# comp_seq_wide

Fig. 1: comp_seq_wide, wiring by layer
Drawn at 6 px/um. Only two layers are drawn.
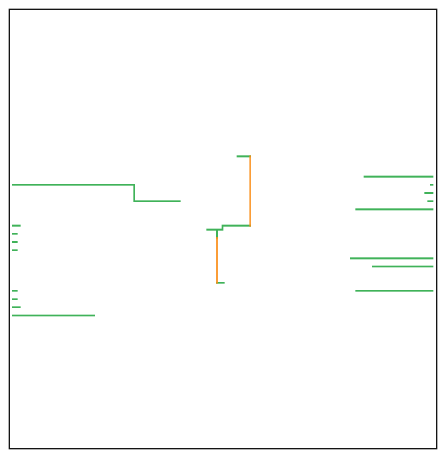

[src/rtl/comp_seq_wide_pkg.sv]
// ============================================================================
// Module  : comp_seq_wide_pkg
// Brief   : Shared state encoding, result one-hot constants and size limits
// Rev     : 1.0  initial release
// ============================================================================
`default_nettype none

package comp_seq_wide_pkg;

    typedef enum logic [1:0] {
        IDLE = 2'd0,
        LOAD = 2'd1,
        DONE = 2'd2
    } state_t;

    localparam logic [2:0] RES_GT = 3'b100;
    localparam logic [2:0] RES_LT = 3'b010;
    localparam logic [2:0] RES_EQ = 3'b001;

    localparam int NIBBLES_MIN = 1;
    localparam int NIBBLES_MAX = 16;

endpackage

`default_nettype wire

[src/rtl/comp_seq_wide_comp4.sv]
// ============================================================================
// Module  : comp_seq_wide_comp4
// Brief   : 4-bit unsigned magnitude comparator (one-hot gt/lt/eq)
// Rev     : 1.0  initial release
// ============================================================================
`default_nettype none

module comp_seq_wide_comp4 (
    input  logic [3:0] i_a,
    input  logic [3:0] i_b,
    output logic       o_gt,
    output logic       o_lt,
    output logic       o_eq
);

    assign o_gt = (i_a >  i_b);
    assign o_lt = (i_a <  i_b);
    assign o_eq = (i_a == i_b);

endmodule

`default_nettype wire

[src/rtl/comp_seq_wide.sv]
// ============================================================================
// Module  : comp_seq_wide
// Brief   : Sequential NIBBLES*4-bit magnitude comparator, MSB nibble first.
//           Define COMP_SIGNED_EN for two's-complement operands.
// Rev     : 1.0  initial release
// ============================================================================
`default_nettype none

module comp_seq_wide
    import comp_seq_wide_pkg::*;
#(
    parameter int NIBBLES = 4
) (
    input  logic       clk,
    input  logic       rst_n,
    input  logic       start,
    input  logic       in_valid,
    output logic       in_ready,
    input  logic [3:0] A_nib,
    input  logic [3:0] B_nib,
    output logic       busy,
    output logic       done,
    output logic       A_gt_B,
    output logic       A_lt_B,
    output logic       A_eq_B
);

    localparam int              CNT_W  = $clog2(NIBBLES + 1);
    localparam logic [CNT_W-1:0] c_last = CNT_W'(NIBBLES - 1);

    state_t           r_state;
    state_t           w_next;
    logic [CNT_W-1:0] r_cnt;
    logic             r_decided;
    logic             r_dir_gt;
    logic [2:0]       r_res;

    logic             w_accept;
    logic             w_last;
    logic             w_restart;
    logic [3:0]       w_a;
    logic [3:0]       w_b;
    logic             w_gt;
    logic             w_lt;
    logic             w_eq;
    logic [2:0]       w_final;

    assign w_accept  = in_valid && (r_state == LOAD);
    assign w_last    = w_accept && (r_cnt == c_last);
    assign w_restart = start && ((r_state == IDLE) || (r_state == DONE));

`ifdef COMP_SIGNED_EN
    // Flipping the sign bit of the leading nibble maps two's complement onto
    // offset binary, so the unsigned nibble compare still orders correctly.
    logic w_first;
    assign w_first = (r_cnt == '0);
    assign w_a     = {A_nib[3] ^ w_first, A_nib[2:0]};
    assign w_b     = {B_nib[3] ^ w_first, B_nib[2:0]};
`else
    assign w_a     = A_nib;
    assign w_b     = B_nib;
`endif

    comp_seq_wide_comp4 u_comp4 (
        .i_a  (w_a),
        .i_b  (w_b),
        .o_gt (w_gt),
        .o_lt (w_lt),
        .o_eq (w_eq)
    );

    // The final nibble can still be the deciding one, so fold it in here.
    always_comb begin
        w_final = RES_EQ;
        if (r_decided) begin
            w_final = r_dir_gt ? RES_GT : RES_LT;
        end else if (w_gt) begin
            w_final = RES_GT;
        end else if (w_lt) begin
            w_final = RES_LT;
        end else if (w_eq) begin
            w_final = RES_EQ;
        end
    end

    always_comb begin
        w_next = r_state;
        case (r_state)
            IDLE:    if (start)  w_next = LOAD;
            LOAD:    if (w_last) w_next = DONE;
            DONE:    w_next = start ? LOAD : IDLE;
            default: w_next = IDLE;
        endcase
    end

    always_ff @(posedge clk) begin
        if (!rst_n) begin
            r_state   <= IDLE;
            r_cnt     <= '0;
            r_decided <= 1'b0;
            r_dir_gt  <= 1'b0;
            r_res     <= 3'b000;
        end else begin
            r_state <= w_next;
            if (w_restart) begin
                r_cnt     <= '0;
                r_decided <= 1'b0;
            end else if (w_accept) begin
                r_cnt <= w_last ? '0 : r_cnt + CNT_W'(1);
                if (!r_decided && (w_gt || w_lt)) begin
                    r_decided <= 1'b1;
                    r_dir_gt  <= w_gt;
                end
            end
            if (w_last) begin
                r_res <= w_final;
            end
        end
    end

    assign in_ready = (r_state == LOAD);
    assign busy     = (r_state == LOAD);
    assign done     = (r_state == DONE);
    assign A_gt_B   = r_res[2];
    assign A_lt_B   = r_res[1];
    assign A_eq_B   = r_res[0];

endmodule

`default_nettype wire
[config.mk]
export PLATFORM = sky130hd
export DESIGN_NAME = comp_seq_wide
export DESIGN_NICKNAME = d
export VERILOG_FILES = /design/src/rtl/comp_seq_wide_pkg.sv /design/src/rtl/comp_seq_wide_comp4.sv /design/src/rtl/comp_seq_wide.sv
export SDC_FILE = /design/constraint.sdc
export NUM_CORES = 1
export LEC_CHECK = 0
export CAP_MARGIN = 20
export CORE_AREA = 10 10 61 63
export DETAILED_ROUTE_END_ITERATION = 16
export DIE_AREA = 0 0 71 73
export MAX_ROUTING_LAYER = met4
export PLACE_DENSITY = 0.53
export RECOVER_POWER = 50
export SLEW_MARGIN = 20
export SYNTH_ARGS = -nofsm -noshare
export SYNTH_HDL_FRONTEND = slang
export SYNTH_HIERARCHICAL = 1
export SYNTH_SLANG_ARGS = --single-unit
[constraint.sdc]
create_clock -name clk -period 4.3 [get_ports clk]
set_input_delay 0.43 -clock clk [delete_from_list [all_inputs] [get_ports clk]]
set_output_delay 0.43 -clock clk [all_outputs]
set_load 0.05 [all_outputs]
# gs_butterfly_pipe

--- config.mk ---
export PLATFORM = sky130hd
export DESIGN_NAME = gs_butterfly_pipe
export DESIGN_NICKNAME = d
export VERILOG_FILES = /design/src/rtl/gs_butterfly_pipe.sv
export SDC_FILE = /design/constraint.sdc
export NUM_CORES = 2
export LEC_CHECK = 0
export CAP_MARGIN = 25
export CORE_MARGIN = 2
export CORE_UTILIZATION = 40
export CTS_CLUSTER_SIZE = 25
export DETAILED_ROUTE_END_ITERATION = 8
export PLACE_DENSITY = 0.62
export SLEW_MARGIN = 20
export SYNTH_ARGS = -nofsm -noshare
export SYNTH_HDL_FRONTEND = slang
export SYNTH_SLANG_ARGS = --single-unit
--- constraint.sdc ---
create_clock -name clk -period 113.9 [get_ports clk]
set_input_delay 22.78 -clock clk [delete_from_list [all_inputs] [get_ports clk]]
set_output_delay 22.78 -clock clk [all_outputs]
set_load 0.03 [all_outputs]
--- src/rtl/gs_butterfly_pipe.sv ---
// ---------------------------------------------------------------------------
// gs_butterfly_pipe
//   Gentleman-Sande (inverse NTT) butterfly with a valid/ready handshake.
//     x = (a + b) mod q
//     y = ((a - b) mod q) * tf mod q
//   Optional per-operand halving multiplies both results by 2^-1 mod q.
//
//   Ranks: S1 add/sub with mod-q correction, S2 multiply by tf,
//   S3 exact mod-q reduction of the product; the output register applies
//   the halving. An operand set accepted at edge k shows out_valid=1 after
//   edge k+3 when the output is not back-pressured.
//
// Ports
//   clk, rst_n            clock, asynchronous active-low reset
//   in_valid / in_ready   input handshake for {a, b, tf, halve}
//   a, b, tf              operands, each < q
//   q                     odd modulus, static while work is in flight
//   halve                 1 = scale both results by 2^-1 mod q
//   out_valid / out_ready output handshake for {x, y}
//   x, y                  sum and twiddled-difference results
// ---------------------------------------------------------------------------
module gs_butterfly_pipe #(
    parameter int N = 17
) (
    input  logic         clk,
    input  logic         rst_n,
    input  logic         in_valid,
    output logic         in_ready,
    input  logic [N-1:0] a,
    input  logic [N-1:0] b,
    input  logic [N-1:0] tf,
    input  logic [N-1:0] q,
    input  logic         halve,
    output logic         out_valid,
    input  logic         out_ready,
    output logic [N-1:0] x,
    output logic [N-1:0] y
);

    localparam int W2 = 2 * N;

    // One global advance enable: the whole pipe moves or the whole pipe
    // holds. Bubbles travel like data whenever the output is not stalled.
    logic adv;
    assign in_ready = ~(out_valid & ~out_ready);
    assign adv      = in_ready;

    // (v * 2^-1) mod q: odd values borrow one q so the shift is exact.
    function automatic logic [N-1:0] halve_mod(input logic [N-1:0] v,
                                               input logic         h,
                                               input logic [N-1:0] m);
        return h ? N'(({1'b0, v} + (v[0] ? {1'b0, m} : '0)) >> 1) : v;
    endfunction

    // ---------------- S1: modular add / subtract ----------------
    logic [N:0]   q_ext;
    logic [N:0]   sum_raw;
    logic [N-1:0] sum_mod;
    logic [N-1:0] diff_mod;

    assign q_ext    = {1'b0, q};
    assign sum_raw  = {1'b0, a} + {1'b0, b};
    assign sum_mod  = N'((sum_raw >= q_ext) ? (sum_raw - q_ext) : sum_raw);
    // a < b wraps by adding q; the result is then below q and fits N bits.
    assign diff_mod = N'((a >= b) ? ({1'b0, a} - {1'b0, b})
                                  : ({1'b0, a} + q_ext - {1'b0, b}));

    logic [N-1:0] s1_sum, s1_diff, s1_tf;
    logic         s1_halve, s1_valid;

    always_ff @(posedge clk or negedge rst_n) begin
        if (!rst_n) begin
            s1_sum   <= '0;
            s1_diff  <= '0;
            s1_tf    <= '0;
            s1_halve <= 1'b0;
            s1_valid <= 1'b0;
        end else if (adv) begin
            s1_sum   <= sum_mod;
            s1_diff  <= diff_mod;
            s1_tf    <= tf;
            s1_halve <= halve;
            s1_valid <= in_valid;
        end
    end

    // ---------------- S2: full-width product ----------------
    logic [W2-1:0] prod_c;
    assign prod_c = W2'(s1_diff) * W2'(s1_tf);

    logic [N-1:0]  s2_sum;
    logic [W2-1:0] s2_prod;
    logic          s2_halve, s2_valid;

    always_ff @(posedge clk or negedge rst_n) begin
        if (!rst_n) begin
            s2_sum   <= '0;
            s2_prod  <= '0;
            s2_halve <= 1'b0;
            s2_valid <= 1'b0;
        end else if (adv) begin
            s2_sum   <= s1_sum;
            s2_prod  <= prod_c;
            s2_halve <= s1_halve;
            s2_valid <= s1_valid;
        end
    end

    // ---------------- S3: exact reduction into [0, q-1] ----------------
    // q is a run-time input, so a general remainder is used; the result is
    // below q and therefore fits N bits.
    logic [N-1:0] red_c;
    assign red_c = N'(s2_prod % W2'(q));

    logic [N-1:0] s3_sum, s3_red;
    logic         s3_halve, s3_valid;

    always_ff @(posedge clk or negedge rst_n) begin
        if (!rst_n) begin
            s3_sum   <= '0;
            s3_red   <= '0;
            s3_halve <= 1'b0;
            s3_valid <= 1'b0;
        end else if (adv) begin
            s3_sum   <= s2_sum;
            s3_red   <= red_c;
            s3_halve <= s2_halve;
            s3_valid <= s2_valid;
        end
    end

    // ---------------- output register: halving ----------------
    always_ff @(posedge clk or negedge rst_n) begin
        if (!rst_n) begin
            x         <= '0;
            y         <= '0;
            out_valid <= 1'b0;
        end else if (adv) begin
            x         <= halve_mod(s3_sum, s3_halve, q);
            y         <= halve_mod(s3_red, s3_halve, q);
            out_valid <= s3_valid;
        end
    end

endmodule

# xaui_reset_ctrl

--- src/rtl/xaui_reset_ctrl.sv ---
// XAUI bring-up sequencer: pulses the core reset, waits for lane sync/alignment,
// qualifies link stability and retries a bounded number of times before giving up.
module xaui_reset_ctrl #(
  parameter int unsigned RESET_CYCLES   = 16,
  parameter int unsigned STABLE_CYCLES  = 1024,
  parameter int unsigned TIMEOUT_CYCLES = 65535,
  parameter int unsigned MAX_RETRIES    = 8
) (
  input  logic       clk156_25,
  input  logic       reset156_25_n,
  input  logic       align_status,
  input  logic [3:0] sync_status,
  input  logic       force_reset,
  output logic       xaui_reset,
  output logic       link_up,
  output logic       link_fail,
  output logic [7:0] retry_cnt
);

  typedef enum logic [4:0] {
    S_RST    = 5'b00001,
    S_WAIT   = 5'b00010,
    S_STABLE = 5'b00100,
    S_UP     = 5'b01000,
    S_FAIL   = 5'b10000
  } state_t;

  // Each state lasts N cycles, i.e. counter values 0..N-1, so exits compare against N-1.
  localparam logic [15:0] RST_LAST    = 16'(RESET_CYCLES - 1);
  localparam logic [15:0] STABLE_LAST = 16'(STABLE_CYCLES - 1);
  localparam logic [15:0] TIMEOUT_LAST = 16'(TIMEOUT_CYCLES - 1);
  localparam logic [7:0]  RETRY_LIMIT = 8'(MAX_RETRIES);

  function automatic logic [15:0] sat_inc16(input logic [15:0] v);
    sat_inc16 = (v == 16'hFFFF) ? v : v + 16'd1;
  endfunction

  function automatic logic [7:0] sat_inc8(input logic [7:0] v);
    sat_inc8 = (v == 8'hFF) ? v : v + 8'd1;
  endfunction

  state_t      state_r;
  state_t      state_nxt_s;
  logic [15:0] cnt_r;
  logic [15:0] cnt_nxt_s;
  logic [7:0]  retry_r;
  logic [7:0]  retry_nxt_s;
  logic [7:0]  retry_inc_s;
  logic        status_good_s;
  logic        fail_evt_s;
  logic        xaui_reset_r;
  logic        link_up_r;
  logic        link_fail_r;

  // Next-state, failure accounting and counter control.
  always_comb begin
    status_good_s = align_status & (&sync_status);
    state_nxt_s   = state_r;
    retry_nxt_s   = retry_r;
    fail_evt_s    = 1'b0;
    retry_inc_s   = sat_inc8(retry_r);
    cnt_nxt_s     = cnt_r;

    case (state_r)
      S_RST: begin
        if (cnt_r == RST_LAST) state_nxt_s = S_WAIT;
        else                   state_nxt_s = S_RST;
      end
      S_WAIT: begin
        if (status_good_s)              state_nxt_s = S_STABLE;
        else if (cnt_r == TIMEOUT_LAST) fail_evt_s  = 1'b1;
        else                            state_nxt_s = S_WAIT;
      end
      S_STABLE: begin
        if (!status_good_s) begin
          state_nxt_s = S_WAIT;
        end else if (cnt_r == STABLE_LAST) begin
          state_nxt_s = S_UP;
          retry_nxt_s = 8'd0;
        end else begin
          state_nxt_s = S_STABLE;
        end
      end
      S_UP: begin
        if (!status_good_s) fail_evt_s  = 1'b1;
        else                state_nxt_s = S_UP;
      end
      S_FAIL:  state_nxt_s = S_FAIL;
      default: state_nxt_s = S_RST;
    endcase

    if (fail_evt_s) begin
      retry_nxt_s = retry_inc_s;
      state_nxt_s = (retry_inc_s == RETRY_LIMIT) ? S_FAIL : S_RST;
    end else begin
      retry_nxt_s = retry_nxt_s;
    end

    // Software restart overrides everything, including a same-cycle failure.
    if (force_reset) begin
      state_nxt_s = S_RST;
      retry_nxt_s = 8'd0;
    end else begin
      state_nxt_s = state_nxt_s;
    end

    if (force_reset || (state_nxt_s != state_r)) cnt_nxt_s = 16'd0;
    else                                          cnt_nxt_s = sat_inc16(cnt_r);
  end

  // State, counter and registered outputs decoded from the next state.
  always_ff @(posedge clk156_25 or negedge reset156_25_n) begin
    if (!reset156_25_n) begin
      state_r      <= S_RST;
      cnt_r        <= 16'd0;
      retry_r      <= 8'd0;
      xaui_reset_r <= 1'b1;
      link_up_r    <= 1'b0;
      link_fail_r  <= 1'b0;
    end else begin
      state_r      <= state_nxt_s;
      cnt_r        <= cnt_nxt_s;
      retry_r      <= retry_nxt_s;
      xaui_reset_r <= (state_nxt_s == S_RST);
      link_up_r    <= (state_nxt_s == S_UP);
      link_fail_r  <= (state_nxt_s == S_FAIL);
    end
  end

  assign xaui_reset = xaui_reset_r;
  assign link_up    = link_up_r;
  assign link_fail  = link_fail_r;
  assign retry_cnt  = retry_r;

endmodule

--- config.mk ---
export PLATFORM = sky130hd
export DESIGN_NAME = xaui_reset_ctrl
export DESIGN_NICKNAME = d
export VERILOG_FILES = /design/src/rtl/xaui_reset_ctrl.sv
export SDC_FILE = /design/constraint.sdc
export NUM_CORES = 1
export LEC_CHECK = 0
export CORE_MARGIN = 5
export CORE_UTILIZATION = 45
export DETAILED_ROUTE_END_ITERATION = 10
export HOLD_SLACK_MARGIN = 0.08
export SLEW_MARGIN = 20
export SYNTH_ARGS = -nofsm -noshare
export SYNTH_HDL_FRONTEND = slang
export SYNTH_SLANG_ARGS = --single-unit
export TNS_END_PERCENT = 100
--- constraint.sdc ---
create_clock -name clk156_25 -period 3.5 [get_ports clk156_25]
set_clock_uncertainty 0.15 [all_clocks]
set_input_delay 0.7 -clock clk156_25 [delete_from_list [all_inputs] [get_ports clk156_25]]
set_output_delay 0.7 -clock clk156_25 [all_outputs]
set_load 0.01 [all_outputs]
Fig. 2: comp_seq_wide, M3 wires
Drawn at 4 px/um. Cells faint in the background.
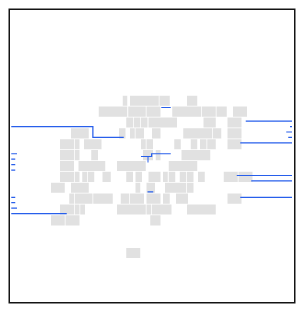
share of all routed wire: 9.6%
wire length on this layer: 124 um
main direction: horizontal

About Fig. 1:
legend:
  orange:
    layer: M4
    wire_length: 19.0 um
  green:
    layer: M3
    wire_length: 124 um
wire per inst: 11.11 um
routed vias: 521

==> impl_metrics.py, comp_seq_wide <==
# Generated from Yosys and OpenROAD reports
metrics = {
    "flow_run": {
        "warning_count": 26,
        "drv_cap": 0,
    },
    "synthesis": {
        "syn_inst": 67,
        "top_cells_by_area": "dfxtp_1, ha_1, a21oi_1",
        "ys_warn_count": 6,
        "syn_nets": 84,
        "aoi_share_pct": 21.78,
        "yosys.area.top_type": "dfxtp_1",
        "ys_sh_simple_pct": 26.14,
    },
    "final_timing": {
        "setup_viol": 0,
        "drv_slew": 0,
        "final-hold-violation-count": 0,
        "fin_skew_ns": 0.0009824,
    },
    "clock_tree": {
        "insertion_delay_ns": 0.27,
        "cts_htree_levels": 1,
        "post-cts-setup-buffer-count": 0,
        "cts_buffers": 3,
    },
    "drt": {
        "routed_wl_mm": 1.300,
        "antenna_left": 0,
        "wl_met1_um": 660,
        "routed_via_density": 4.453,
    },
    "outcome": {
        "outcome": "finished, final reports clean",
    },
    "grt": {
        "grt_max_degree": 10,
    },
    "finish": {
        "layout.area.comb_sq_um": 345.3,
    },
    "floorplanning": {
        "fp-utilization_pct": 23.06,
    },
    "worst_setup_path": {
        "cp_num_buf_inv": 2,
        "slowest_stage": "clkdlybuf4s50_1",
        "cp-end-kind": "flop",
        "reg2reg_slack_ns": 3.01,
    },
}
comp_seq_wide: registers in the layout, indices dropped and copies added, names as in the netlist:
register,flops
r_dir_gt,1
r_res,3
r_cnt,3
r_decided,1
r_state,2
comp_seq_wide: worst max-delay path by stage:
| stage | start | to | slack [ns] | cells after the start |
|---|---|---|---|---|
| 2_1_floorplan | r_state[0] | in_ready | 2.36 | 2 |
| 3_3_place_gp | B_nib[3] | r_res[1] | 2.00 | 9 |
| 3_5_place_dp | B_nib[3] | r_res[1] | 1.94 | 9 |
| 4_1_cts | r_state[0] | in_ready | 2.12 | 2 |
| 5_1_grt | B_nib[1] | r_res[1] | 2.05 | 9 |
| 6_report | B_nib[3] | r_res[1] | 2.11 | 9 |
comp_seq_wide: cell type report:
| type | count | share of cell area, % |
|---|---|---|
| flip-flops and latches | 10 | 24.62 |
| inverters | 6 | 2.769 |
| well taps | 31 | 4.769 |
| clock buffers | 4 | 4.462 |
| multi-input cells | 49 | 42.46 |
| repair buffers | 17 | 20.92 |
Fig. 3: xaui_reset_ctrl, wiring by layer
Drawn at 6 px/um. Only two layers are drawn.
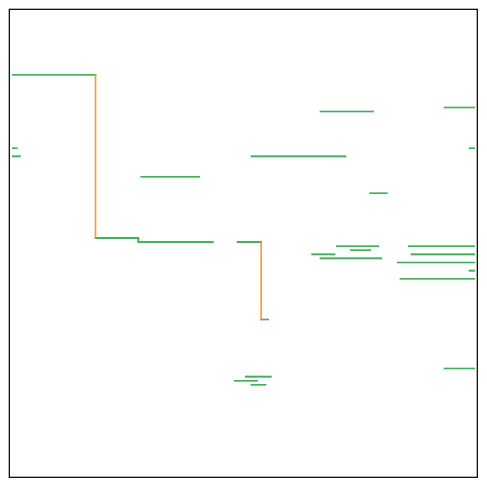
legend:
  orange:
    layer: M4
    wire_length: 40.1 um
  green:
    layer: M3
    wire_length: 170 um
Global Route Usage Sum: 16.61%
wirelength, routed: 4.650 mm

Fig. 4: xaui_reset_ctrl, M3 wires
Drawn at 4 px/um. Cells faint in the background.
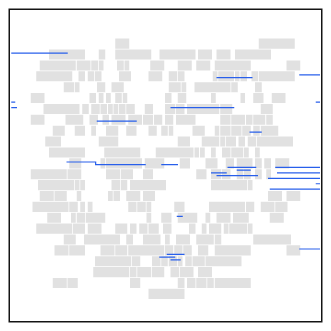
wire length on this layer: 170 um
longest straight run: 15.6 um
grt met3 use: 5.093%
routed vias: 1750

==> impl_metrics.py, xaui_reset_ctrl <==
# Generated from Yosys and OpenROAD reports
metrics = {
    "outcome": {
        "outcome": "finished, final reports clean",
    },
    "worst_setup_path": {
        "crit_start": "force_reset",
        "cp-end-kind": "flop",
        "cp_num_buf_inv": 2,
    },
    "floorplanning": {
        "tap_cells": 52,
        "die_h_um": 77.78,
    },
    "clock_tree": {
        "cts_tree": "yes",
    },
    "final_timing": {
        "max_clock_freq_ghz": 0.3532,
    },
    "finish": {
        "area_share_clock_buf_inv_pct": 3.241,
        "n_all_buffers": 23,
    },
    "synthesis": {
        "edf_count": 0,
        "logic_family": "simple AND/OR/NAND/NOR gates",
        "ys_sh_simple_pct": 31.66,
        "ff_type": "dfrtp_1",
        "syn_nets": 232,
        "synthArstFlopShare_pct": 100.0,
    },
    "placed_design": {
        "portBuffers": 18,
    },
    "flow_run": {
        "drv_cap": 0,
    },
}
## xaui_reset_ctrl: state kept, by name (all words and copies together) (netlist names)
register / flops
retry_cnt: 8
xaui_reset: 1
link_fail: 1
cnt_r: 16
link_up: 1
state_r: 5
## xaui_reset_ctrl: layout by cell type (no fill, tap or decap), types with 4 or more instances in the layout
cell type        count
nor2_1              12
xnor2_1              4
nor3_2              10
xor2_1              10
buf_4                5
a31oi_1              4
nand3_1             10
clkbuf_8             5
nand4_1              9
clkdlybuf4s50_1     18
o21ai_0              6
a21oi_1             15
nor3_1               7
inv_1                4
dfrtp_1             30
or3_1                6
nand2_1             22
## xaui_reset_ctrl: per-stage QoR
stage | std cells | cell area [sq um] | util, %
4_1_cts | 292 | 2355 | 53.34
3_5_place_dp | 285 | 2278 | 51.62
5_1_grt | 292 | 2355 | 53.34
6_report | 292 | 2355 | 53.34
3_3_place_gp | 285 | 2278 | 51.62
2_1_floorplan | 221 | 2067 | -
Fig. 5: gs_butterfly_pipe, signal wires on met4
Drawn at 1.5 px/um. Supply wires on this layer in grey.
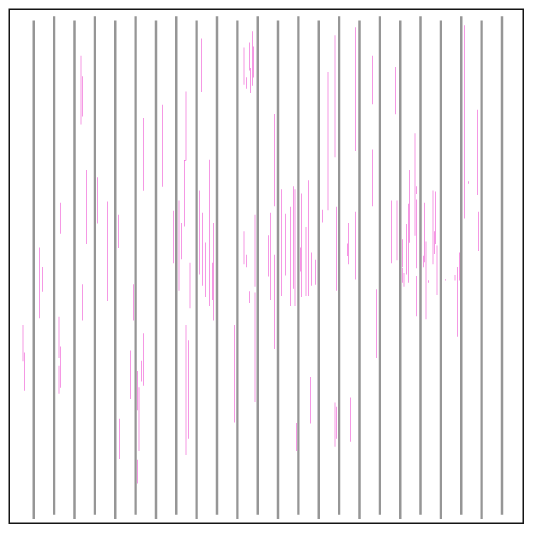
nets with wire on the layer: 88
share of all routed wire: 2.7%
main direction: vertical
longest straight run: 129 um

==> impl_metrics.py, gs_butterfly_pipe <==
# Generated from Yosys and OpenROAD reports
metrics = {
    "grt": {
        "use_met3_pct": 3.561,
    },
    "synthesis": {
        "edf_count": 0,
        "synthArstFlopShare_pct": 100.0,
        "logic_family": "adder cells",
        "ys_warn_count": 0,
        "aoi_share_pct": 23.30,
        "syn-cell-area_sq_um": 45630,
        "yosysMostFrequentCell": "nand2_1",
        "synth_cell_types": 119,
    },
    "drt": {
        "antenna_left": 0,
        "wl_met1_mm": 71.74,
        "routed_wl_mm": 155.4,
    },
    "worst_setup_path": {
        "crit_type": "in -> reg",
        "cp_num_buf_inv": 21,
        "rr_worst_depth": 458,
        "crit_start": "q[10]",
        "crit_cells": 462,
        "cp-start-kind": "primary input",
    },
    "floorplanning": {
        "die_h_um": 341.8,
        "core_area_sq_um": 112800,
    },
    "clock_tree": {
        "cts_root_buffer": "clkbuf_16",
        "cts_buffers": 17,
        "cts_tree": "yes",
    },
    "final_timing": {
        "tns_ns": 0,
        "drv_slew": 0,
    },
    "flow_run": {
        "drv_cap": 0,
    },
    "outcome": {
        "outcome": "finished, final reports clean",
    },
    "finish": {
        "lay_top_cells": "nand2_1, ha_1, buf_4",
    },
}
==> gs_butterfly_pipe: worst min path at each step <==
stage,start,to,cells past startpoint
2_1_floorplan,s3_valid,s3_valid,2
3_3_place_gp,s2_sum[7],s2_sum[7],2
3_5_place_dp,s3_valid,out_valid,1
4_1_cts,s2_valid,s2_valid,2
5_1_grt,s3_valid,s3_valid,2
6_report,s2_valid,s2_valid,2
==> gs_butterfly_pipe: timing repair <==
| item | 4_1_cts | 5_1_grt |
|---|---|---|
| hold endpoints to repair | 0 | 0 |
| setup endpoints to repair | 17 | 17 |
| setup buffers | 9 | 221 |
| gates resized | 32 | 466 |
| pin swaps | 9 | 307 |
| cloned | 1 | 9 |
==> gs_butterfly_pipe: layout make-up <==
cell class              count  area [sq um]  share of cell area, %
well taps                1500          1877                  3.348
multi-input cells        5076         41650                  74.30
diodes                      3         7.507                0.01339
clock buffers              17         425.4                 0.7589
flip-flops and latches    177          4431                  7.904
inverters                 478          1814                  3.237
repair buffers            682          5687                  10.14
clock inverters            15         166.4                 0.2969

## Gallery

Sequential cells coloured by netlist name.
panel A
Drawn at 6 px/um. Other sequential cells in the stronger grey, the rest of the logic in the fainter grey.
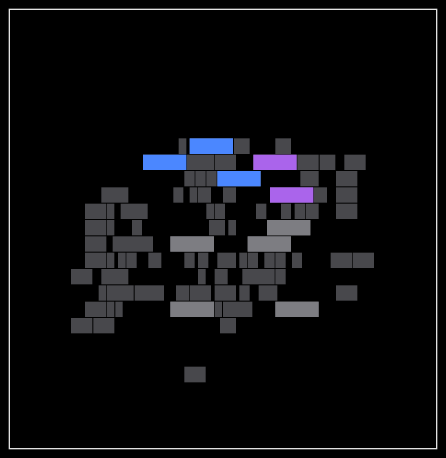
panel B
Drawn at 1.5 px/um. Other sequential cells in the stronger grey, the rest of the logic in the fainter grey.
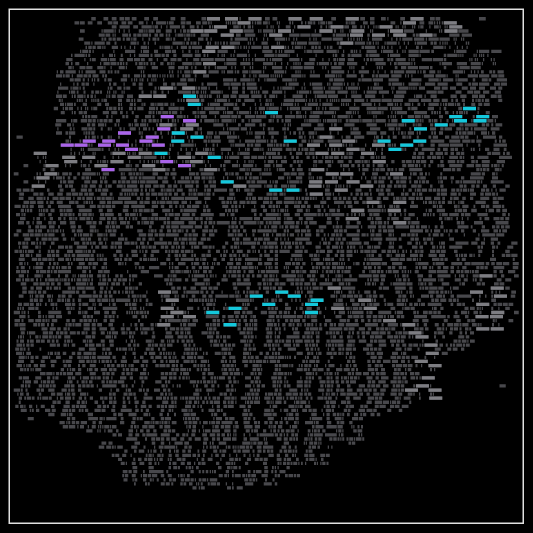
panel C
Drawn at 6 px/um. Other sequential cells in the stronger grey, the rest of the logic in the fainter grey.
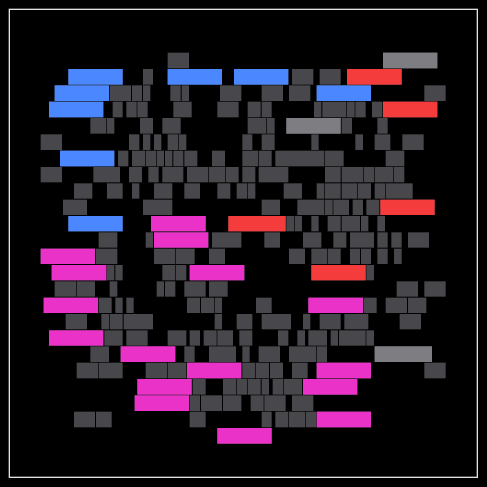
For gs_butterfly_pipe, see panel B.
For xaui_reset_ctrl, see panel C.
For comp_seq_wide, see panel A.


# datapath_ctrl_flat

Fig. 6: datapath_ctrl_flat, congestion heat map
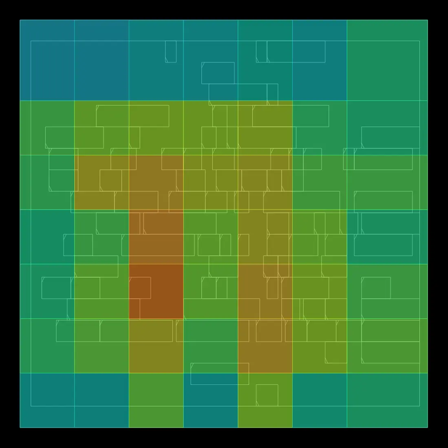

## src/rtl/datapath_ctrl_pkg.sv

```systemverilog
// Shared definitions for the datapath controller: FSM state type, opcode,
// register-select, write-back-source and ALU-operation encodings, plus the
// decode helper that maps a latched instruction to its first execute state.
package datapath_ctrl_pkg;

  typedef enum logic [2:0] {
    S_WAIT, S_DECODE, S_GET_A, S_GET_B, S_EXEC, S_STATUS, S_WRITE_REG, S_WRITE_IMM
  } state_t;

  localparam logic [2:0] OPC_ALU    = 3'b101;
  localparam logic [2:0] OPC_MOV    = 3'b110;
  localparam logic [1:0] OP_MOV_REG = 2'b00;
  localparam logic [1:0] OP_MOV_IMM = 2'b10;

  localparam logic [2:0] NSEL_NONE  = 3'b000;
  localparam logic [2:0] NSEL_RM    = 3'b001;
  localparam logic [2:0] NSEL_RD    = 3'b010;
  localparam logic [2:0] NSEL_RN    = 3'b100;

  localparam logic [1:0] VSEL_C     = 2'b00;
  localparam logic [1:0] VSEL_IMM   = 2'b01;

  localparam logic [1:0] ALU_ADD    = 2'b00;
  localparam logic [1:0] ALU_SUB    = 2'b01;
  localparam logic [1:0] ALU_AND    = 2'b10;
  localparam logic [1:0] ALU_NOTB   = 2'b11;

  // State entered from S_DECODE; S_WAIT means the instruction is illegal.
  function automatic state_t decode_next(input logic [2:0] opc, input logic [1:0] op);
    state_t nxt;
    nxt = S_WAIT;
    if (opc == OPC_MOV) begin
      if (op == OP_MOV_IMM)      nxt = S_WRITE_IMM;
      else if (op == OP_MOV_REG) nxt = S_GET_B;
    end else if (opc == OPC_ALU) begin
      nxt = (op == ALU_NOTB) ? S_GET_B : S_GET_A;
    end
    return nxt;
  endfunction

endpackage

```

## src/rtl/datapath_ctrl_if.sv

```systemverilog
// Instruction handshake and datapath control bundle.
//   s/opcode/op : instruction request (master -> controller)
//   w, err      : ready and illegal-instruction status
//   nsel, load*, asel, bsel, vsel, write, alu_op : datapath controls
interface datapath_ctrl_if;
  import datapath_ctrl_pkg::*;

  logic       s;
  logic [2:0] opcode;
  logic [1:0] op;
  logic       w;
  logic [2:0] nsel;
  logic       loada, loadb, loadc, loads;
  logic       asel, bsel;
  logic [1:0] vsel;
  logic       write;
  logic [1:0] alu_op;
  logic       err;

  modport master (
    output s, opcode, op,
    input  w, nsel, loada, loadb, loadc, loads, asel, bsel, vsel, write, alu_op, err
  );

  modport slave (
    input  s, opcode, op,
    output w, nsel, loada, loadb, loadc, loads, asel, bsel, vsel, write, alu_op, err
  );
endinterface

```

## src/rtl/datapath_ctrl.sv

```systemverilog
// Multi-cycle datapath controller. Accepts an instruction when idle (w=1,s=1),
// latches opcode/op, then sequences register reads, ALU execute, status update
// or register write-back. Outputs are decoded from state and the latched
// instruction only.
//   clk   : rising-edge clock
//   rst_n : asynchronous active-low reset (returns to idle, abandons instruction)
//   bus   : slave side of datapath_ctrl_if (request in, controls/status out)
module datapath_ctrl
  import datapath_ctrl_pkg::*;
(
  input logic            clk,
  input logic            rst_n,
  datapath_ctrl_if.slave bus
);

  state_t     r_state, w_next;
  logic [2:0] r_opcode;
  logic [1:0] r_op;
  logic       r_err;
  logic       w_accept;
  logic       w_is_cmp;

  assign w_accept = (r_state == S_WAIT) && bus.s;
  assign w_is_cmp = (r_opcode == OPC_ALU) && (r_op == ALU_SUB);

  always_ff @(posedge clk or negedge rst_n) begin
    if (!rst_n) r_state <= S_WAIT;
    else        r_state <= w_next;
  end

  always_comb begin
    w_next = r_state;
    case (r_state)
      S_WAIT:      if (bus.s) w_next = S_DECODE;
      S_DECODE:    w_next = decode_next(r_opcode, r_op);
      S_GET_A:     w_next = S_GET_B;
      S_GET_B:     w_next = w_is_cmp ? S_STATUS : S_EXEC;
      S_EXEC:      w_next = S_WRITE_REG;
      S_STATUS,
      S_WRITE_REG,
      S_WRITE_IMM: w_next = S_WAIT;
      default:     w_next = S_WAIT;
    endcase
  end

  // Instruction latch and sticky error: err is raised when decode bounces an
  // illegal instruction back to idle, and only a new accept clears it.
  always_ff @(posedge clk or negedge rst_n) begin
    if (!rst_n) begin
      r_opcode <= '0;
      r_op     <= '0;
      r_err    <= 1'b0;
    end else if (w_accept) begin
      r_opcode <= bus.opcode;
      r_op     <= bus.op;
      r_err    <= 1'b0;
    end else if (r_state == S_DECODE && w_next == S_WAIT) begin
      r_err    <= 1'b1;
    end
  end

  always_comb begin
    bus.w      = 1'b0;
    bus.nsel   = NSEL_NONE;
    bus.loada  = 1'b0;
    bus.loadb  = 1'b0;
    bus.loadc  = 1'b0;
    bus.loads  = 1'b0;
    bus.asel   = 1'b0;
    bus.bsel   = 1'b0;
    bus.vsel   = VSEL_C;
    bus.write  = 1'b0;
    bus.err    = r_err;
    bus.alu_op = (r_opcode == OPC_ALU) ? r_op : ALU_ADD;
    case (r_state)
      S_WAIT:      bus.w = 1'b1;
      S_GET_A:     begin bus.nsel = NSEL_RN; bus.loada = 1'b1; end
      S_GET_B:     begin bus.nsel = NSEL_RM; bus.loadb = 1'b1; end
      // Only MOV-reg and MVN use asel here: both pass B through with A zeroed.
      S_EXEC:      begin
                     bus.loadc = 1'b1;
                     bus.asel  = (r_opcode == OPC_MOV) || (r_op == ALU_NOTB);
                   end
      S_STATUS:    begin bus.loads = 1'b1; bus.alu_op = ALU_SUB; end
      S_WRITE_REG: begin bus.nsel = NSEL_RD; bus.vsel = VSEL_C; bus.write = 1'b1; end
      S_WRITE_IMM: begin bus.nsel = NSEL_RN; bus.vsel = VSEL_IMM; bus.write = 1'b1; end
      default:     ;
    endcase
  end

endmodule

```

## src/flat_wrapper.sv

```systemverilog
// flat-port wrapper written by rule: the top's interface ports become plain ports
module datapath_ctrl_flat import datapath_ctrl_pkg::*;
  (clk, rst_n, bus_s, bus_opcode, bus_op, bus_w, bus_nsel, bus_loada, bus_loadb, bus_loadc, bus_loads, bus_asel, bus_bsel, bus_vsel, bus_write, bus_alu_op, bus_err);
  datapath_ctrl_if bus_i ();
  input logic clk;
  input logic rst_n;
  input wire logic [$bits(bus_i.s)-1:0] bus_s;
  input wire logic [$bits(bus_i.opcode)-1:0] bus_opcode;
  input wire logic [$bits(bus_i.op)-1:0] bus_op;
  output wire logic [$bits(bus_i.w)-1:0] bus_w;
  output wire logic [$bits(bus_i.nsel)-1:0] bus_nsel;
  output wire logic [$bits(bus_i.loada)-1:0] bus_loada;
  output wire logic [$bits(bus_i.loadb)-1:0] bus_loadb;
  output wire logic [$bits(bus_i.loadc)-1:0] bus_loadc;
  output wire logic [$bits(bus_i.loads)-1:0] bus_loads;
  output wire logic [$bits(bus_i.asel)-1:0] bus_asel;
  output wire logic [$bits(bus_i.bsel)-1:0] bus_bsel;
  output wire logic [$bits(bus_i.vsel)-1:0] bus_vsel;
  output wire logic [$bits(bus_i.write)-1:0] bus_write;
  output wire logic [$bits(bus_i.alu_op)-1:0] bus_alu_op;
  output wire logic [$bits(bus_i.err)-1:0] bus_err;
  assign bus_i.s = bus_s;
  assign bus_i.opcode = bus_opcode;
  assign bus_i.op = bus_op;
  assign bus_w = bus_i.w;
  assign bus_nsel = bus_i.nsel;
  assign bus_loada = bus_i.loada;
  assign bus_loadb = bus_i.loadb;
  assign bus_loadc = bus_i.loadc;
  assign bus_loads = bus_i.loads;
  assign bus_asel = bus_i.asel;
  assign bus_bsel = bus_i.bsel;
  assign bus_vsel = bus_i.vsel;
  assign bus_write = bus_i.write;
  assign bus_alu_op = bus_i.alu_op;
  assign bus_err = bus_i.err;
  datapath_ctrl u_core (.clk(clk), .rst_n(rst_n), .bus(bus_i));
endmodule
```

## config.mk

```make
export PLATFORM = sky130hd
export DESIGN_NAME = datapath_ctrl_flat
export DESIGN_NICKNAME = d
export VERILOG_FILES = /design/src/rtl/datapath_ctrl_pkg.sv /design/src/rtl/datapath_ctrl_if.sv /design/src/rtl/datapath_ctrl.sv /design/src/flat_wrapper.sv
export SDC_FILE = /design/constraint.sdc
export NUM_CORES = 1
export LEC_CHECK = 0
export CAP_MARGIN = 20
export CORE_UTILIZATION = 24
export DETAILED_ROUTE_END_ITERATION = 12
export GPL_ROUTABILITY_DRIVEN = 0
export MAX_ROUTING_LAYER = met4
export PLACE_DENSITY = 0.51
export SYNTH_ARGS = -nofsm -noshare
export SYNTH_HDL_FRONTEND = slang
export SYNTH_SLANG_ARGS = --single-unit
```

## constraint.sdc

```tcl
create_clock -name clk -period 1.6 [get_ports clk]
set_input_delay 0.16 -clock clk [delete_from_list [all_inputs] [get_ports clk]]
set_output_delay 0.16 -clock clk [all_outputs]
set_load 0.05 [all_outputs]
```

# fetch_unit_flat

## config.mk

```make
export PLATFORM = sky130hd
export DESIGN_NAME = fetch_unit_flat
export DESIGN_NICKNAME = d
export VERILOG_FILES = /design/src/rtl/fetch_unit_pkg.sv /design/src/rtl/fetch_unit_if.sv /design/src/rtl/fetch_unit_buffer.sv /design/src/rtl/fetch_unit.sv /design/src/flat_wrapper.sv
export SDC_FILE = /design/constraint.sdc
export NUM_CORES = 1
export LEC_CHECK = 0
export ABC_AREA = 1
export CAP_MARGIN = 15
export CORE_UTILIZATION = 40
export CTS_CLUSTER_DIAMETER = 200
export CTS_CLUSTER_SIZE = 20
export DETAILED_ROUTE_END_ITERATION = 8
export GPL_TIMING_DRIVEN = 0
export PLACE_DENSITY = 0.77
export SLEW_MARGIN = 20
export SYNTH_ARGS = -nofsm -noshare
export SYNTH_HDL_FRONTEND = slang
export SYNTH_SLANG_ARGS = --single-unit
```

## constraint.sdc

```tcl
create_clock -name clk -period 1.7 [get_ports clk]
set_input_delay 0.425 -clock clk [delete_from_list [all_inputs] [get_ports clk]]
set_output_delay 0.425 -clock clk [all_outputs]
set_load 0.1 [all_outputs]
```

## src/rtl/fetch_unit_pkg.sv

```systemverilog
// Shared types and constants for the rv32i instruction fetch stage.
// Holds the fetch FSM state enum, instruction field positions and the NOP encoding.
package rv_fetch_pkg;

   typedef enum logic [1:0] {
      IDLE = 2'd0,
      REQ  = 2'd1,
      WAIT = 2'd2,
      HOLD = 2'd3
   } fetch_state_e;

   localparam int OPCODE_LSB = 0;
   localparam int OPCODE_MSB = 6;
   localparam int F3_LSB     = 12;
   localparam int F3_MSB     = 14;
   localparam int F7_BIT     = 30;

   localparam logic [31:0] NOP_INSTR = 32'h0000_0013;

endpackage

```

## src/rtl/fetch_unit_if.sv

```systemverilog
// Fetch stage bus: imem request/response, redirect from execute, decode handshake.
// master = fetch_unit side, slave = memory / execute / decode side.
interface fetch_unit_if;

   logic        imem_req_valid;
   logic        imem_req_ready;
   logic [31:0] imem_addr;
   logic        imem_rsp_valid;
   logic [31:0] imem_rsp_data;
   logic        redirect;
   logic [31:0] redirect_pc;
   logic        instr_valid;
   logic        instr_ready;
   logic [31:0] instr;
   logic [31:0] instr_pc;
   logic [6:0]  op_code;
   logic [2:0]  f3;
   logic        f7;

   modport master (
      output imem_req_valid, imem_addr,
      input  imem_req_ready, imem_rsp_valid, imem_rsp_data,
      input  redirect, redirect_pc,
      output instr_valid, instr, instr_pc, op_code, f3, f7,
      input  instr_ready
   );

   modport slave (
      input  imem_req_valid, imem_addr,
      output imem_req_ready, imem_rsp_valid, imem_rsp_data,
      output redirect, redirect_pc,
      input  instr_valid, instr, instr_pc, op_code, f3, f7,
      output instr_ready
   );

endinterface

```

## src/rtl/fetch_unit_buffer.sv

```systemverilog
// Single-entry instruction buffer: instr/pc register with load/clear and field slicing.
// Ports: clk, rst_n, i_load, i_clr, i_data, i_pc -> o_valid, o_instr, o_pc, o_op_code, o_f3, o_f7.
module fetch_buffer
   import rv_fetch_pkg::*;
(
   input  logic        clk,
   input  logic        rst_n,
   input  logic        i_load,
   input  logic        i_clr,
   input  logic [31:0] i_data,
   input  logic [31:0] i_pc,
   output logic        o_valid,
   output logic [31:0] o_instr,
   output logic [31:0] o_pc,
   output logic [6:0]  o_op_code,
   output logic [2:0]  o_f3,
   output logic        o_f7
);

   logic        r_valid;
   logic [31:0] r_instr;
   logic [31:0] r_pc;

   // Clearing only drops the valid flag; data is left as-is.
   always_ff @(posedge clk or negedge rst_n) begin
      if (!rst_n) begin
         r_valid <= 1'b0;
         r_instr <= '0;
         r_pc    <= '0;
      end else if (i_load) begin
         r_valid <= 1'b1;
         r_instr <= i_data;
         r_pc    <= i_pc;
      end else if (i_clr) begin
         r_valid <= 1'b0;
      end
   end

   assign o_valid   = r_valid;
   assign o_instr   = r_instr;
   assign o_pc      = r_pc;
   assign o_op_code = r_instr[OPCODE_MSB:OPCODE_LSB];
   assign o_f3      = r_instr[F3_MSB:F3_LSB];
   assign o_f7      = r_instr[F7_BIT];

endmodule

```

## src/rtl/fetch_unit.sv

```systemverilog
// rv32i fetch stage: PC, imem valid/ready request, redirect with stale-response discard.
// Ports: clk, rst_n, bus (fetch_unit_if.master); parameter RESET_PC.
module fetch_unit
   import rv_fetch_pkg::*;
#(
   parameter logic [31:0] RESET_PC = 32'h0000_0000
) (
   input  logic       clk,
   input  logic       rst_n,
   fetch_unit_if.master bus
);

   fetch_state_e r_state;
   fetch_state_e w_state_nxt;
   logic [31:0]  r_pc;
   logic [31:0]  w_pc_nxt;
   logic         r_discard;
   logic         w_discard_nxt;
   logic         w_load;
   logic         w_clr;

   always_ff @(posedge clk or negedge rst_n) begin
      if (!rst_n) begin
         r_state   <= IDLE;
         r_pc      <= RESET_PC;
         r_discard <= 1'b0;
      end else begin
         r_state   <= w_state_nxt;
         r_pc      <= w_pc_nxt;
         r_discard <= w_discard_nxt;
      end
   end

   always_comb begin
      w_state_nxt   = r_state;
      w_pc_nxt      = r_pc;
      w_discard_nxt = r_discard;
      w_load        = 1'b0;
      w_clr         = 1'b0;
      if (bus.redirect) begin
         w_pc_nxt = bus.redirect_pc & ~32'h3;
         w_clr    = 1'b1;
         unique case (r_state)
            IDLE: w_state_nxt = REQ;
            REQ: begin
               // Old-address request accepted this cycle: its reply is stale.
               if (bus.imem_req_ready) begin
                  w_state_nxt   = WAIT;
                  w_discard_nxt = 1'b1;
               end else begin
                  w_state_nxt = REQ;
               end
            end
            WAIT: begin
               if (bus.imem_rsp_valid) begin
                  w_state_nxt   = REQ;
                  w_discard_nxt = 1'b0;
               end else begin
                  w_state_nxt   = WAIT;
                  w_discard_nxt = 1'b1;
               end
            end
            HOLD: w_state_nxt = REQ;
         endcase
      end else begin
         unique case (r_state)
            IDLE: w_state_nxt = REQ;
            REQ: begin
               if (bus.imem_req_ready) w_state_nxt = WAIT;
            end
            WAIT: begin
               if (bus.imem_rsp_valid) begin
                  if (r_discard) begin
                     w_discard_nxt = 1'b0;
                     w_state_nxt   = REQ;
                  end else begin
                     w_load      = 1'b1;
                     w_pc_nxt    = r_pc + 32'd4;
                     w_state_nxt = HOLD;
                  end
               end
            end
            HOLD: begin
               if (bus.instr_ready) begin
                  w_clr       = 1'b1;
                  w_state_nxt = REQ;
               end
            end
         endcase
      end
   end

   assign bus.imem_req_valid = (r_state == REQ);
   assign bus.imem_addr      = r_pc;

   fetch_buffer u_buf (
      .clk       (clk),
      .rst_n     (rst_n),
      .i_load    (w_load),
      .i_clr     (w_clr),
      .i_data    (bus.imem_rsp_data),
      .i_pc      (r_pc),
      .o_valid   (bus.instr_valid),
      .o_instr   (bus.instr),
      .o_pc      (bus.instr_pc),
      .o_op_code (bus.op_code),
      .o_f3      (bus.f3),
      .o_f7      (bus.f7)
   );

endmodule
```

## src/flat_wrapper.sv

```systemverilog
// flat-port wrapper written by rule: the top's interface ports become plain ports
module fetch_unit_flat import rv_fetch_pkg::*;
#(
   parameter logic [31:0] RESET_PC = 32'h0000_0000
)
  (clk, rst_n, bus_imem_req_valid, bus_imem_addr, bus_imem_req_ready, bus_imem_rsp_valid, bus_imem_rsp_data, bus_redirect, bus_redirect_pc, bus_instr_valid, bus_instr, bus_instr_pc, bus_op_code, bus_f3, bus_f7, bus_instr_ready);
  fetch_unit_if bus_i ();
  input  logic clk;
  input  logic rst_n;
  output wire logic [$bits(bus_i.imem_req_valid)-1:0] bus_imem_req_valid;
  output wire logic [$bits(bus_i.imem_addr)-1:0] bus_imem_addr;
  input wire logic [$bits(bus_i.imem_req_ready)-1:0] bus_imem_req_ready;
  input wire logic [$bits(bus_i.imem_rsp_valid)-1:0] bus_imem_rsp_valid;
  input wire logic [$bits(bus_i.imem_rsp_data)-1:0] bus_imem_rsp_data;
  input wire logic [$bits(bus_i.redirect)-1:0] bus_redirect;
  input wire logic [$bits(bus_i.redirect_pc)-1:0] bus_redirect_pc;
  output wire logic [$bits(bus_i.instr_valid)-1:0] bus_instr_valid;
  output wire logic [$bits(bus_i.instr)-1:0] bus_instr;
  output wire logic [$bits(bus_i.instr_pc)-1:0] bus_instr_pc;
  output wire logic [$bits(bus_i.op_code)-1:0] bus_op_code;
  output wire logic [$bits(bus_i.f3)-1:0] bus_f3;
  output wire logic [$bits(bus_i.f7)-1:0] bus_f7;
  input wire logic [$bits(bus_i.instr_ready)-1:0] bus_instr_ready;
  assign bus_imem_req_valid = bus_i.imem_req_valid;
  assign bus_imem_addr = bus_i.imem_addr;
  assign bus_i.imem_req_ready = bus_imem_req_ready;
  assign bus_i.imem_rsp_valid = bus_imem_rsp_valid;
  assign bus_i.imem_rsp_data = bus_imem_rsp_data;
  assign bus_i.redirect = bus_redirect;
  assign bus_i.redirect_pc = bus_redirect_pc;
  assign bus_instr_valid = bus_i.instr_valid;
  assign bus_instr = bus_i.instr;
  assign bus_instr_pc = bus_i.instr_pc;
  assign bus_op_code = bus_i.op_code;
  assign bus_f3 = bus_i.f3;
  assign bus_f7 = bus_i.f7;
  assign bus_i.instr_ready = bus_instr_ready;
  fetch_unit #(.RESET_PC(RESET_PC)) u_core (.clk(clk), .rst_n(rst_n), .bus(bus_i));
endmodule
```

Fig. 7: datapath_ctrl_flat, signal wires on met1
Drawn at 12 px/um. Supply wires on this layer in grey. Cells faint in the background.
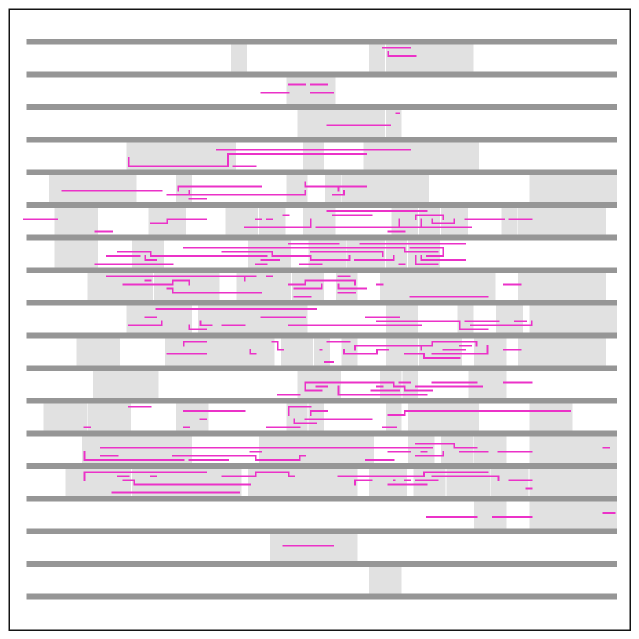
nets with wire on the layer: 69
longest straight run: 27.6 um
share of all routed wire: 47%
grt met1 use: 14.00%
routed vias: 503

About Fig. 6:
Util after Layout: 44.64%
gr busiest metal: met2
Global Route Usage Sum: 11.56%

==> impl_metrics.py, datapath_ctrl_flat <==
# Generated from Yosys and OpenROAD reports
metrics = {
    "outcome": {
        "outcome": "finished, final reports clean",
    },
    "placed_design": {
        "placed_area_sq_um": 960.9,
    },
    "synthesis": {
        "yosys_area_sq_um": 590.6,
        "ys_sh_mux_pct": 12.71,
        "syn_inst": 59,
        "synth_cell_types": 30,
        "syn_avg_cell_area_sq_um": 10.01,
        "top_area_share_pct": 38.14,
    },
    "final_timing": {
        "layout_setup_ws_ns": 0.05123,
    },
    "drt": {
        "wire_per_inst_um": 11.79,
        "routed_wl_mm": 1.332,
        "drt_pass1_iterations": 2,
        "drtIter0Drc": 1,
        "top_layer": "met3",
    },
    "grt": {
        "grt_antenna_before_repair": 0,
        "grt.overflow.total": 0,
        "grt_pass1_wl_mm": 2.214,
    },
    "worst_setup_path": {
        "critPathArrivalTime_ns": 1.39,
        "crit_path_max_fanout": 6,
        "worstPathCellList": "buf_4 > and2_2 > nor2b_2 > buf_12",
    },
    "finish": {
        "final_common_cell": "buf_12",
    },
    "floorplanning": {
        "fp-utilization_pct": 25.95,
        "ios": 24,
    },
    "clock_tree": {
        "hold_buffers": 0,
    },
    "pwr": {
        "p_leak_nw": 0.4629,
    },
}
==> datapath_ctrl_flat: power by group <==
group          switching [mW]  internal [mW]  total [mW]
clock                  0.0854         0.0923       0.178
combinational           0.667          0.658        1.32
sequential              0.138          0.340       0.478
total                   0.890           1.09        1.98
==> datapath_ctrl_flat: worst paths after layout <==
check | cells after the start | start | slack [ns] | endpoint
setup / recovery | 4 | u_core.r_state[2] | 0.05 | bus_nsel[1]
setup reg to reg | 4 | u_core.r_state[1] | 0.09 | u_core.r_opcode[0]
min in group clk | 2 | bus_opcode[1] | 0.51 | u_core.r_opcode[1]
hold / removal | 1 | rst_n | 0.21 | u_core.bus.err
hold reg to reg | 2 | u_core.bus.err | 0.52 | u_core.bus.err
max in group asynchronous | 1 | rst_n | 1.06 | u_core.r_state[0]
==> datapath_ctrl_flat: layout make-up <==
type                    count  area (sq um)
clock inverters             1         5.005
fillers                   216          1260
well taps                  28         35.03
flip-flops and latches      9         229.0
multi-input cells          40         322.8
inverters                   5         18.77
clock buffers               3         22.52
repair buffers             27         382.9
==> datapath_ctrl_flat: flip-flops by register name, indices dropped and copies added (netlist names) <==
signal,cells
u_core.r_opcode,3
u_core.r_state,3
u_core.r_op,2
u_core.bus.err,1
Fig. 8: fetch_unit_flat, signal wires on met4
Drawn at 4 px/um. Supply wires on this layer in grey.
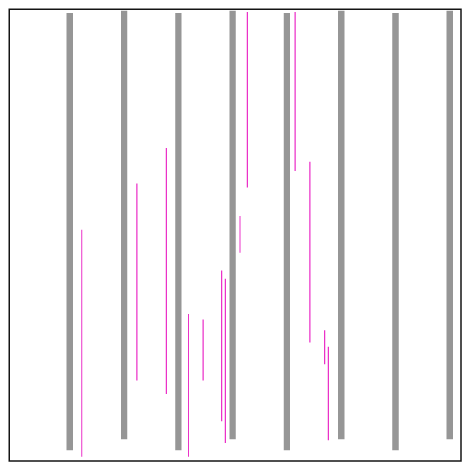
longest straight run: 61.2 um
nets with wire on the layer: 12
main direction: vertical
wirelength, routed: 15.72 mm
routed vias: 4980

Fig. 9: fetch_unit_flat, congestion heat map
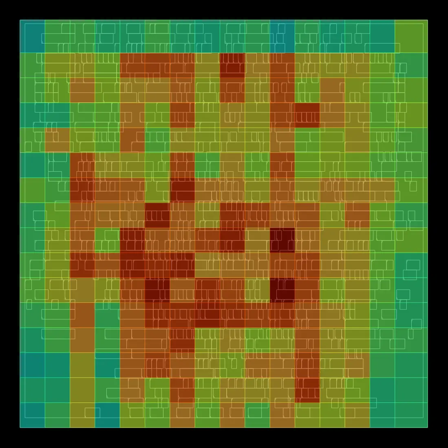
gr busiest metal: met2
wire per inst: 16.16 um
Util after Layout: 60.88%
routing usage on met2: 41.28%
grt met1 use: 31.24%

==> impl_metrics.py, fetch_unit_flat <==
# Generated from Yosys and OpenROAD reports
metrics = {
    "outcome": {
        "violations": "hold timing, setup timing",
        "outcome": "complete, but fails checks",
    },
    "worst_setup_path": {
        "critPathArrivalTime_ns": 1.96,
        "reg2reg_slack_ns": -0.04,
        "rr_startpoint": "u_core.r_state[0]",
        "cp-start-kind": "flop",
    },
    "clock_tree": {
        "cts_root_buffer": "clkbuf_16",
        "cts_tree": "yes",
    },
    "final_timing": {
        "final-hold-violation-count": 2,
        "fin_skew_ns": 0.007084,
        "setup_viol": 9,
        "finalCriticalPeriod_ns": 1.735,
        "layout_setup_ws_ns": -0.03515,
        "whs_ns": -0.003981,
    },
    "finish": {
        "lay_top_cells": "nand2_1, buf_2, clkdlybuf4s50_1",
        "layout.cells.non_filler": 973,
    },
    "synthesis": {
        "top_area_share_pct": 49.16,
        "ys_warn_count": 0,
        "yosys.area.top_type": "dfrtp_1",
        "edf_count": 0,
        "top_cells_by_area": "dfrtp_1, nand2_1, nor2_1",
        "ys_top_cells_by_count": "nand2_1, dfrtp_1, nor2_1",
        "synthArstFlopShare_pct": 100.0,
    },
    "flow_run": {
        "drv_cap": 0,
        "warning_count": 33,
    },
    "drt": {
        "routed_via_density": 5.118,
        "antenna_left": 0,
        "dr_wl_met2_mm": 7.821,
    },
    "grt": {
        "grt_pass1_wl_mm": 24.40,
        "grt_antenna_before_repair": 0,
        "grt.overflow.total": 0,
    },
    "pwr": {
        "clk-power_mw": 2.08,
        "p_leak_nw": 3.562,
        "vdd.ir_drop.worst_v": 0.0009359,
        "pg_seq_mw": 3.58,
        "clkPwrFrac_pct": 14.2,
        "power_switching_mw": 8.648,
        "largestPowerGroup": "combinational logic",
    },
    "floorplanning": {
        "core_area_sq_um": 11960,
    },
}
## fetch_unit_flat: worst max-delay path, stage by stage, from the launching register on
cell	delay (ns)
dfrtp_2	0.44
inv_2	0.08
ha_4	0.17
nand2_4	0.08
nor2_8	0.19
buf_12	0.12
nor2_4	0.04
buf_6	0.14
a22o_1	0.20
nand3b_1	0.15
## fetch_unit_flat: layout make-up
type / instances / area, sq um
Fill cell: 1056 / 4679
Sequential cell: 96 / 2457
Multi-Input combinational cell: 442 / 2190
Timing Repair Buffer: 185 / 1625
Buffer: 36 / 319.1
Clock buffer: 12 / 246.5
Inverter: 51 / 206.4
Tap cell: 147 / 183.9
Clock inverter: 4 / 53.80
## fetch_unit_flat: how the worst max path moves through the flow
stage                     slack [ns]                    start  cells past startpoint                       end
final                          -0.04        u_core.r_state[0]                      9  u_core.bus.imem_addr[26]
after global routing           -0.10        u_core.r_state[0]                     10  u_core.bus.imem_addr[24]
after CTS                      -0.13        u_core.r_state[1]                      3        bus_imem_req_valid
after detailed placement       -0.60        u_core.r_state[1]                      3        bus_imem_req_valid
after global placement         -4.07                    rst_n                      1   u_core.bus.imem_addr[3]
after floorplan                0.004  u_core.bus.imem_addr[2]                     10  u_core.bus.imem_addr[24]

# divu_hilo_seq

Fig. 10: divu_hilo_seq, wiring by layer
Drawn at 3 px/um. Only two layers are drawn.
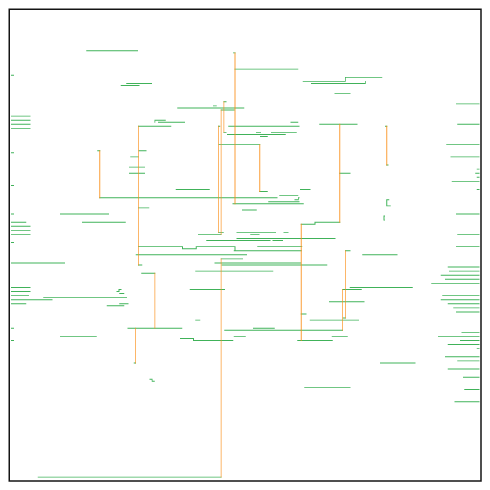

**src/rtl/mips_alu_pkg.sv**
```systemverilog
// Shared ALU function codes and divide-sequencer state encoding.
package mips_alu_pkg;

  localparam logic [5:0] F_divu = 6'd27;
  localparam logic [5:0] F_mfhi = 6'b010000;
  localparam logic [5:0] F_mflo = 6'b010010;

  typedef enum logic [1:0] {
    IDLE = 2'd0,
    CALC = 2'd1,
    DONE = 2'd2
  } divu_state_t;

endpackage

```
**src/rtl/divu_step.sv**
```systemverilog
// One restoring-division iteration: shift {A,Q} left by one, then subtract D
// from A when it fits and shift a 1 into the quotient.
// The compare uses WIDTH+1 bits because the shifted partial remainder can
// exceed 2^WIDTH-1 when the divisor is above 2^(WIDTH-1).
module divu_step #(
  parameter int WIDTH = 32
) (
  input  logic [WIDTH-1:0] a_in,
  input  logic [WIDTH-1:0] q_in,
  input  logic [WIDTH-1:0] d,
  output logic [WIDTH-1:0] a_out,
  output logic [WIDTH-1:0] q_out
);

  logic [WIDTH:0]   a_sh;
  logic [WIDTH-1:0] diff;
  logic             ge;

  assign a_sh = {a_in, q_in[WIDTH-1]};
  assign ge   = (a_sh >= {1'b0, d});
  // When ge holds the true difference is below d, so the low WIDTH bits are exact.
  assign diff = a_sh[WIDTH-1:0] - d;

  assign a_out = ge ? diff : a_sh[WIDTH-1:0];
  assign q_out = {q_in[WIDTH-2:0], ge};

endmodule

```
**src/rtl/divu_hilo_seq.sv**
```systemverilog
// EX-stage unsigned divide sequencer and HI/LO register owner.
// Quotient lands in LO, remainder in HI; the pipeline is stalled while a
// divide is in flight and an instruction needs HI/LO or the divider.
//
// Optional build macro DIVU_FAST_ZERO_EN: a divide whose quotient is trivially
// zero (dividend < divisor) or whose divisor is zero bypasses CALC and
// completes on the accepting edge with identical HI/LO results.
//
// state | meaning
// IDLE  | no divide in flight
// CALC  | iterating, one quotient bit per cycle, cnt = bits remaining
// DONE  | HI/LO just updated; may accept a new divu this cycle
module divu_hilo_seq
  import mips_alu_pkg::*;
#(
  parameter int WIDTH = 32,
  parameter int CNT_W = 6
) (
  input  logic             clk,
  input  logic             rst,
  input  logic [5:0]       alu_op,
  input  logic             ex_valid,
  input  logic [WIDTH-1:0] dividend,
  input  logic [WIDTH-1:0] divisor,
  output logic [WIDTH-1:0] hi,
  output logic [WIDTH-1:0] lo,
  output logic             busy,
  output logic             done,
  output logic             stall,
  output logic             dbz
);

  divu_state_t state, state_nxt;

  logic [WIDTH-1:0] a_reg, q_reg, d_reg;
  logic [WIDTH-1:0] a_nxt, q_nxt;
  logic [CNT_W-1:0] cnt;
  logic             start, rd, accept, last, fast;

  assign start  = ex_valid && (alu_op == F_divu);
  assign rd     = ex_valid && ((alu_op == F_mfhi) || (alu_op == F_mflo));
  assign accept = start && (state != CALC);
  assign last   = (state == CALC) && (cnt == CNT_W'(1));

`ifdef DIVU_FAST_ZERO_EN
  assign fast = (dividend < divisor) || (divisor == '0);
`else
  assign fast = 1'b0;
`endif

  divu_step #(.WIDTH(WIDTH)) u_step (
    .a_in  (a_reg),
    .q_in  (q_reg),
    .d     (d_reg),
    .a_out (a_nxt),
    .q_out (q_nxt)
  );

  // State register.
  always_ff @(posedge clk or negedge rst) begin
    if (!rst) state <= IDLE;
    else      state <= state_nxt;
  end

  // Next-state logic; DONE behaves like IDLE for a new start.
  always_comb begin
    state_nxt = state;
    case (state)
      IDLE, DONE: begin
        if (start) state_nxt = fast ? DONE : CALC;
        else       state_nxt = IDLE;
      end
      CALC:    if (last) state_nxt = DONE;
      default: state_nxt = IDLE;
    endcase
  end

  // Status outputs; stall only exists while the divider is iterating.
  always_comb begin
    busy  = (state != IDLE);
    done  = (state == DONE);
    stall = (state == CALC) && (start || rd);
  end

  // Divider datapath, down-counter and HI/LO update.
  always_ff @(posedge clk or negedge rst) begin
    if (!rst) begin
      a_reg <= '0;
      q_reg <= '0;
      d_reg <= '0;
      cnt   <= '0;
      hi    <= '0;
      lo    <= '0;
      dbz   <= 1'b0;
    end else if (accept) begin
      a_reg <= '0;
      q_reg <= dividend;
      d_reg <= divisor;
      cnt   <= CNT_W'(WIDTH);
      dbz   <= (divisor == '0);
      if (fast) begin
        cnt <= '0;
        hi  <= dividend;
        lo  <= (divisor == '0) ? '1 : '0;
      end
    end else if (state == CALC) begin
      a_reg <= a_nxt;
      q_reg <= q_nxt;
      cnt   <= cnt - CNT_W'(1);
      if (last) begin
        hi <= a_nxt;
        lo <= q_nxt;
      end
    end
  end

endmodule

```
**config.mk**
```make
export PLATFORM = sky130hd
export DESIGN_NAME = divu_hilo_seq
export DESIGN_NICKNAME = d
export VERILOG_FILES = /design/src/rtl/mips_alu_pkg.sv /design/src/rtl/divu_step.sv /design/src/rtl/divu_hilo_seq.sv
export SDC_FILE = /design/constraint.sdc
export NUM_CORES = 1
export LEC_CHECK = 0
export ABC_AREA = 1
export CAP_MARGIN = 20
export CORE_MARGIN = 5
export CORE_UTILIZATION = 45
export CTS_BUF_LIST = sky130_fd_sc_hd__clkbuf_4
export CTS_CLUSTER_SIZE = 24
export DETAILED_ROUTE_END_ITERATION = 16
export PLACE_DENSITY = 0.67
export SYNTH_ARGS = -nofsm -noshare
export SYNTH_HDL_FRONTEND = slang
export SYNTH_SLANG_ARGS = --single-unit
```
**constraint.sdc**
```tcl
create_clock -name clk -period 1.7 [get_ports clk]
set_input_delay 0.34 -clock clk [delete_from_list [all_inputs] [get_ports clk]]
set_output_delay 0.34 -clock clk [all_outputs]
set_load 0.01 [all_outputs]
```
# sc_lane_shifter

--- config.mk ---
export PLATFORM = sky130hd
export DESIGN_NAME = sc_lane_shifter
export DESIGN_NICKNAME = d
export VERILOG_FILES = /design/src/rtl/sc_lane_shifter_pkg.sv /design/src/rtl/sc_negedge_detector.sv /design/src/rtl/sc_lane_shifter.sv
export SDC_FILE = /design/constraint.sdc
export NUM_CORES = 1
export LEC_CHECK = 0
export CELL_PAD_IN_SITES_DETAIL_PLACEMENT = 0
export CELL_PAD_IN_SITES_GLOBAL_PLACEMENT = 1
export CORE_ASPECT_RATIO = 1.4
export CORE_MARGIN = 4
export CORE_UTILIZATION = 33
export CTS_CLUSTER_SIZE = 24
export DETAILED_ROUTE_END_ITERATION = 16
export GPL_ROUTABILITY_DRIVEN = 0
export PLACE_DENSITY = 0.85
export SETUP_SLACK_MARGIN = 0.15
export SYNTH_ARGS = -nofsm -noshare
export SYNTH_HDL_FRONTEND = slang
export SYNTH_SLANG_ARGS = --single-unit
--- constraint.sdc ---
create_clock -name SC_LANESHIFTER_CLOCK_50 -period 3 [get_ports SC_LANESHIFTER_CLOCK_50]
set_input_delay 0.6 -clock SC_LANESHIFTER_CLOCK_50 [delete_from_list [all_inputs] [get_ports SC_LANESHIFTER_CLOCK_50]]
set_output_delay 0.6 -clock SC_LANESHIFTER_CLOCK_50 [all_outputs]
set_load 0.05 [all_outputs]
--- src/rtl/sc_lane_shifter_pkg.sv ---
// Shared encodings for the lane shifter: FSM states, rotate direction, default lane width.
package sc_lane_shifter_pkg;

    typedef enum logic [1:0] {
        ST_IDLE = 2'b00,
        ST_RUN  = 2'b01,
        ST_HOLD = 2'b10
    } laneState_t;

    localparam logic DIR_LEFT  = 1'b0;
    localparam logic DIR_RIGHT = 1'b1;

    localparam int LANE_WIDTH_DEFAULT = 8;

endpackage

--- src/rtl/sc_negedge_detector.sv ---
// Registered falling-edge detector for active-low game ticks; one pulse per high-to-low transition.
module sc_negedge_detector (
    input  logic clk,
    input  logic rst,
    input  logic sigLow,
    output logic fallPulse
);

    logic sigD;

    // History resets to 0 so a signal already low when reset releases is not an edge.
    always_ff @(posedge clk) begin
        if (rst) begin
            sigD      <= 1'b0;
            fallPulse <= 1'b0;
        end else begin
            sigD      <= sigLow;
            fallPulse <= sigD & ~sigLow;
        end
    end

endmodule

--- src/rtl/sc_lane_shifter.sv ---
// One Frogger lane held in a rotating register; advances one cell per speed-tick falling edge.
module sc_lane_shifter
    import sc_lane_shifter_pkg::*;
#(
    parameter int                               LANESHIFTER_DATAWIDTH = LANE_WIDTH_DEFAULT,
    parameter logic [LANESHIFTER_DATAWIDTH-1:0] LANESHIFTER_INIT      = 8'b00110011
) (
    input  logic                             SC_LANESHIFTER_CLOCK_50,
    input  logic                             SC_LANESHIFTER_RESET_InHigh,
    input  logic                             SC_LANESHIFTER_tick_InLow,
    input  logic                             SC_LANESHIFTER_load_InLow,
    input  logic [LANESHIFTER_DATAWIDTH-1:0] SC_LANESHIFTER_data_InBUS,
    input  logic                             SC_LANESHIFTER_dir_InHigh,
    input  logic                             SC_LANESHIFTER_pause_InHigh,
    output logic [LANESHIFTER_DATAWIDTH-1:0] SC_LANESHIFTER_data_OutBUS,
    output logic                             SC_LANESHIFTER_step_OutHigh
);

    localparam int W = LANESHIFTER_DATAWIDTH;

    laneState_t     state, stateNext;
    logic           tickFall;
    logic           loadEn, rotEn;
    logic [W-1:0]   rotated;

    sc_negedge_detector uTickEdge (
        .clk       (SC_LANESHIFTER_CLOCK_50),
        .rst       (SC_LANESHIFTER_RESET_InHigh),
        .sigLow    (SC_LANESHIFTER_tick_InLow),
        .fallPulse (tickFall)
    );

    assign rotated = (SC_LANESHIFTER_dir_InHigh == DIR_RIGHT)
                   ? {SC_LANESHIFTER_data_OutBUS[0], SC_LANESHIFTER_data_OutBUS[W-1:1]}
                   : {SC_LANESHIFTER_data_OutBUS[W-2:0], SC_LANESHIFTER_data_OutBUS[W-1]};

    // Load outranks pause, pause outranks a tick; ticks seen outside RUN are dropped.
    always_comb begin
        stateNext = state;
        loadEn    = 1'b0;
        rotEn     = 1'b0;
        case (state)
            ST_IDLE: begin
                if (!SC_LANESHIFTER_load_InLow) begin
                    loadEn    = 1'b1;
                    stateNext = ST_RUN;
                end
            end
            ST_RUN: begin
                if (!SC_LANESHIFTER_load_InLow)     loadEn    = 1'b1;
                else if (SC_LANESHIFTER_pause_InHigh) stateNext = ST_HOLD;
                else if (tickFall)                  rotEn     = 1'b1;
            end
            ST_HOLD: begin
                if (!SC_LANESHIFTER_load_InLow)      loadEn    = 1'b1;
                else if (!SC_LANESHIFTER_pause_InHigh) stateNext = ST_RUN;
            end
            default: stateNext = ST_IDLE;
        endcase
    end

    always_ff @(posedge SC_LANESHIFTER_CLOCK_50) begin
        if (SC_LANESHIFTER_RESET_InHigh) begin
            state                       <= ST_IDLE;
            SC_LANESHIFTER_data_OutBUS  <= LANESHIFTER_INIT;
            SC_LANESHIFTER_step_OutHigh <= 1'b0;
        end else begin
            state <= stateNext;
            if (loadEn)     SC_LANESHIFTER_data_OutBUS <= SC_LANESHIFTER_data_InBUS;
            else if (rotEn) SC_LANESHIFTER_data_OutBUS <= rotated;
            SC_LANESHIFTER_step_OutHigh <= rotEn;
        end
    end

endmodule

# pipe_seq_ctrl

### src/rtl/pipe_seq_ctrl.sv
// Pipeline sequencer for the 5-stage core: PC / IF-ID / ID-EX enables, bubble and flush.
// Control outputs are combinational from state and inputs; state and counters update each clk.
// A data-memory wait freezes every stage; a wait longer than TIMEOUT cycles sets err_timeout.
module pipe_seq_ctrl #(
  parameter int TIMEOUT = 64,
  parameter int CNT_W   = 16
) (
  input  logic             clk,
  input  logic             reset,
  input  logic             start,
  input  logic [31:0]      ins_id,
  input  logic             id_valid,
  input  logic             br_taken,
  input  logic             dm_busy,
  output logic             pc_en,
  output logic             ifid_en,
  output logic             idex_en,
  output logic             bubble,
  output logic             flush,
  output logic [2:0]       state,
  output logic [CNT_W-1:0] stall_cnt,
  output logic             err_timeout
);

  typedef enum logic [2:0] {
    IDLE    = 3'd0,
    RUN     = 3'd1,
    LDUSE   = 3'd2,
    FLUSH   = 3'd3,
    MEMWAIT = 3'd4
  } state_t;

  localparam int               WAIT_W   = $clog2(TIMEOUT + 1);
  localparam logic [WAIT_W-1:0] WAIT_MAX = WAIT_W'(TIMEOUT);
  localparam logic [WAIT_W-1:0] WAIT_ONE = WAIT_W'(1);
  localparam logic [CNT_W-1:0]  CNT_MAX  = '1;

  state_t            state_q, state_d;
  logic              ld_pend_q;
  logic [4:0]        ld_rd_q;
  logic [WAIT_W-1:0] wait_cnt_q, wait_cnt_d;
  logic [CNT_W-1:0]  stall_cnt_q;
  logic              err_q, err_d;

  // Raw (pre-reset-gating) control outputs.
  logic pc_en_d, ifid_en_d, idex_en_d, bubble_d, flush_d;

  // Instruction decode; a bubble in ID never decodes as anything.
  logic [5:0] opcode;
  logic       is_ld, is_jmp, hz_ld;
  logic       unused_ins_bits;

  assign opcode = ins_id[31:26];
  assign is_ld  = id_valid && (opcode == 6'b010100);
  assign is_jmp = id_valid && (opcode == 6'b011000);
  // Register 0 is hard-wired zero, so a load into r0 never creates a hazard.
  assign hz_ld  = ld_pend_q && (ld_rd_q != 5'd0) && id_valid &&
                  ((ins_id[20:16] == ld_rd_q) || (ins_id[15:11] == ld_rd_q));
  assign unused_ins_bits = ^ins_id[10:0];

  // Next state, wait counter and Mealy control outputs, in priority dm_busy > br_taken > hz_ld > JMP.
  always_comb begin
    state_d    = state_q;
    wait_cnt_d = wait_cnt_q;
    err_d      = err_q;
    pc_en_d    = 1'b0;
    ifid_en_d  = 1'b0;
    idex_en_d  = 1'b0;
    bubble_d   = 1'b0;
    flush_d    = 1'b0;
    case (state_q)
      IDLE: begin
        if (start) state_d = RUN;
      end
      RUN: begin
        if (dm_busy) begin
          state_d    = MEMWAIT;
          wait_cnt_d = WAIT_ONE;
        end else if (br_taken) begin
          pc_en_d   = 1'b1;
          ifid_en_d = 1'b1;
          idex_en_d = 1'b1;
          flush_d   = 1'b1;
          bubble_d  = 1'b1;
          state_d   = FLUSH;
        end else if (hz_ld) begin
          idex_en_d = 1'b1;
          bubble_d  = 1'b1;
          state_d   = LDUSE;
        end else begin
          pc_en_d   = 1'b1;
          ifid_en_d = 1'b1;
          idex_en_d = 1'b1;
          flush_d   = is_jmp;
        end
      end
      LDUSE, FLUSH: begin
        // EX holds a bubble here, so br_taken is not looked at.
        if (dm_busy) begin
          state_d    = MEMWAIT;
          wait_cnt_d = WAIT_ONE;
        end else begin
          pc_en_d   = 1'b1;
          ifid_en_d = 1'b1;
          idex_en_d = 1'b1;
          flush_d   = (state_q == FLUSH);
          state_d   = RUN;
        end
      end
      MEMWAIT: begin
        if (!dm_busy) begin
          state_d    = RUN;
          wait_cnt_d = '0;
        end else if (wait_cnt_q == WAIT_MAX) begin
          err_d      = 1'b1;
          state_d    = RUN;
          wait_cnt_d = '0;
        end else begin
          wait_cnt_d = wait_cnt_q + WAIT_ONE;
        end
      end
      default: state_d = IDLE;
    endcase
  end

  // While reset is asserted nothing may pulse, whatever state is current.
  assign pc_en   = pc_en_d   && !reset;
  assign ifid_en = ifid_en_d && !reset;
  assign idex_en = idex_en_d && !reset;
  assign bubble  = bubble_d  && !reset;
  assign flush   = flush_d   && !reset;

  // State, load tracking, wait/stall counters and the sticky timeout flag.
  always_ff @(posedge clk) begin
    if (reset) begin
      state_q     <= IDLE;
      ld_pend_q   <= 1'b0;
      ld_rd_q     <= 5'd0;
      wait_cnt_q  <= '0;
      stall_cnt_q <= '0;
      err_q       <= 1'b0;
    end else begin
      state_q    <= state_d;
      wait_cnt_q <= wait_cnt_d;
      err_q      <= err_d;
      // Track the destination of whatever instruction moves into EX; a bubble is never a load.
      if (idex_en) begin
        ld_pend_q <= is_ld && !bubble;
        ld_rd_q   <= ins_id[25:21];
      end
      if ((state_q != IDLE) && !pc_en && (stall_cnt_q != CNT_MAX)) begin
        stall_cnt_q <= stall_cnt_q + 1'b1;
      end
    end
  end

  assign state       = state_q;
  assign stall_cnt   = stall_cnt_q;
  assign err_timeout = err_q;

endmodule

### config.mk
export PLATFORM = sky130hd
export DESIGN_NAME = pipe_seq_ctrl
export DESIGN_NICKNAME = d
export VERILOG_FILES = /design/src/rtl/pipe_seq_ctrl.sv
export SDC_FILE = /design/constraint.sdc
export NUM_CORES = 1
export LEC_CHECK = 0
export ABC_AREA = 1
export ABC_CLOCK_PERIOD_IN_PS = 1500
export CAP_MARGIN = 5
export CORE_MARGIN = 2
export CORE_UTILIZATION = 43
export DETAILED_ROUTE_END_ITERATION = 8
export PLACE_DENSITY_LB_ADDON = 0.25
export SLEW_MARGIN = 20
export SYNTH_ARGS = -nofsm -noshare
export SYNTH_HDL_FRONTEND = slang
export SYNTH_SLANG_ARGS = --single-unit
### constraint.sdc
create_clock -name clk -period 1.5 [get_ports clk]
set_input_delay 0.3 -clock clk [delete_from_list [all_inputs] [get_ports clk]]
set_output_delay 0.3 -clock clk [all_outputs]
set_load 0.03 [all_outputs]
# vga_square_gen

[config.mk]
export PLATFORM = sky130hd
export DESIGN_NAME = vga_square_gen
export DESIGN_NICKNAME = d
export VERILOG_FILES = /design/src/rtl/vga_square_gen.sv
export SDC_FILE = /design/constraint.sdc
export NUM_CORES = 1
export LEC_CHECK = 0
export CORE_ASPECT_RATIO = 1.25
export CORE_MARGIN = 5
export CORE_UTILIZATION = 47
export DETAILED_ROUTE_END_ITERATION = 10
export PLACE_DENSITY = 0.7
export SYNTH_ARGS = -nofsm -noshare
export SYNTH_HDL_FRONTEND = slang
export SYNTH_SLANG_ARGS = --single-unit
[constraint.sdc]
create_clock -name clk -period 5.1 [get_ports clk]
set_clock_uncertainty 0.05 [all_clocks]
set_input_delay 0.51 -clock clk [delete_from_list [all_inputs] [get_ports clk]]
set_output_delay 0.51 -clock clk [all_outputs]
set_load 0.1 [all_outputs]
[src/rtl/vga_square_gen.sv]
// vga_square_gen
//
// Pixel-generation stage that follows the VGA sync generator. Draws a solid
// square that moves diagonally by VEL pixels per frame and bounces off the
// edges of the 640x480 visible area, over a flat background colour. RGB and
// the pass-through syncs leave through a matched 2-pixel pipeline, so the
// sync-to-colour relationship seen at the inputs is preserved at the outputs.
//
// Optional feature (compile-time macro):
//   VGA_BORDER_EN - draw a 1-pixel BORDER_COLOR frame around the visible area,
//                   taking priority over both the square and the background.
//
// Parameters:
//   SQ_SIZE      square edge length in pixels (1..479)
//   VEL          per-frame step on each axis in pixels (1..SQ_SIZE)
//   SQ_COLOR     square colour {R4,G4,B4}
//   BG_COLOR     background colour inside the visible area
//   BORDER_COLOR border colour (only with VGA_BORDER_EN)
//
// Ports:
//   clk       in   system clock, shared with the sync generator
//   reset     in   synchronous, active-high reset
//   pix_tick  in   one-clk pulse per pixel; all state advances only on it
//   pixel_x   in   current column 0..799
//   pixel_y   in   current row 0..524
//   video_on  in   high inside the 640x480 visible area
//   hsync_in  in   horizontal sync, polarity passed through unchanged
//   vsync_in  in   vertical sync, polarity passed through unchanged
//   rgb       out  12-bit pixel colour, 2 pixel ticks behind the inputs
//   hsync     out  hsync_in delayed to align with rgb
//   vsync     out  vsync_in delayed to align with rgb

module vga_square_gen #(
   parameter int unsigned SQ_SIZE      = 32,
   parameter int unsigned VEL          = 2,
   parameter logic [11:0] SQ_COLOR     = 12'hF00,
   parameter logic [11:0] BG_COLOR     = 12'h00F,
   parameter logic [11:0] BORDER_COLOR = 12'hFFF
) (
   input  logic        clk,
   input  logic        reset,
   input  logic        pix_tick,
   input  logic [9:0]  pixel_x,
   input  logic [9:0]  pixel_y,
   input  logic        video_on,
   input  logic        hsync_in,
   input  logic        vsync_in,
   output logic [11:0] rgb,
   output logic        hsync,
   output logic        vsync
);

   // Largest legal top-left coordinate on each axis.
   localparam logic [9:0]  X_MAX  = 10'(640 - SQ_SIZE);
   localparam logic [9:0]  Y_MAX  = 10'(480 - SQ_SIZE);
   localparam logic [10:0] VEL_W  = 11'(VEL);
   localparam logic [10:0] SIZE_W = 11'(SQ_SIZE);

   // Motion FSM: the encoding is {dir_x, dir_y}, 0 = increasing, 1 = decreasing.
   typedef enum logic [1:0] {
      StRightDown = 2'b00,
      StRightUp   = 2'b01,
      StLeftDown  = 2'b10,
      StLeftUp    = 2'b11
   } motion_e;

   motion_e     state_q, state_d;
   logic [9:0]  sq_x_q, sq_x_d;
   logic [9:0]  sq_y_q, sq_y_d;

   // Stage 1 registers
   logic        video_on_q;
   logic        hsync_s1_q;
   logic        vsync_s1_q;
   logic        in_sq_q;
   logic        on_border_q;

   logic        frame_tick;
   logic        dir_x, dir_y;
   logic        new_dir_x, new_dir_y;
   logic        in_sq;
   logic [10:0] step_x, step_y;

   // One step along an axis with clamping at either edge. Returns
   // {new_dir, new_pos}. Arithmetic is 11-bit so pos + VEL cannot wrap.
   function automatic logic [10:0] step(input logic [9:0] pos, input logic dir,
                                        input logic [9:0] lim);
      logic [10:0] sum;
      sum = {1'b0, pos} + VEL_W;
      if (!dir) begin
         if (sum > {1'b0, lim}) step = {1'b1, lim};
         else                   step = {1'b0, sum[9:0]};
      end else begin
         if ({1'b0, pos} < VEL_W) step = {1'b0, 10'd0};
         else                     step = {1'b1, pos - VEL_W[9:0]};
      end
   endfunction

   // Once per frame, during vertical blanking, so the square never tears.
   assign frame_tick = pix_tick && (pixel_x == 10'd0) && (pixel_y == 10'd480);

   assign step_x = step(sq_x_q, dir_x, X_MAX);
   assign step_y = step(sq_y_q, dir_y, Y_MAX);

   // ------------------------------------------------------------------
   // Motion FSM and position next-state
   // ------------------------------------------------------------------
   always_comb begin
      dir_x     = 1'b0;
      dir_y     = 1'b0;
      new_dir_x = 1'b0;
      new_dir_y = 1'b0;
      sq_x_d    = sq_x_q;
      sq_y_d    = sq_y_q;
      state_d   = state_q;

      unique case (state_q)
         StRightDown: begin dir_x = 1'b0; dir_y = 1'b0; end
         StRightUp:   begin dir_x = 1'b0; dir_y = 1'b1; end
         StLeftDown:  begin dir_x = 1'b1; dir_y = 1'b0; end
         StLeftUp:    begin dir_x = 1'b1; dir_y = 1'b1; end
      endcase

      new_dir_x = dir_x;
      new_dir_y = dir_y;

      if (frame_tick) begin
         // Axes are independent: a corner hit flips both directions at once.
         new_dir_x = step_x[10];
         new_dir_y = step_y[10];
         sq_x_d    = step_x[9:0];
         sq_y_d    = step_y[9:0];
      end

      unique case ({new_dir_x, new_dir_y})
         2'b00: state_d = StRightDown;
         2'b01: state_d = StRightUp;
         2'b10: state_d = StLeftDown;
         2'b11: state_d = StLeftUp;
      endcase
   end

   always_ff @(posedge clk) begin
      if (reset) begin
         state_q <= StRightDown;
         sq_x_q  <= 10'd0;
         sq_y_q  <= 10'd0;
      end else if (pix_tick) begin
         state_q <= state_d;
         sq_x_q  <= sq_x_d;
         sq_y_q  <= sq_y_d;
      end
   end

   // ------------------------------------------------------------------
   // Stage 1: hit test against the current square position
   // ------------------------------------------------------------------
   assign in_sq = ({1'b0, pixel_x} >= {1'b0, sq_x_q}) &&
                  ({1'b0, pixel_x} <  ({1'b0, sq_x_q} + SIZE_W)) &&
                  ({1'b0, pixel_y} >= {1'b0, sq_y_q}) &&
                  ({1'b0, pixel_y} <  ({1'b0, sq_y_q} + SIZE_W));

   always_ff @(posedge clk) begin
      if (reset) begin
         video_on_q <= 1'b0;
         hsync_s1_q <= 1'b0;
         vsync_s1_q <= 1'b0;
         in_sq_q    <= 1'b0;
      end else if (pix_tick) begin
         video_on_q <= video_on;
         hsync_s1_q <= hsync_in;
         vsync_s1_q <= vsync_in;
         in_sq_q    <= in_sq;
      end
   end

`ifdef VGA_BORDER_EN
   always_ff @(posedge clk) begin
      if (reset) begin
         on_border_q <= 1'b0;
      end else if (pix_tick) begin
         on_border_q <= (pixel_x == 10'd0) || (pixel_x == 10'd639) ||
                        (pixel_y == 10'd0) || (pixel_y == 10'd479);
      end
   end
`else
   // Tied low so the colour mux below is the same text in both builds; the
   // border branch folds away entirely.
   assign on_border_q = 1'b0;
`endif

   // ------------------------------------------------------------------
   // Stage 2: colour select and sync alignment
   // ------------------------------------------------------------------
   always_ff @(posedge clk) begin
      if (reset) begin
         rgb   <= 12'h000;
         hsync <= 1'b0;
         vsync <= 1'b0;
      end else if (pix_tick) begin
         hsync <= hsync_s1_q;
         vsync <= vsync_s1_q;
         if (!video_on_q)      rgb <= 12'h000;
         else if (on_border_q) rgb <= BORDER_COLOR;
         else if (in_sq_q)     rgb <= SQ_COLOR;
         else                  rgb <= BG_COLOR;
      end
   end

endmodule

==> notes/layouts.md <==
Pictures saved along the way, in no particular order.

Congestion heat map.
shot_01.png
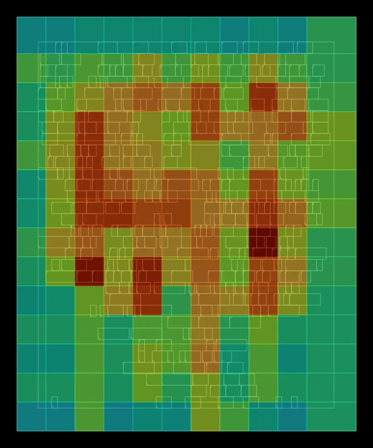
shot_02.png
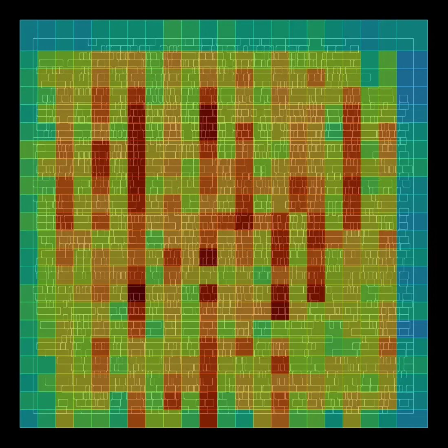
shot_03.png
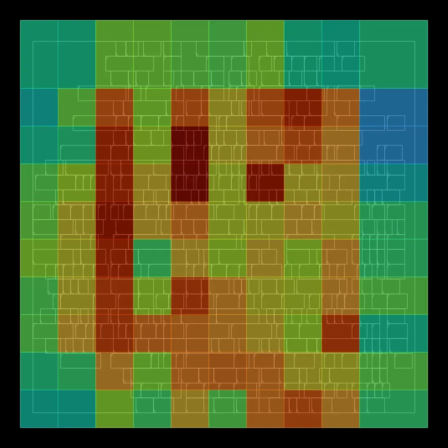
| from | picture |
|---|---|
| pipe_seq_ctrl | shot_03.png |
| divu_hilo_seq | shot_02.png |
| vga_square_gen | shot_01.png |
Of these, lowest track usage: shot_01.png
Of these, least wire per cell: shot_03.png

Fig. 11: divu_hilo_seq, signal wires on met4
Drawn at 3 px/um. Supply wires on this layer in grey.
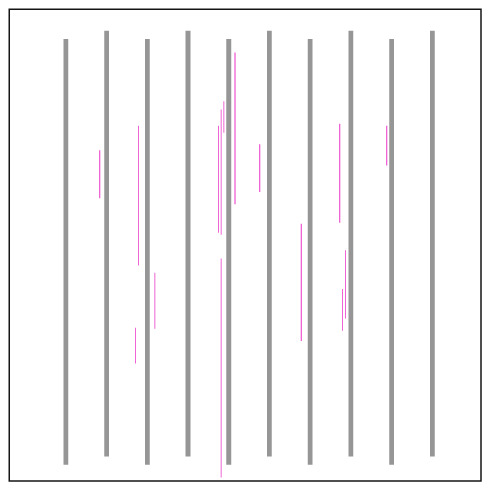
share of all routed wire: 1.5%
main direction: vertical
longest straight run: 72.8 um
routed vias: 9789
wirelength, routed: 30.07 mm

Notes on Fig. 10 above:
legend:
  orange:
    layer: M4
    wire_length: 438 um
  green:
    layer: M3
    wire_length: 1420 um

==> impl_metrics.py, divu_hilo_seq <==
# Generated from Yosys and OpenROAD reports
metrics = {
    "finish": {
        "lay_top_cells": "nand2_1, buf_4, dfrtp_1",
        "flops": 169,
        "non_clock_buffer_area_share_pct": 22.52,
        "area_share_clock_buf_inv_pct": 2.263,
    },
    "synthesis": {
        "synth-seq-area-share_pct": 43.64,
        "ys_warn_count": 0,
        "synth_xor_xnor_area_share_pct": 1.265,
        "yosys_register_bits": 169,
        "synthArstFlopShare_pct": 100.0,
        "ys_sh_mux_pct": 0,
    },
    "pwr": {
        "finalPower_mw": 22.25,
    },
    "final_timing": {
        "setup_viol": 68,
        "layout_setup_ws_ns": -0.4498,
        "drv_slew": 0,
        "relSlewSlack_pct": 68.29,
        "max_clock_freq_ghz": 0.4652,
    },
    "worst_setup_path": {
        "cp-start-kind": "flop",
        "crit_path_max_incr_delay_ns": 0.42,
        "critPathTopFamily": "simple AND/OR/NAND/NOR gates",
        "critPathRequiredTime_ns": 2.19,
        "r2r-end": "a_reg[11]",
        "cp_num_buf_inv": 3,
    },
    "floorplanning": {
        "tap_cells": 275,
        "fp-utilization_pct": 45.95,
    },
    "placed_design": {
        "place_ws_ns": -0.4890,
        "portBuffers": 140,
    },
    "clock_tree": {
        "cts_root_buffer": "clkbuf_4",
        "cts_resized": 171,
    },
    "grt": {
        "grt_pass1_wl_mm": 47.58,
        "grt_use_total_pct": 24.21,
    },
    "outcome": {
        "violations": "setup timing",
        "outcome": "complete, but fails checks",
    },
    "flow_run": {
        "drv_cap": 0,
        "warning_count": 30,
    },
    "worst_hold_path": {
        "hold_path_class": "in -> async",
    },
}
## divu_hilo_seq: power breakdown
group          switching (mW)  total (mW)  internal (mW)
registers               0.947        6.53           5.59
clock network            1.92        2.67          0.755
logic                    6.73        13.0           6.31
total                    9.60        22.2           12.7
## divu_hilo_seq: layer usage
metal  GRT usage (%)  share of wire (%)  routed length [um]
met1           35.04                 47               14180
met2           38.29                 47               14030
met3           3.650                4.7                1424
met4           6.198                1.5                 437
met5               0                  0                   0
## divu_hilo_seq: Yosys cell counts (all sizes together) (14+ instances only)
cell | instances | area [sq um]
a21oi | 20 | 118.9
buf | 22 | 121.4
ha | 34 | 425.4
nand3 | 81 | 415.4
dfrtp | 169 | 4229
inv | 211 | 792.0
nand2 | 582 | 2207
clkbuf | 23 | 86.33
nor2 | 47 | 201.4
o21ai | 67 | 335.3
o221ai | 31 | 271.5
nand4 | 14 | 87.58
## divu_hilo_seq: stage by stage
stage               area (sq um)  TNS [ns]  std cells
finish                     14540    -26.08       1981
global route               14540    -33.06       1981
CTS                        13690    -23.64       1939
detailed placement         12980    -42.35       1884
global placement           12980    -40.41       1884
floorplan                  10080    -7.740       1355
Fig. 12: vga_square_gen, M3 wires
Drawn at 4 px/um. Cells faint in the background.
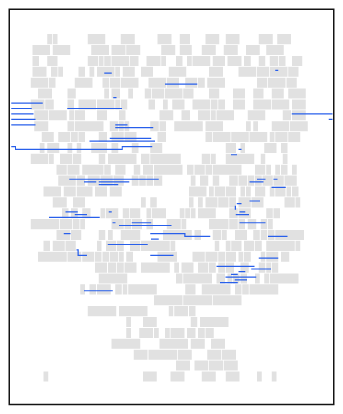
nets with wire on the layer: 40
main direction: horizontal
share of all routed wire: 4.3%

Fig. 13: vga_square_gen, signal wires on met1
Drawn at 6 px/um. Supply wires on this layer in grey. Cells faint in the background.
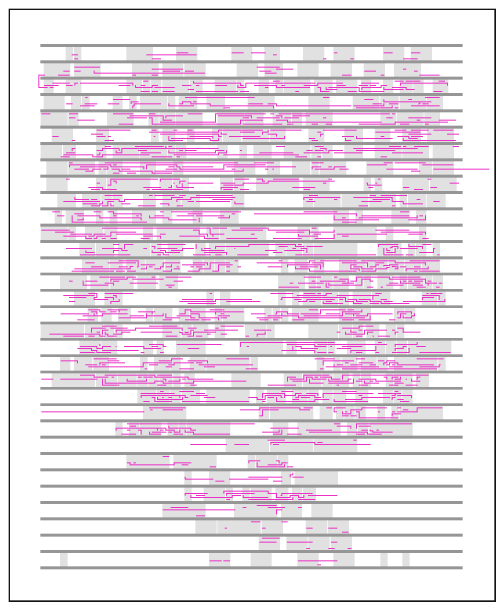
main direction: horizontal
wire length on this layer: 3070 um
nets with wire on the layer: 413
longest straight run: 22.1 um

==> impl_metrics.py, vga_square_gen <==
# Generated from Yosys and OpenROAD reports
metrics = {
    "synthesis": {
        "syn_avg_cell_area_sq_um": 7.734,
        "top_area_share_pct": 19.07,
        "synth-seq-area-share_pct": 19.07,
        "logic_family": "AND-OR/OR-AND gates",
        "synth_cell_types": 66,
    },
    "grt": {
        "grt_use_total_pct": 19.12,
        "top_usage_layer": "met2",
    },
    "final_timing": {
        "max_clock_freq_ghz": 0.3391,
        "relSlewSlack_pct": 21.02,
        "tns_ns": 0,
    },
    "pwr": {
        "combPwrFrac_pct": 22.2,
        "vdd.ir_drop.worst_v": 0.00007945,
    },
    "flow_run": {
        "warning_count": 32,
    },
    "clock_tree": {
        "cts_htree_levels": 1,
        "cts_tree": "yes",
        "insertion_delay_ns": 0.27,
        "cts_root_buffer": "clkbuf_8",
    },
    "drt": {
        "wl_met3_um": 318,
    },
    "finish": {
        "syn2layout_area_growth_pct": 11.83,
        "drive_gt1_share_pct": 3.333,
    },
    "floorplanning": {
        "row_count": 32,
        "dieWidth_um": 80.73,
        "fp-utilization_pct": 47.98,
        "die_h_um": 98.41,
    },
    "outcome": {
        "outcome": "finished, final reports clean",
    },
    "worst_setup_path": {
        "slowest_stage": "clkdlybuf4s50_1",
        "crit_path_max_incr_delay_ns": 0.82,
        "critPathTopFamily": "simple AND/OR/NAND/NOR gates",
        "cp-end-kind": "flop",
    },
    "worst_hold_path": {
        "hold_path_class": "reg -> reg",
    },
}
==> vga_square_gen: area by class of cell <==
cell class                      count  area (sq um)
Fill cell                         598          2839
Timing Repair Buffer               37         365.4
Tap cell                           85         106.4
Sequential cell                    28         560.5
Clock buffer                        3         41.29
Multi-Input combinational cell    297          2120
Inverter                           25         93.84
==> vga_square_gen: stage by stage <==
stage	hold slack, ns	cell area [sq um]	setup slack [ns]	util, %
floorplan	0.4028	2950	2.576	-
global placement	0.4197	3246	1.946	52.98
detailed placement	0.4285	3246	1.890	52.98
CTS	0.4449	3287	2.173	53.66
global route	0.4692	3287	1.992	53.66
finish	0.4482	3287	2.151	53.66
==> vga_square_gen: power groups by stage <==
stage	registers (mW)	logic [mW]	clock network, mW
detailed placement	0.230	0.0993	0
floorplan	0.234	0.0622	0
global route	0.226	0.108	0.135
finish	0.225	0.0995	0.123
global placement	0.230	0.0976	0
CTS	0.225	0.0998	0.126
==> vga_square_gen: registers in the layout, summed over array words and instances (netlist names) <==
name        count
sq_x_q          9
sq_y_q          9
rgb             2
state_q         2
hsync           1
hsync_s1_q      1
in_sq_q         1
video_on_q      1
vsync           1
vsync_s1_q      1
Fig. 14: pipe_seq_ctrl, signal wires on met4
Drawn at 6 px/um. Supply wires on this layer in grey.
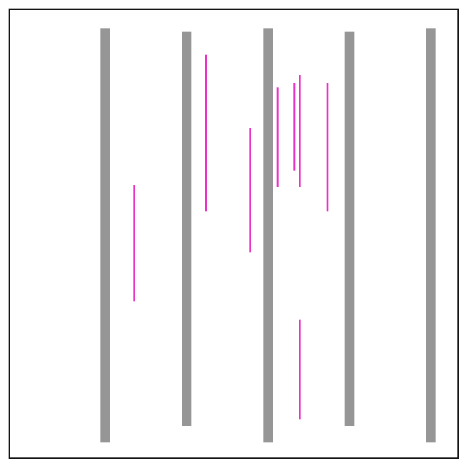
wire length on this layer: 152 um
nets with wire on the layer: 7
share of all routed wire: 2.4%
longest straight run: 25.8 um
main direction: vertical
routed vias: 2435
wirelength, routed: 6.396 mm

==> impl_metrics.py, pipe_seq_ctrl <==
# Generated from Yosys and OpenROAD reports
metrics = {
    "outcome": {
        "violations": "setup timing",
        "outcome": "complete, but fails checks",
    },
    "grt": {
        "grt_pass1_vias": 2367,
        "use_met3_pct": 3.930,
        "grt_pass1_wl_mm": 10.43,
    },
    "worst_setup_path": {
        "r2r-end": "stall_cnt[12]",
        "crit_end": "flush",
        "critPathTopFamily": "simple AND/OR/NAND/NOR gates",
        "rr_worst_depth": 13,
    },
    "final_timing": {
        "layout_setup_ws_ns": -0.3659,
        "tns_ns": -4.196,
        "final-hold-violation-count": 0,
        "drv_slew": 0,
        "setup_viol": 20,
        "relSlewSlack_pct": 77.24,
    },
    "finish": {
        "final_common_cell": "nand2_1",
        "non_clock_buffer_area_share_pct": 27.68,
        "num_antenna_cells": 0,
        "flops": 33,
        "fillers": 348,
        "nClkBuffers": 8,
        "lay_top_cells": "nand2_1, buf_4, dlygate4sd2_1",
    },
    "drt": {
        "wl_met1_mm": 2.631,
        "drtIter0Drc": 102,
        "drt_pass1_iterations": 4,
    },
    "synthesis": {
        "yosysMostFrequentCell": "nand2_1",
        "yosys_register_bits": 33,
        "top_cells_by_area": "dfxtp_1, nand2_1, inv_1",
        "yosys_area_sq_um": 2141,
        "syn_inst": 313,
        "synth_xor_xnor_area_share_pct": 6.137,
        "synthAdderAreaFrac_pct": 1.753,
        "ys_sh_simple_pct": 39.10,
        "syn-cell-area_sq_um": 2141,
    },
    "clock_tree": {
        "clk_pin_slew_ns": 0.07,
        "cts_htree_levels": 2,
    },
    "floorplanning": {
        "die_h_um": 74.56,
        "fp-utilization_pct": 45.03,
        "dieWidth_um": 74.56,
        "core_area_sq_um": 4755,
    },
    "placed_design": {
        "place_ws_ns": -0.5258,
    },
    "pwr": {
        "vdd.ir_drop.worst_v": 0.0004743,
        "p_leak_nw": 1.547,
        "finalPower_mw": 2.241,
    },
}
pipe_seq_ctrl: power breakdown:
group          total [mW]  switching, mW  internal [mW]
clock               0.652          0.322          0.330
combinational       0.666          0.363          0.304
sequential          0.923         0.0323          0.891
pipe_seq_ctrl: logic make-up after synthesis:
kind of cell,Yosys count
flops,33
xor+xnor,15
buf+inv,51
compound gates,38
fa+ha+maj,3
simple gates,173
pipe_seq_ctrl: state kept, by name, summed over array words and instances (netlist names):
signal,cells
err_timeout,1
ld_pend_q,1
ld_rd_q,5
stall_cnt,16
state,3
wait_cnt_q,7
pipe_seq_ctrl: timing repair:
item                       4_1_cts  5_1_grt
setup endpoints to repair       48       29
hold endpoints to repair         0        0
buffers inserted                 7        3
gates resized                   62       47
pin swaps                       23       22
cloned                           2        0
pipe_seq_ctrl: stage by stage:
step	instances	util, %	hold slack (ns)
floorplan	313	-	0.3694
global placement	468	65.00	0.4550
detailed placement	468	65.00	0.4611
CTS	485	70.21	0.4715
global route	488	73.50	0.5095
finish	488	73.50	0.4720
Fig. 15: sc_lane_shifter, sequential cells coloured by netlist name
Drawn at 8 px/um. Other sequential cells in the stronger grey, the rest of the logic in the fainter grey.
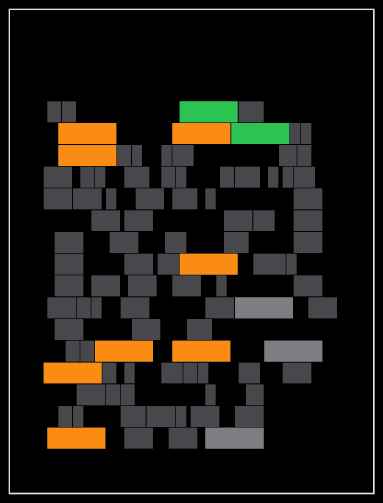
legend:
  green:
    signal: state
    sequential_cells: 2
  orange:
    signal: SC_LANESHIFTER_data_OutBUS
    sequential_cells: 8
not coloured: 3

==> impl_metrics.py, sc_lane_shifter <==
# Generated from Yosys and OpenROAD reports
metrics = {
    "synthesis": {
        "ys_warn_count": 0,
    },
    "floorplanning": {
        "row_count": 18,
        "dieArea_sq_um": 2738,
    },
    "worst_setup_path": {
        "crit_cells": 1,
        "crit_type": "reg -> out",
        "cp-end-kind": "primary output",
        "cp_num_buf_inv": 1,
        "cp-start-kind": "flop",
        "crit_path_max_incr_delay_ns": 0.84,
        "rr_worst_depth": 3,
    },
    "flow_run": {
        "drv_cap": 0,
    },
    "finish": {
        "fin_util_pct": 49.17,
        "syn2layout_area_growth_pct": 37.21,
        "final_nets": 110,
        "num-nonclk-inverters": 1,
    },
    "drt": {
        "vias": 599,
        "routed_wl_mm": 1.579,
    },
    "outcome": {
        "outcome": "finished, final reports clean",
    },
    "worst_hold_path": {
        "hold_path_class": "reg -> reg",
    },
    "grt": {
        "grt_pass1_vias": 641,
    },
    "placed_design": {
        "dp.cells": 111,
    },
}
[sc_lane_shifter: cell usage in the layout, fill, tap and decap left out]
| master | count |
|---|---|
| a211o_2 | 1 |
| clkbuf_4 | 3 |
| a22o_2 | 1 |
| or2b_1 | 1 |
| a31oi_1 | 1 |
| dfxtp_1 | 13 |
| clkdlybuf4s50_1 | 22 |
| nor3b_1 | 1 |
| and2b_2 | 1 |
| o21ai_0 | 6 |
| a211oi_1 | 1 |
| or4bb_1 | 1 |
| nand3b_1 | 1 |
| a211o_1 | 4 |
| nand2_1 | 9 |
| nor2b_1 | 1 |
| nor2_1 | 7 |
| mux2i_1 | 8 |
| clkbuf_1 | 1 |
| inv_1 | 1 |
| a21oi_1 | 9 |
| nand4b_1 | 1 |
| a21o_2 | 1 |
[sc_lane_shifter: sequential cells by signal (all words and copies together), names as in the netlist]
signal,count
SC_LANESHIFTER_data_OutBUS,8
SC_LANESHIFTER_step_OutHigh,1
state,2
uTickEdge.fallPulse,1
uTickEdge.sigD,1
[sc_lane_shifter: per-layer routing]
metal  vias up  global-route usage, %  share of wire, %
met3         2                  3.561               7.2
met2        22                  21.16                46
li1        307                      -                 -
met4         0                  6.276              0.51
met5         -                      0                 0
met1       268                  16.46                46


==> layout pictures side by side <==
M3 wires.
picture 1
Drawn at 6 px/um. Cells faint in the background.
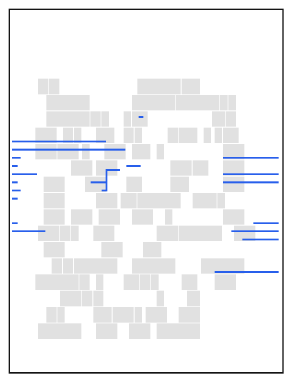
picture 2
Drawn at 8 px/um. Cells faint in the background.
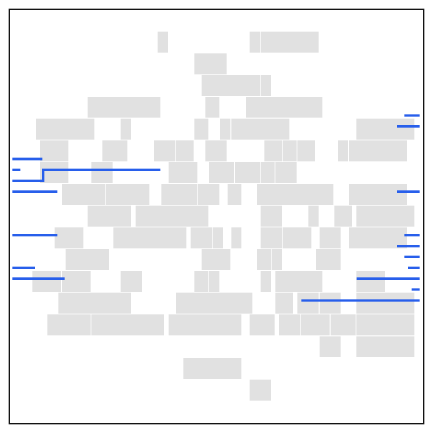
picture 3
Drawn at 2 px/um. Cells faint in the background.
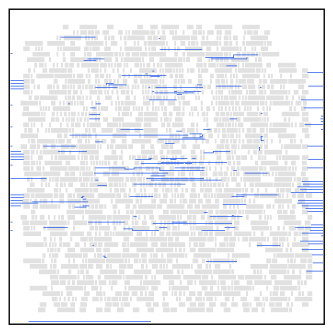
Of these, largest die: picture 3
| picture | from |
|---|---|
| picture 1 | sc_lane_shifter |
| picture 2 | datapath_ctrl_flat |
| picture 3 | divu_hilo_seq |

Key to picture 3:
nets with wire on the layer: 116
share of all routed wire: 4.7%
main direction: horizontal
wire length on this layer: 1420 um


==> screenshots <==
Signal wires on met1.
(a)
Drawn at 10 px/um. Supply wires on this layer in grey. Cells faint in the background.
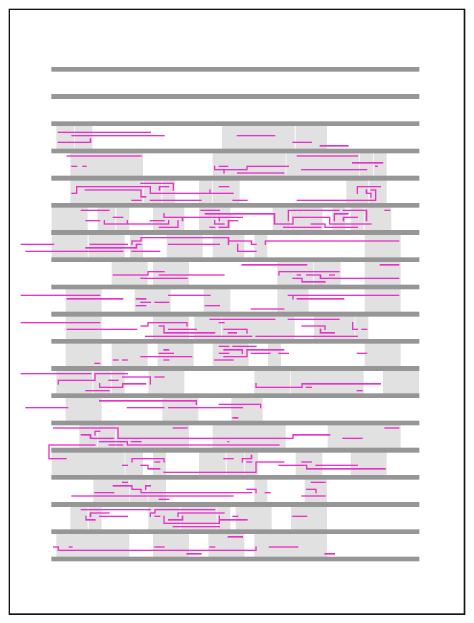
(b)
Drawn at 8 px/um. Supply wires on this layer in grey. Cells faint in the background.
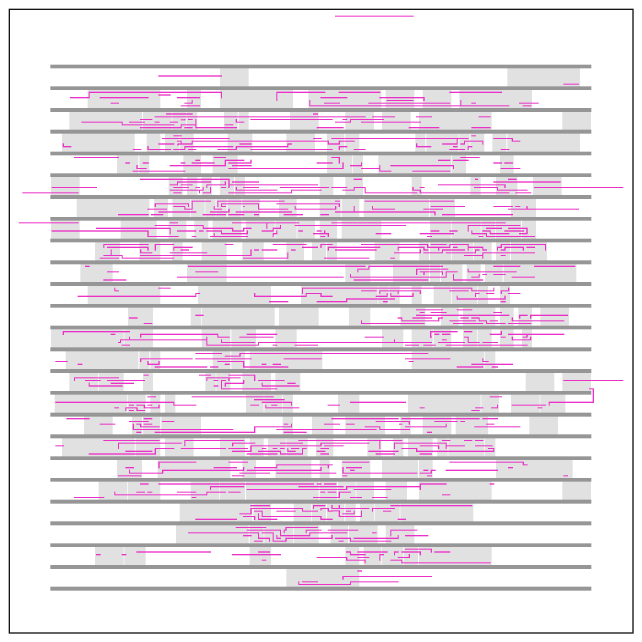
(c)
Drawn at 8 px/um. Supply wires on this layer in grey. Cells faint in the background.
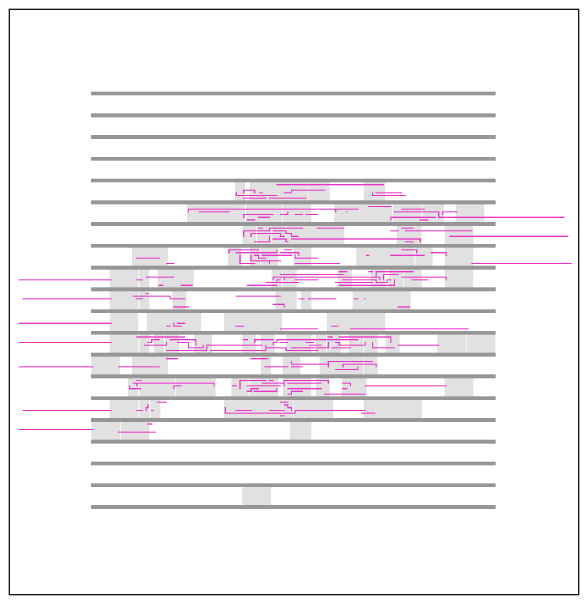
(d)
Drawn at 8 px/um. Supply wires on this layer in grey. Cells faint in the background.
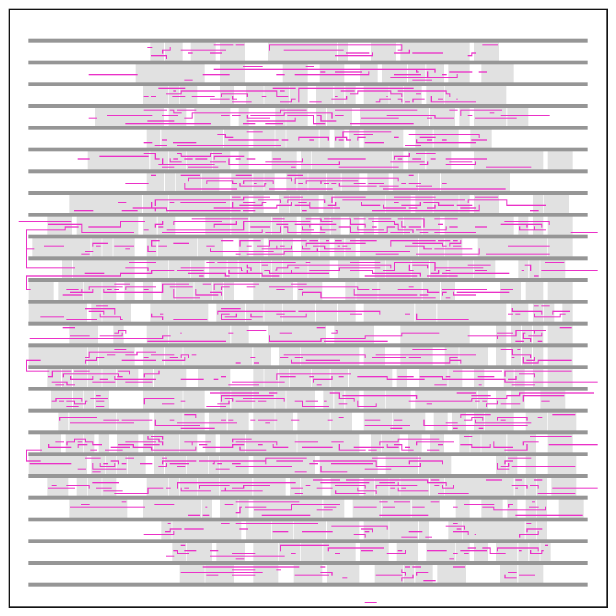
(e)
Drawn at 4 px/um. Supply wires on this layer in grey. Cells faint in the background.
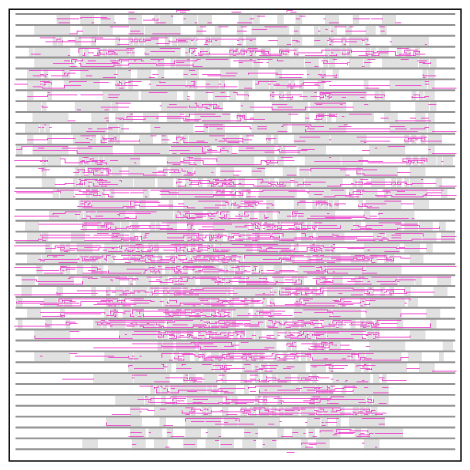
(f)
Drawn at 4 px/um. Supply wires on this layer in grey. Cells faint in the background.
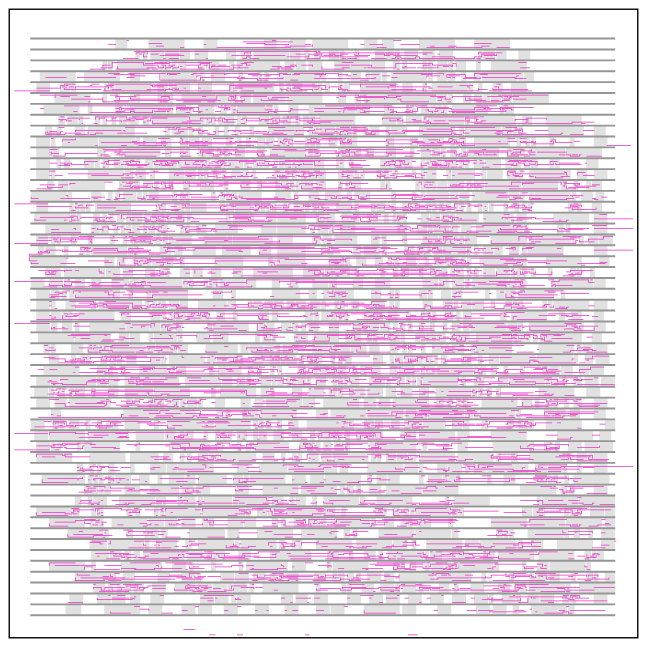
(a) comes from sc_lane_shifter.
(d) comes from pipe_seq_ctrl.
(b) comes from xaui_reset_ctrl.
(e) comes from fetch_unit_flat.
(c) comes from comp_seq_wide.
(f) comes from divu_hilo_seq.

No activity file was given, so power comes from the tool's default toggle rates.
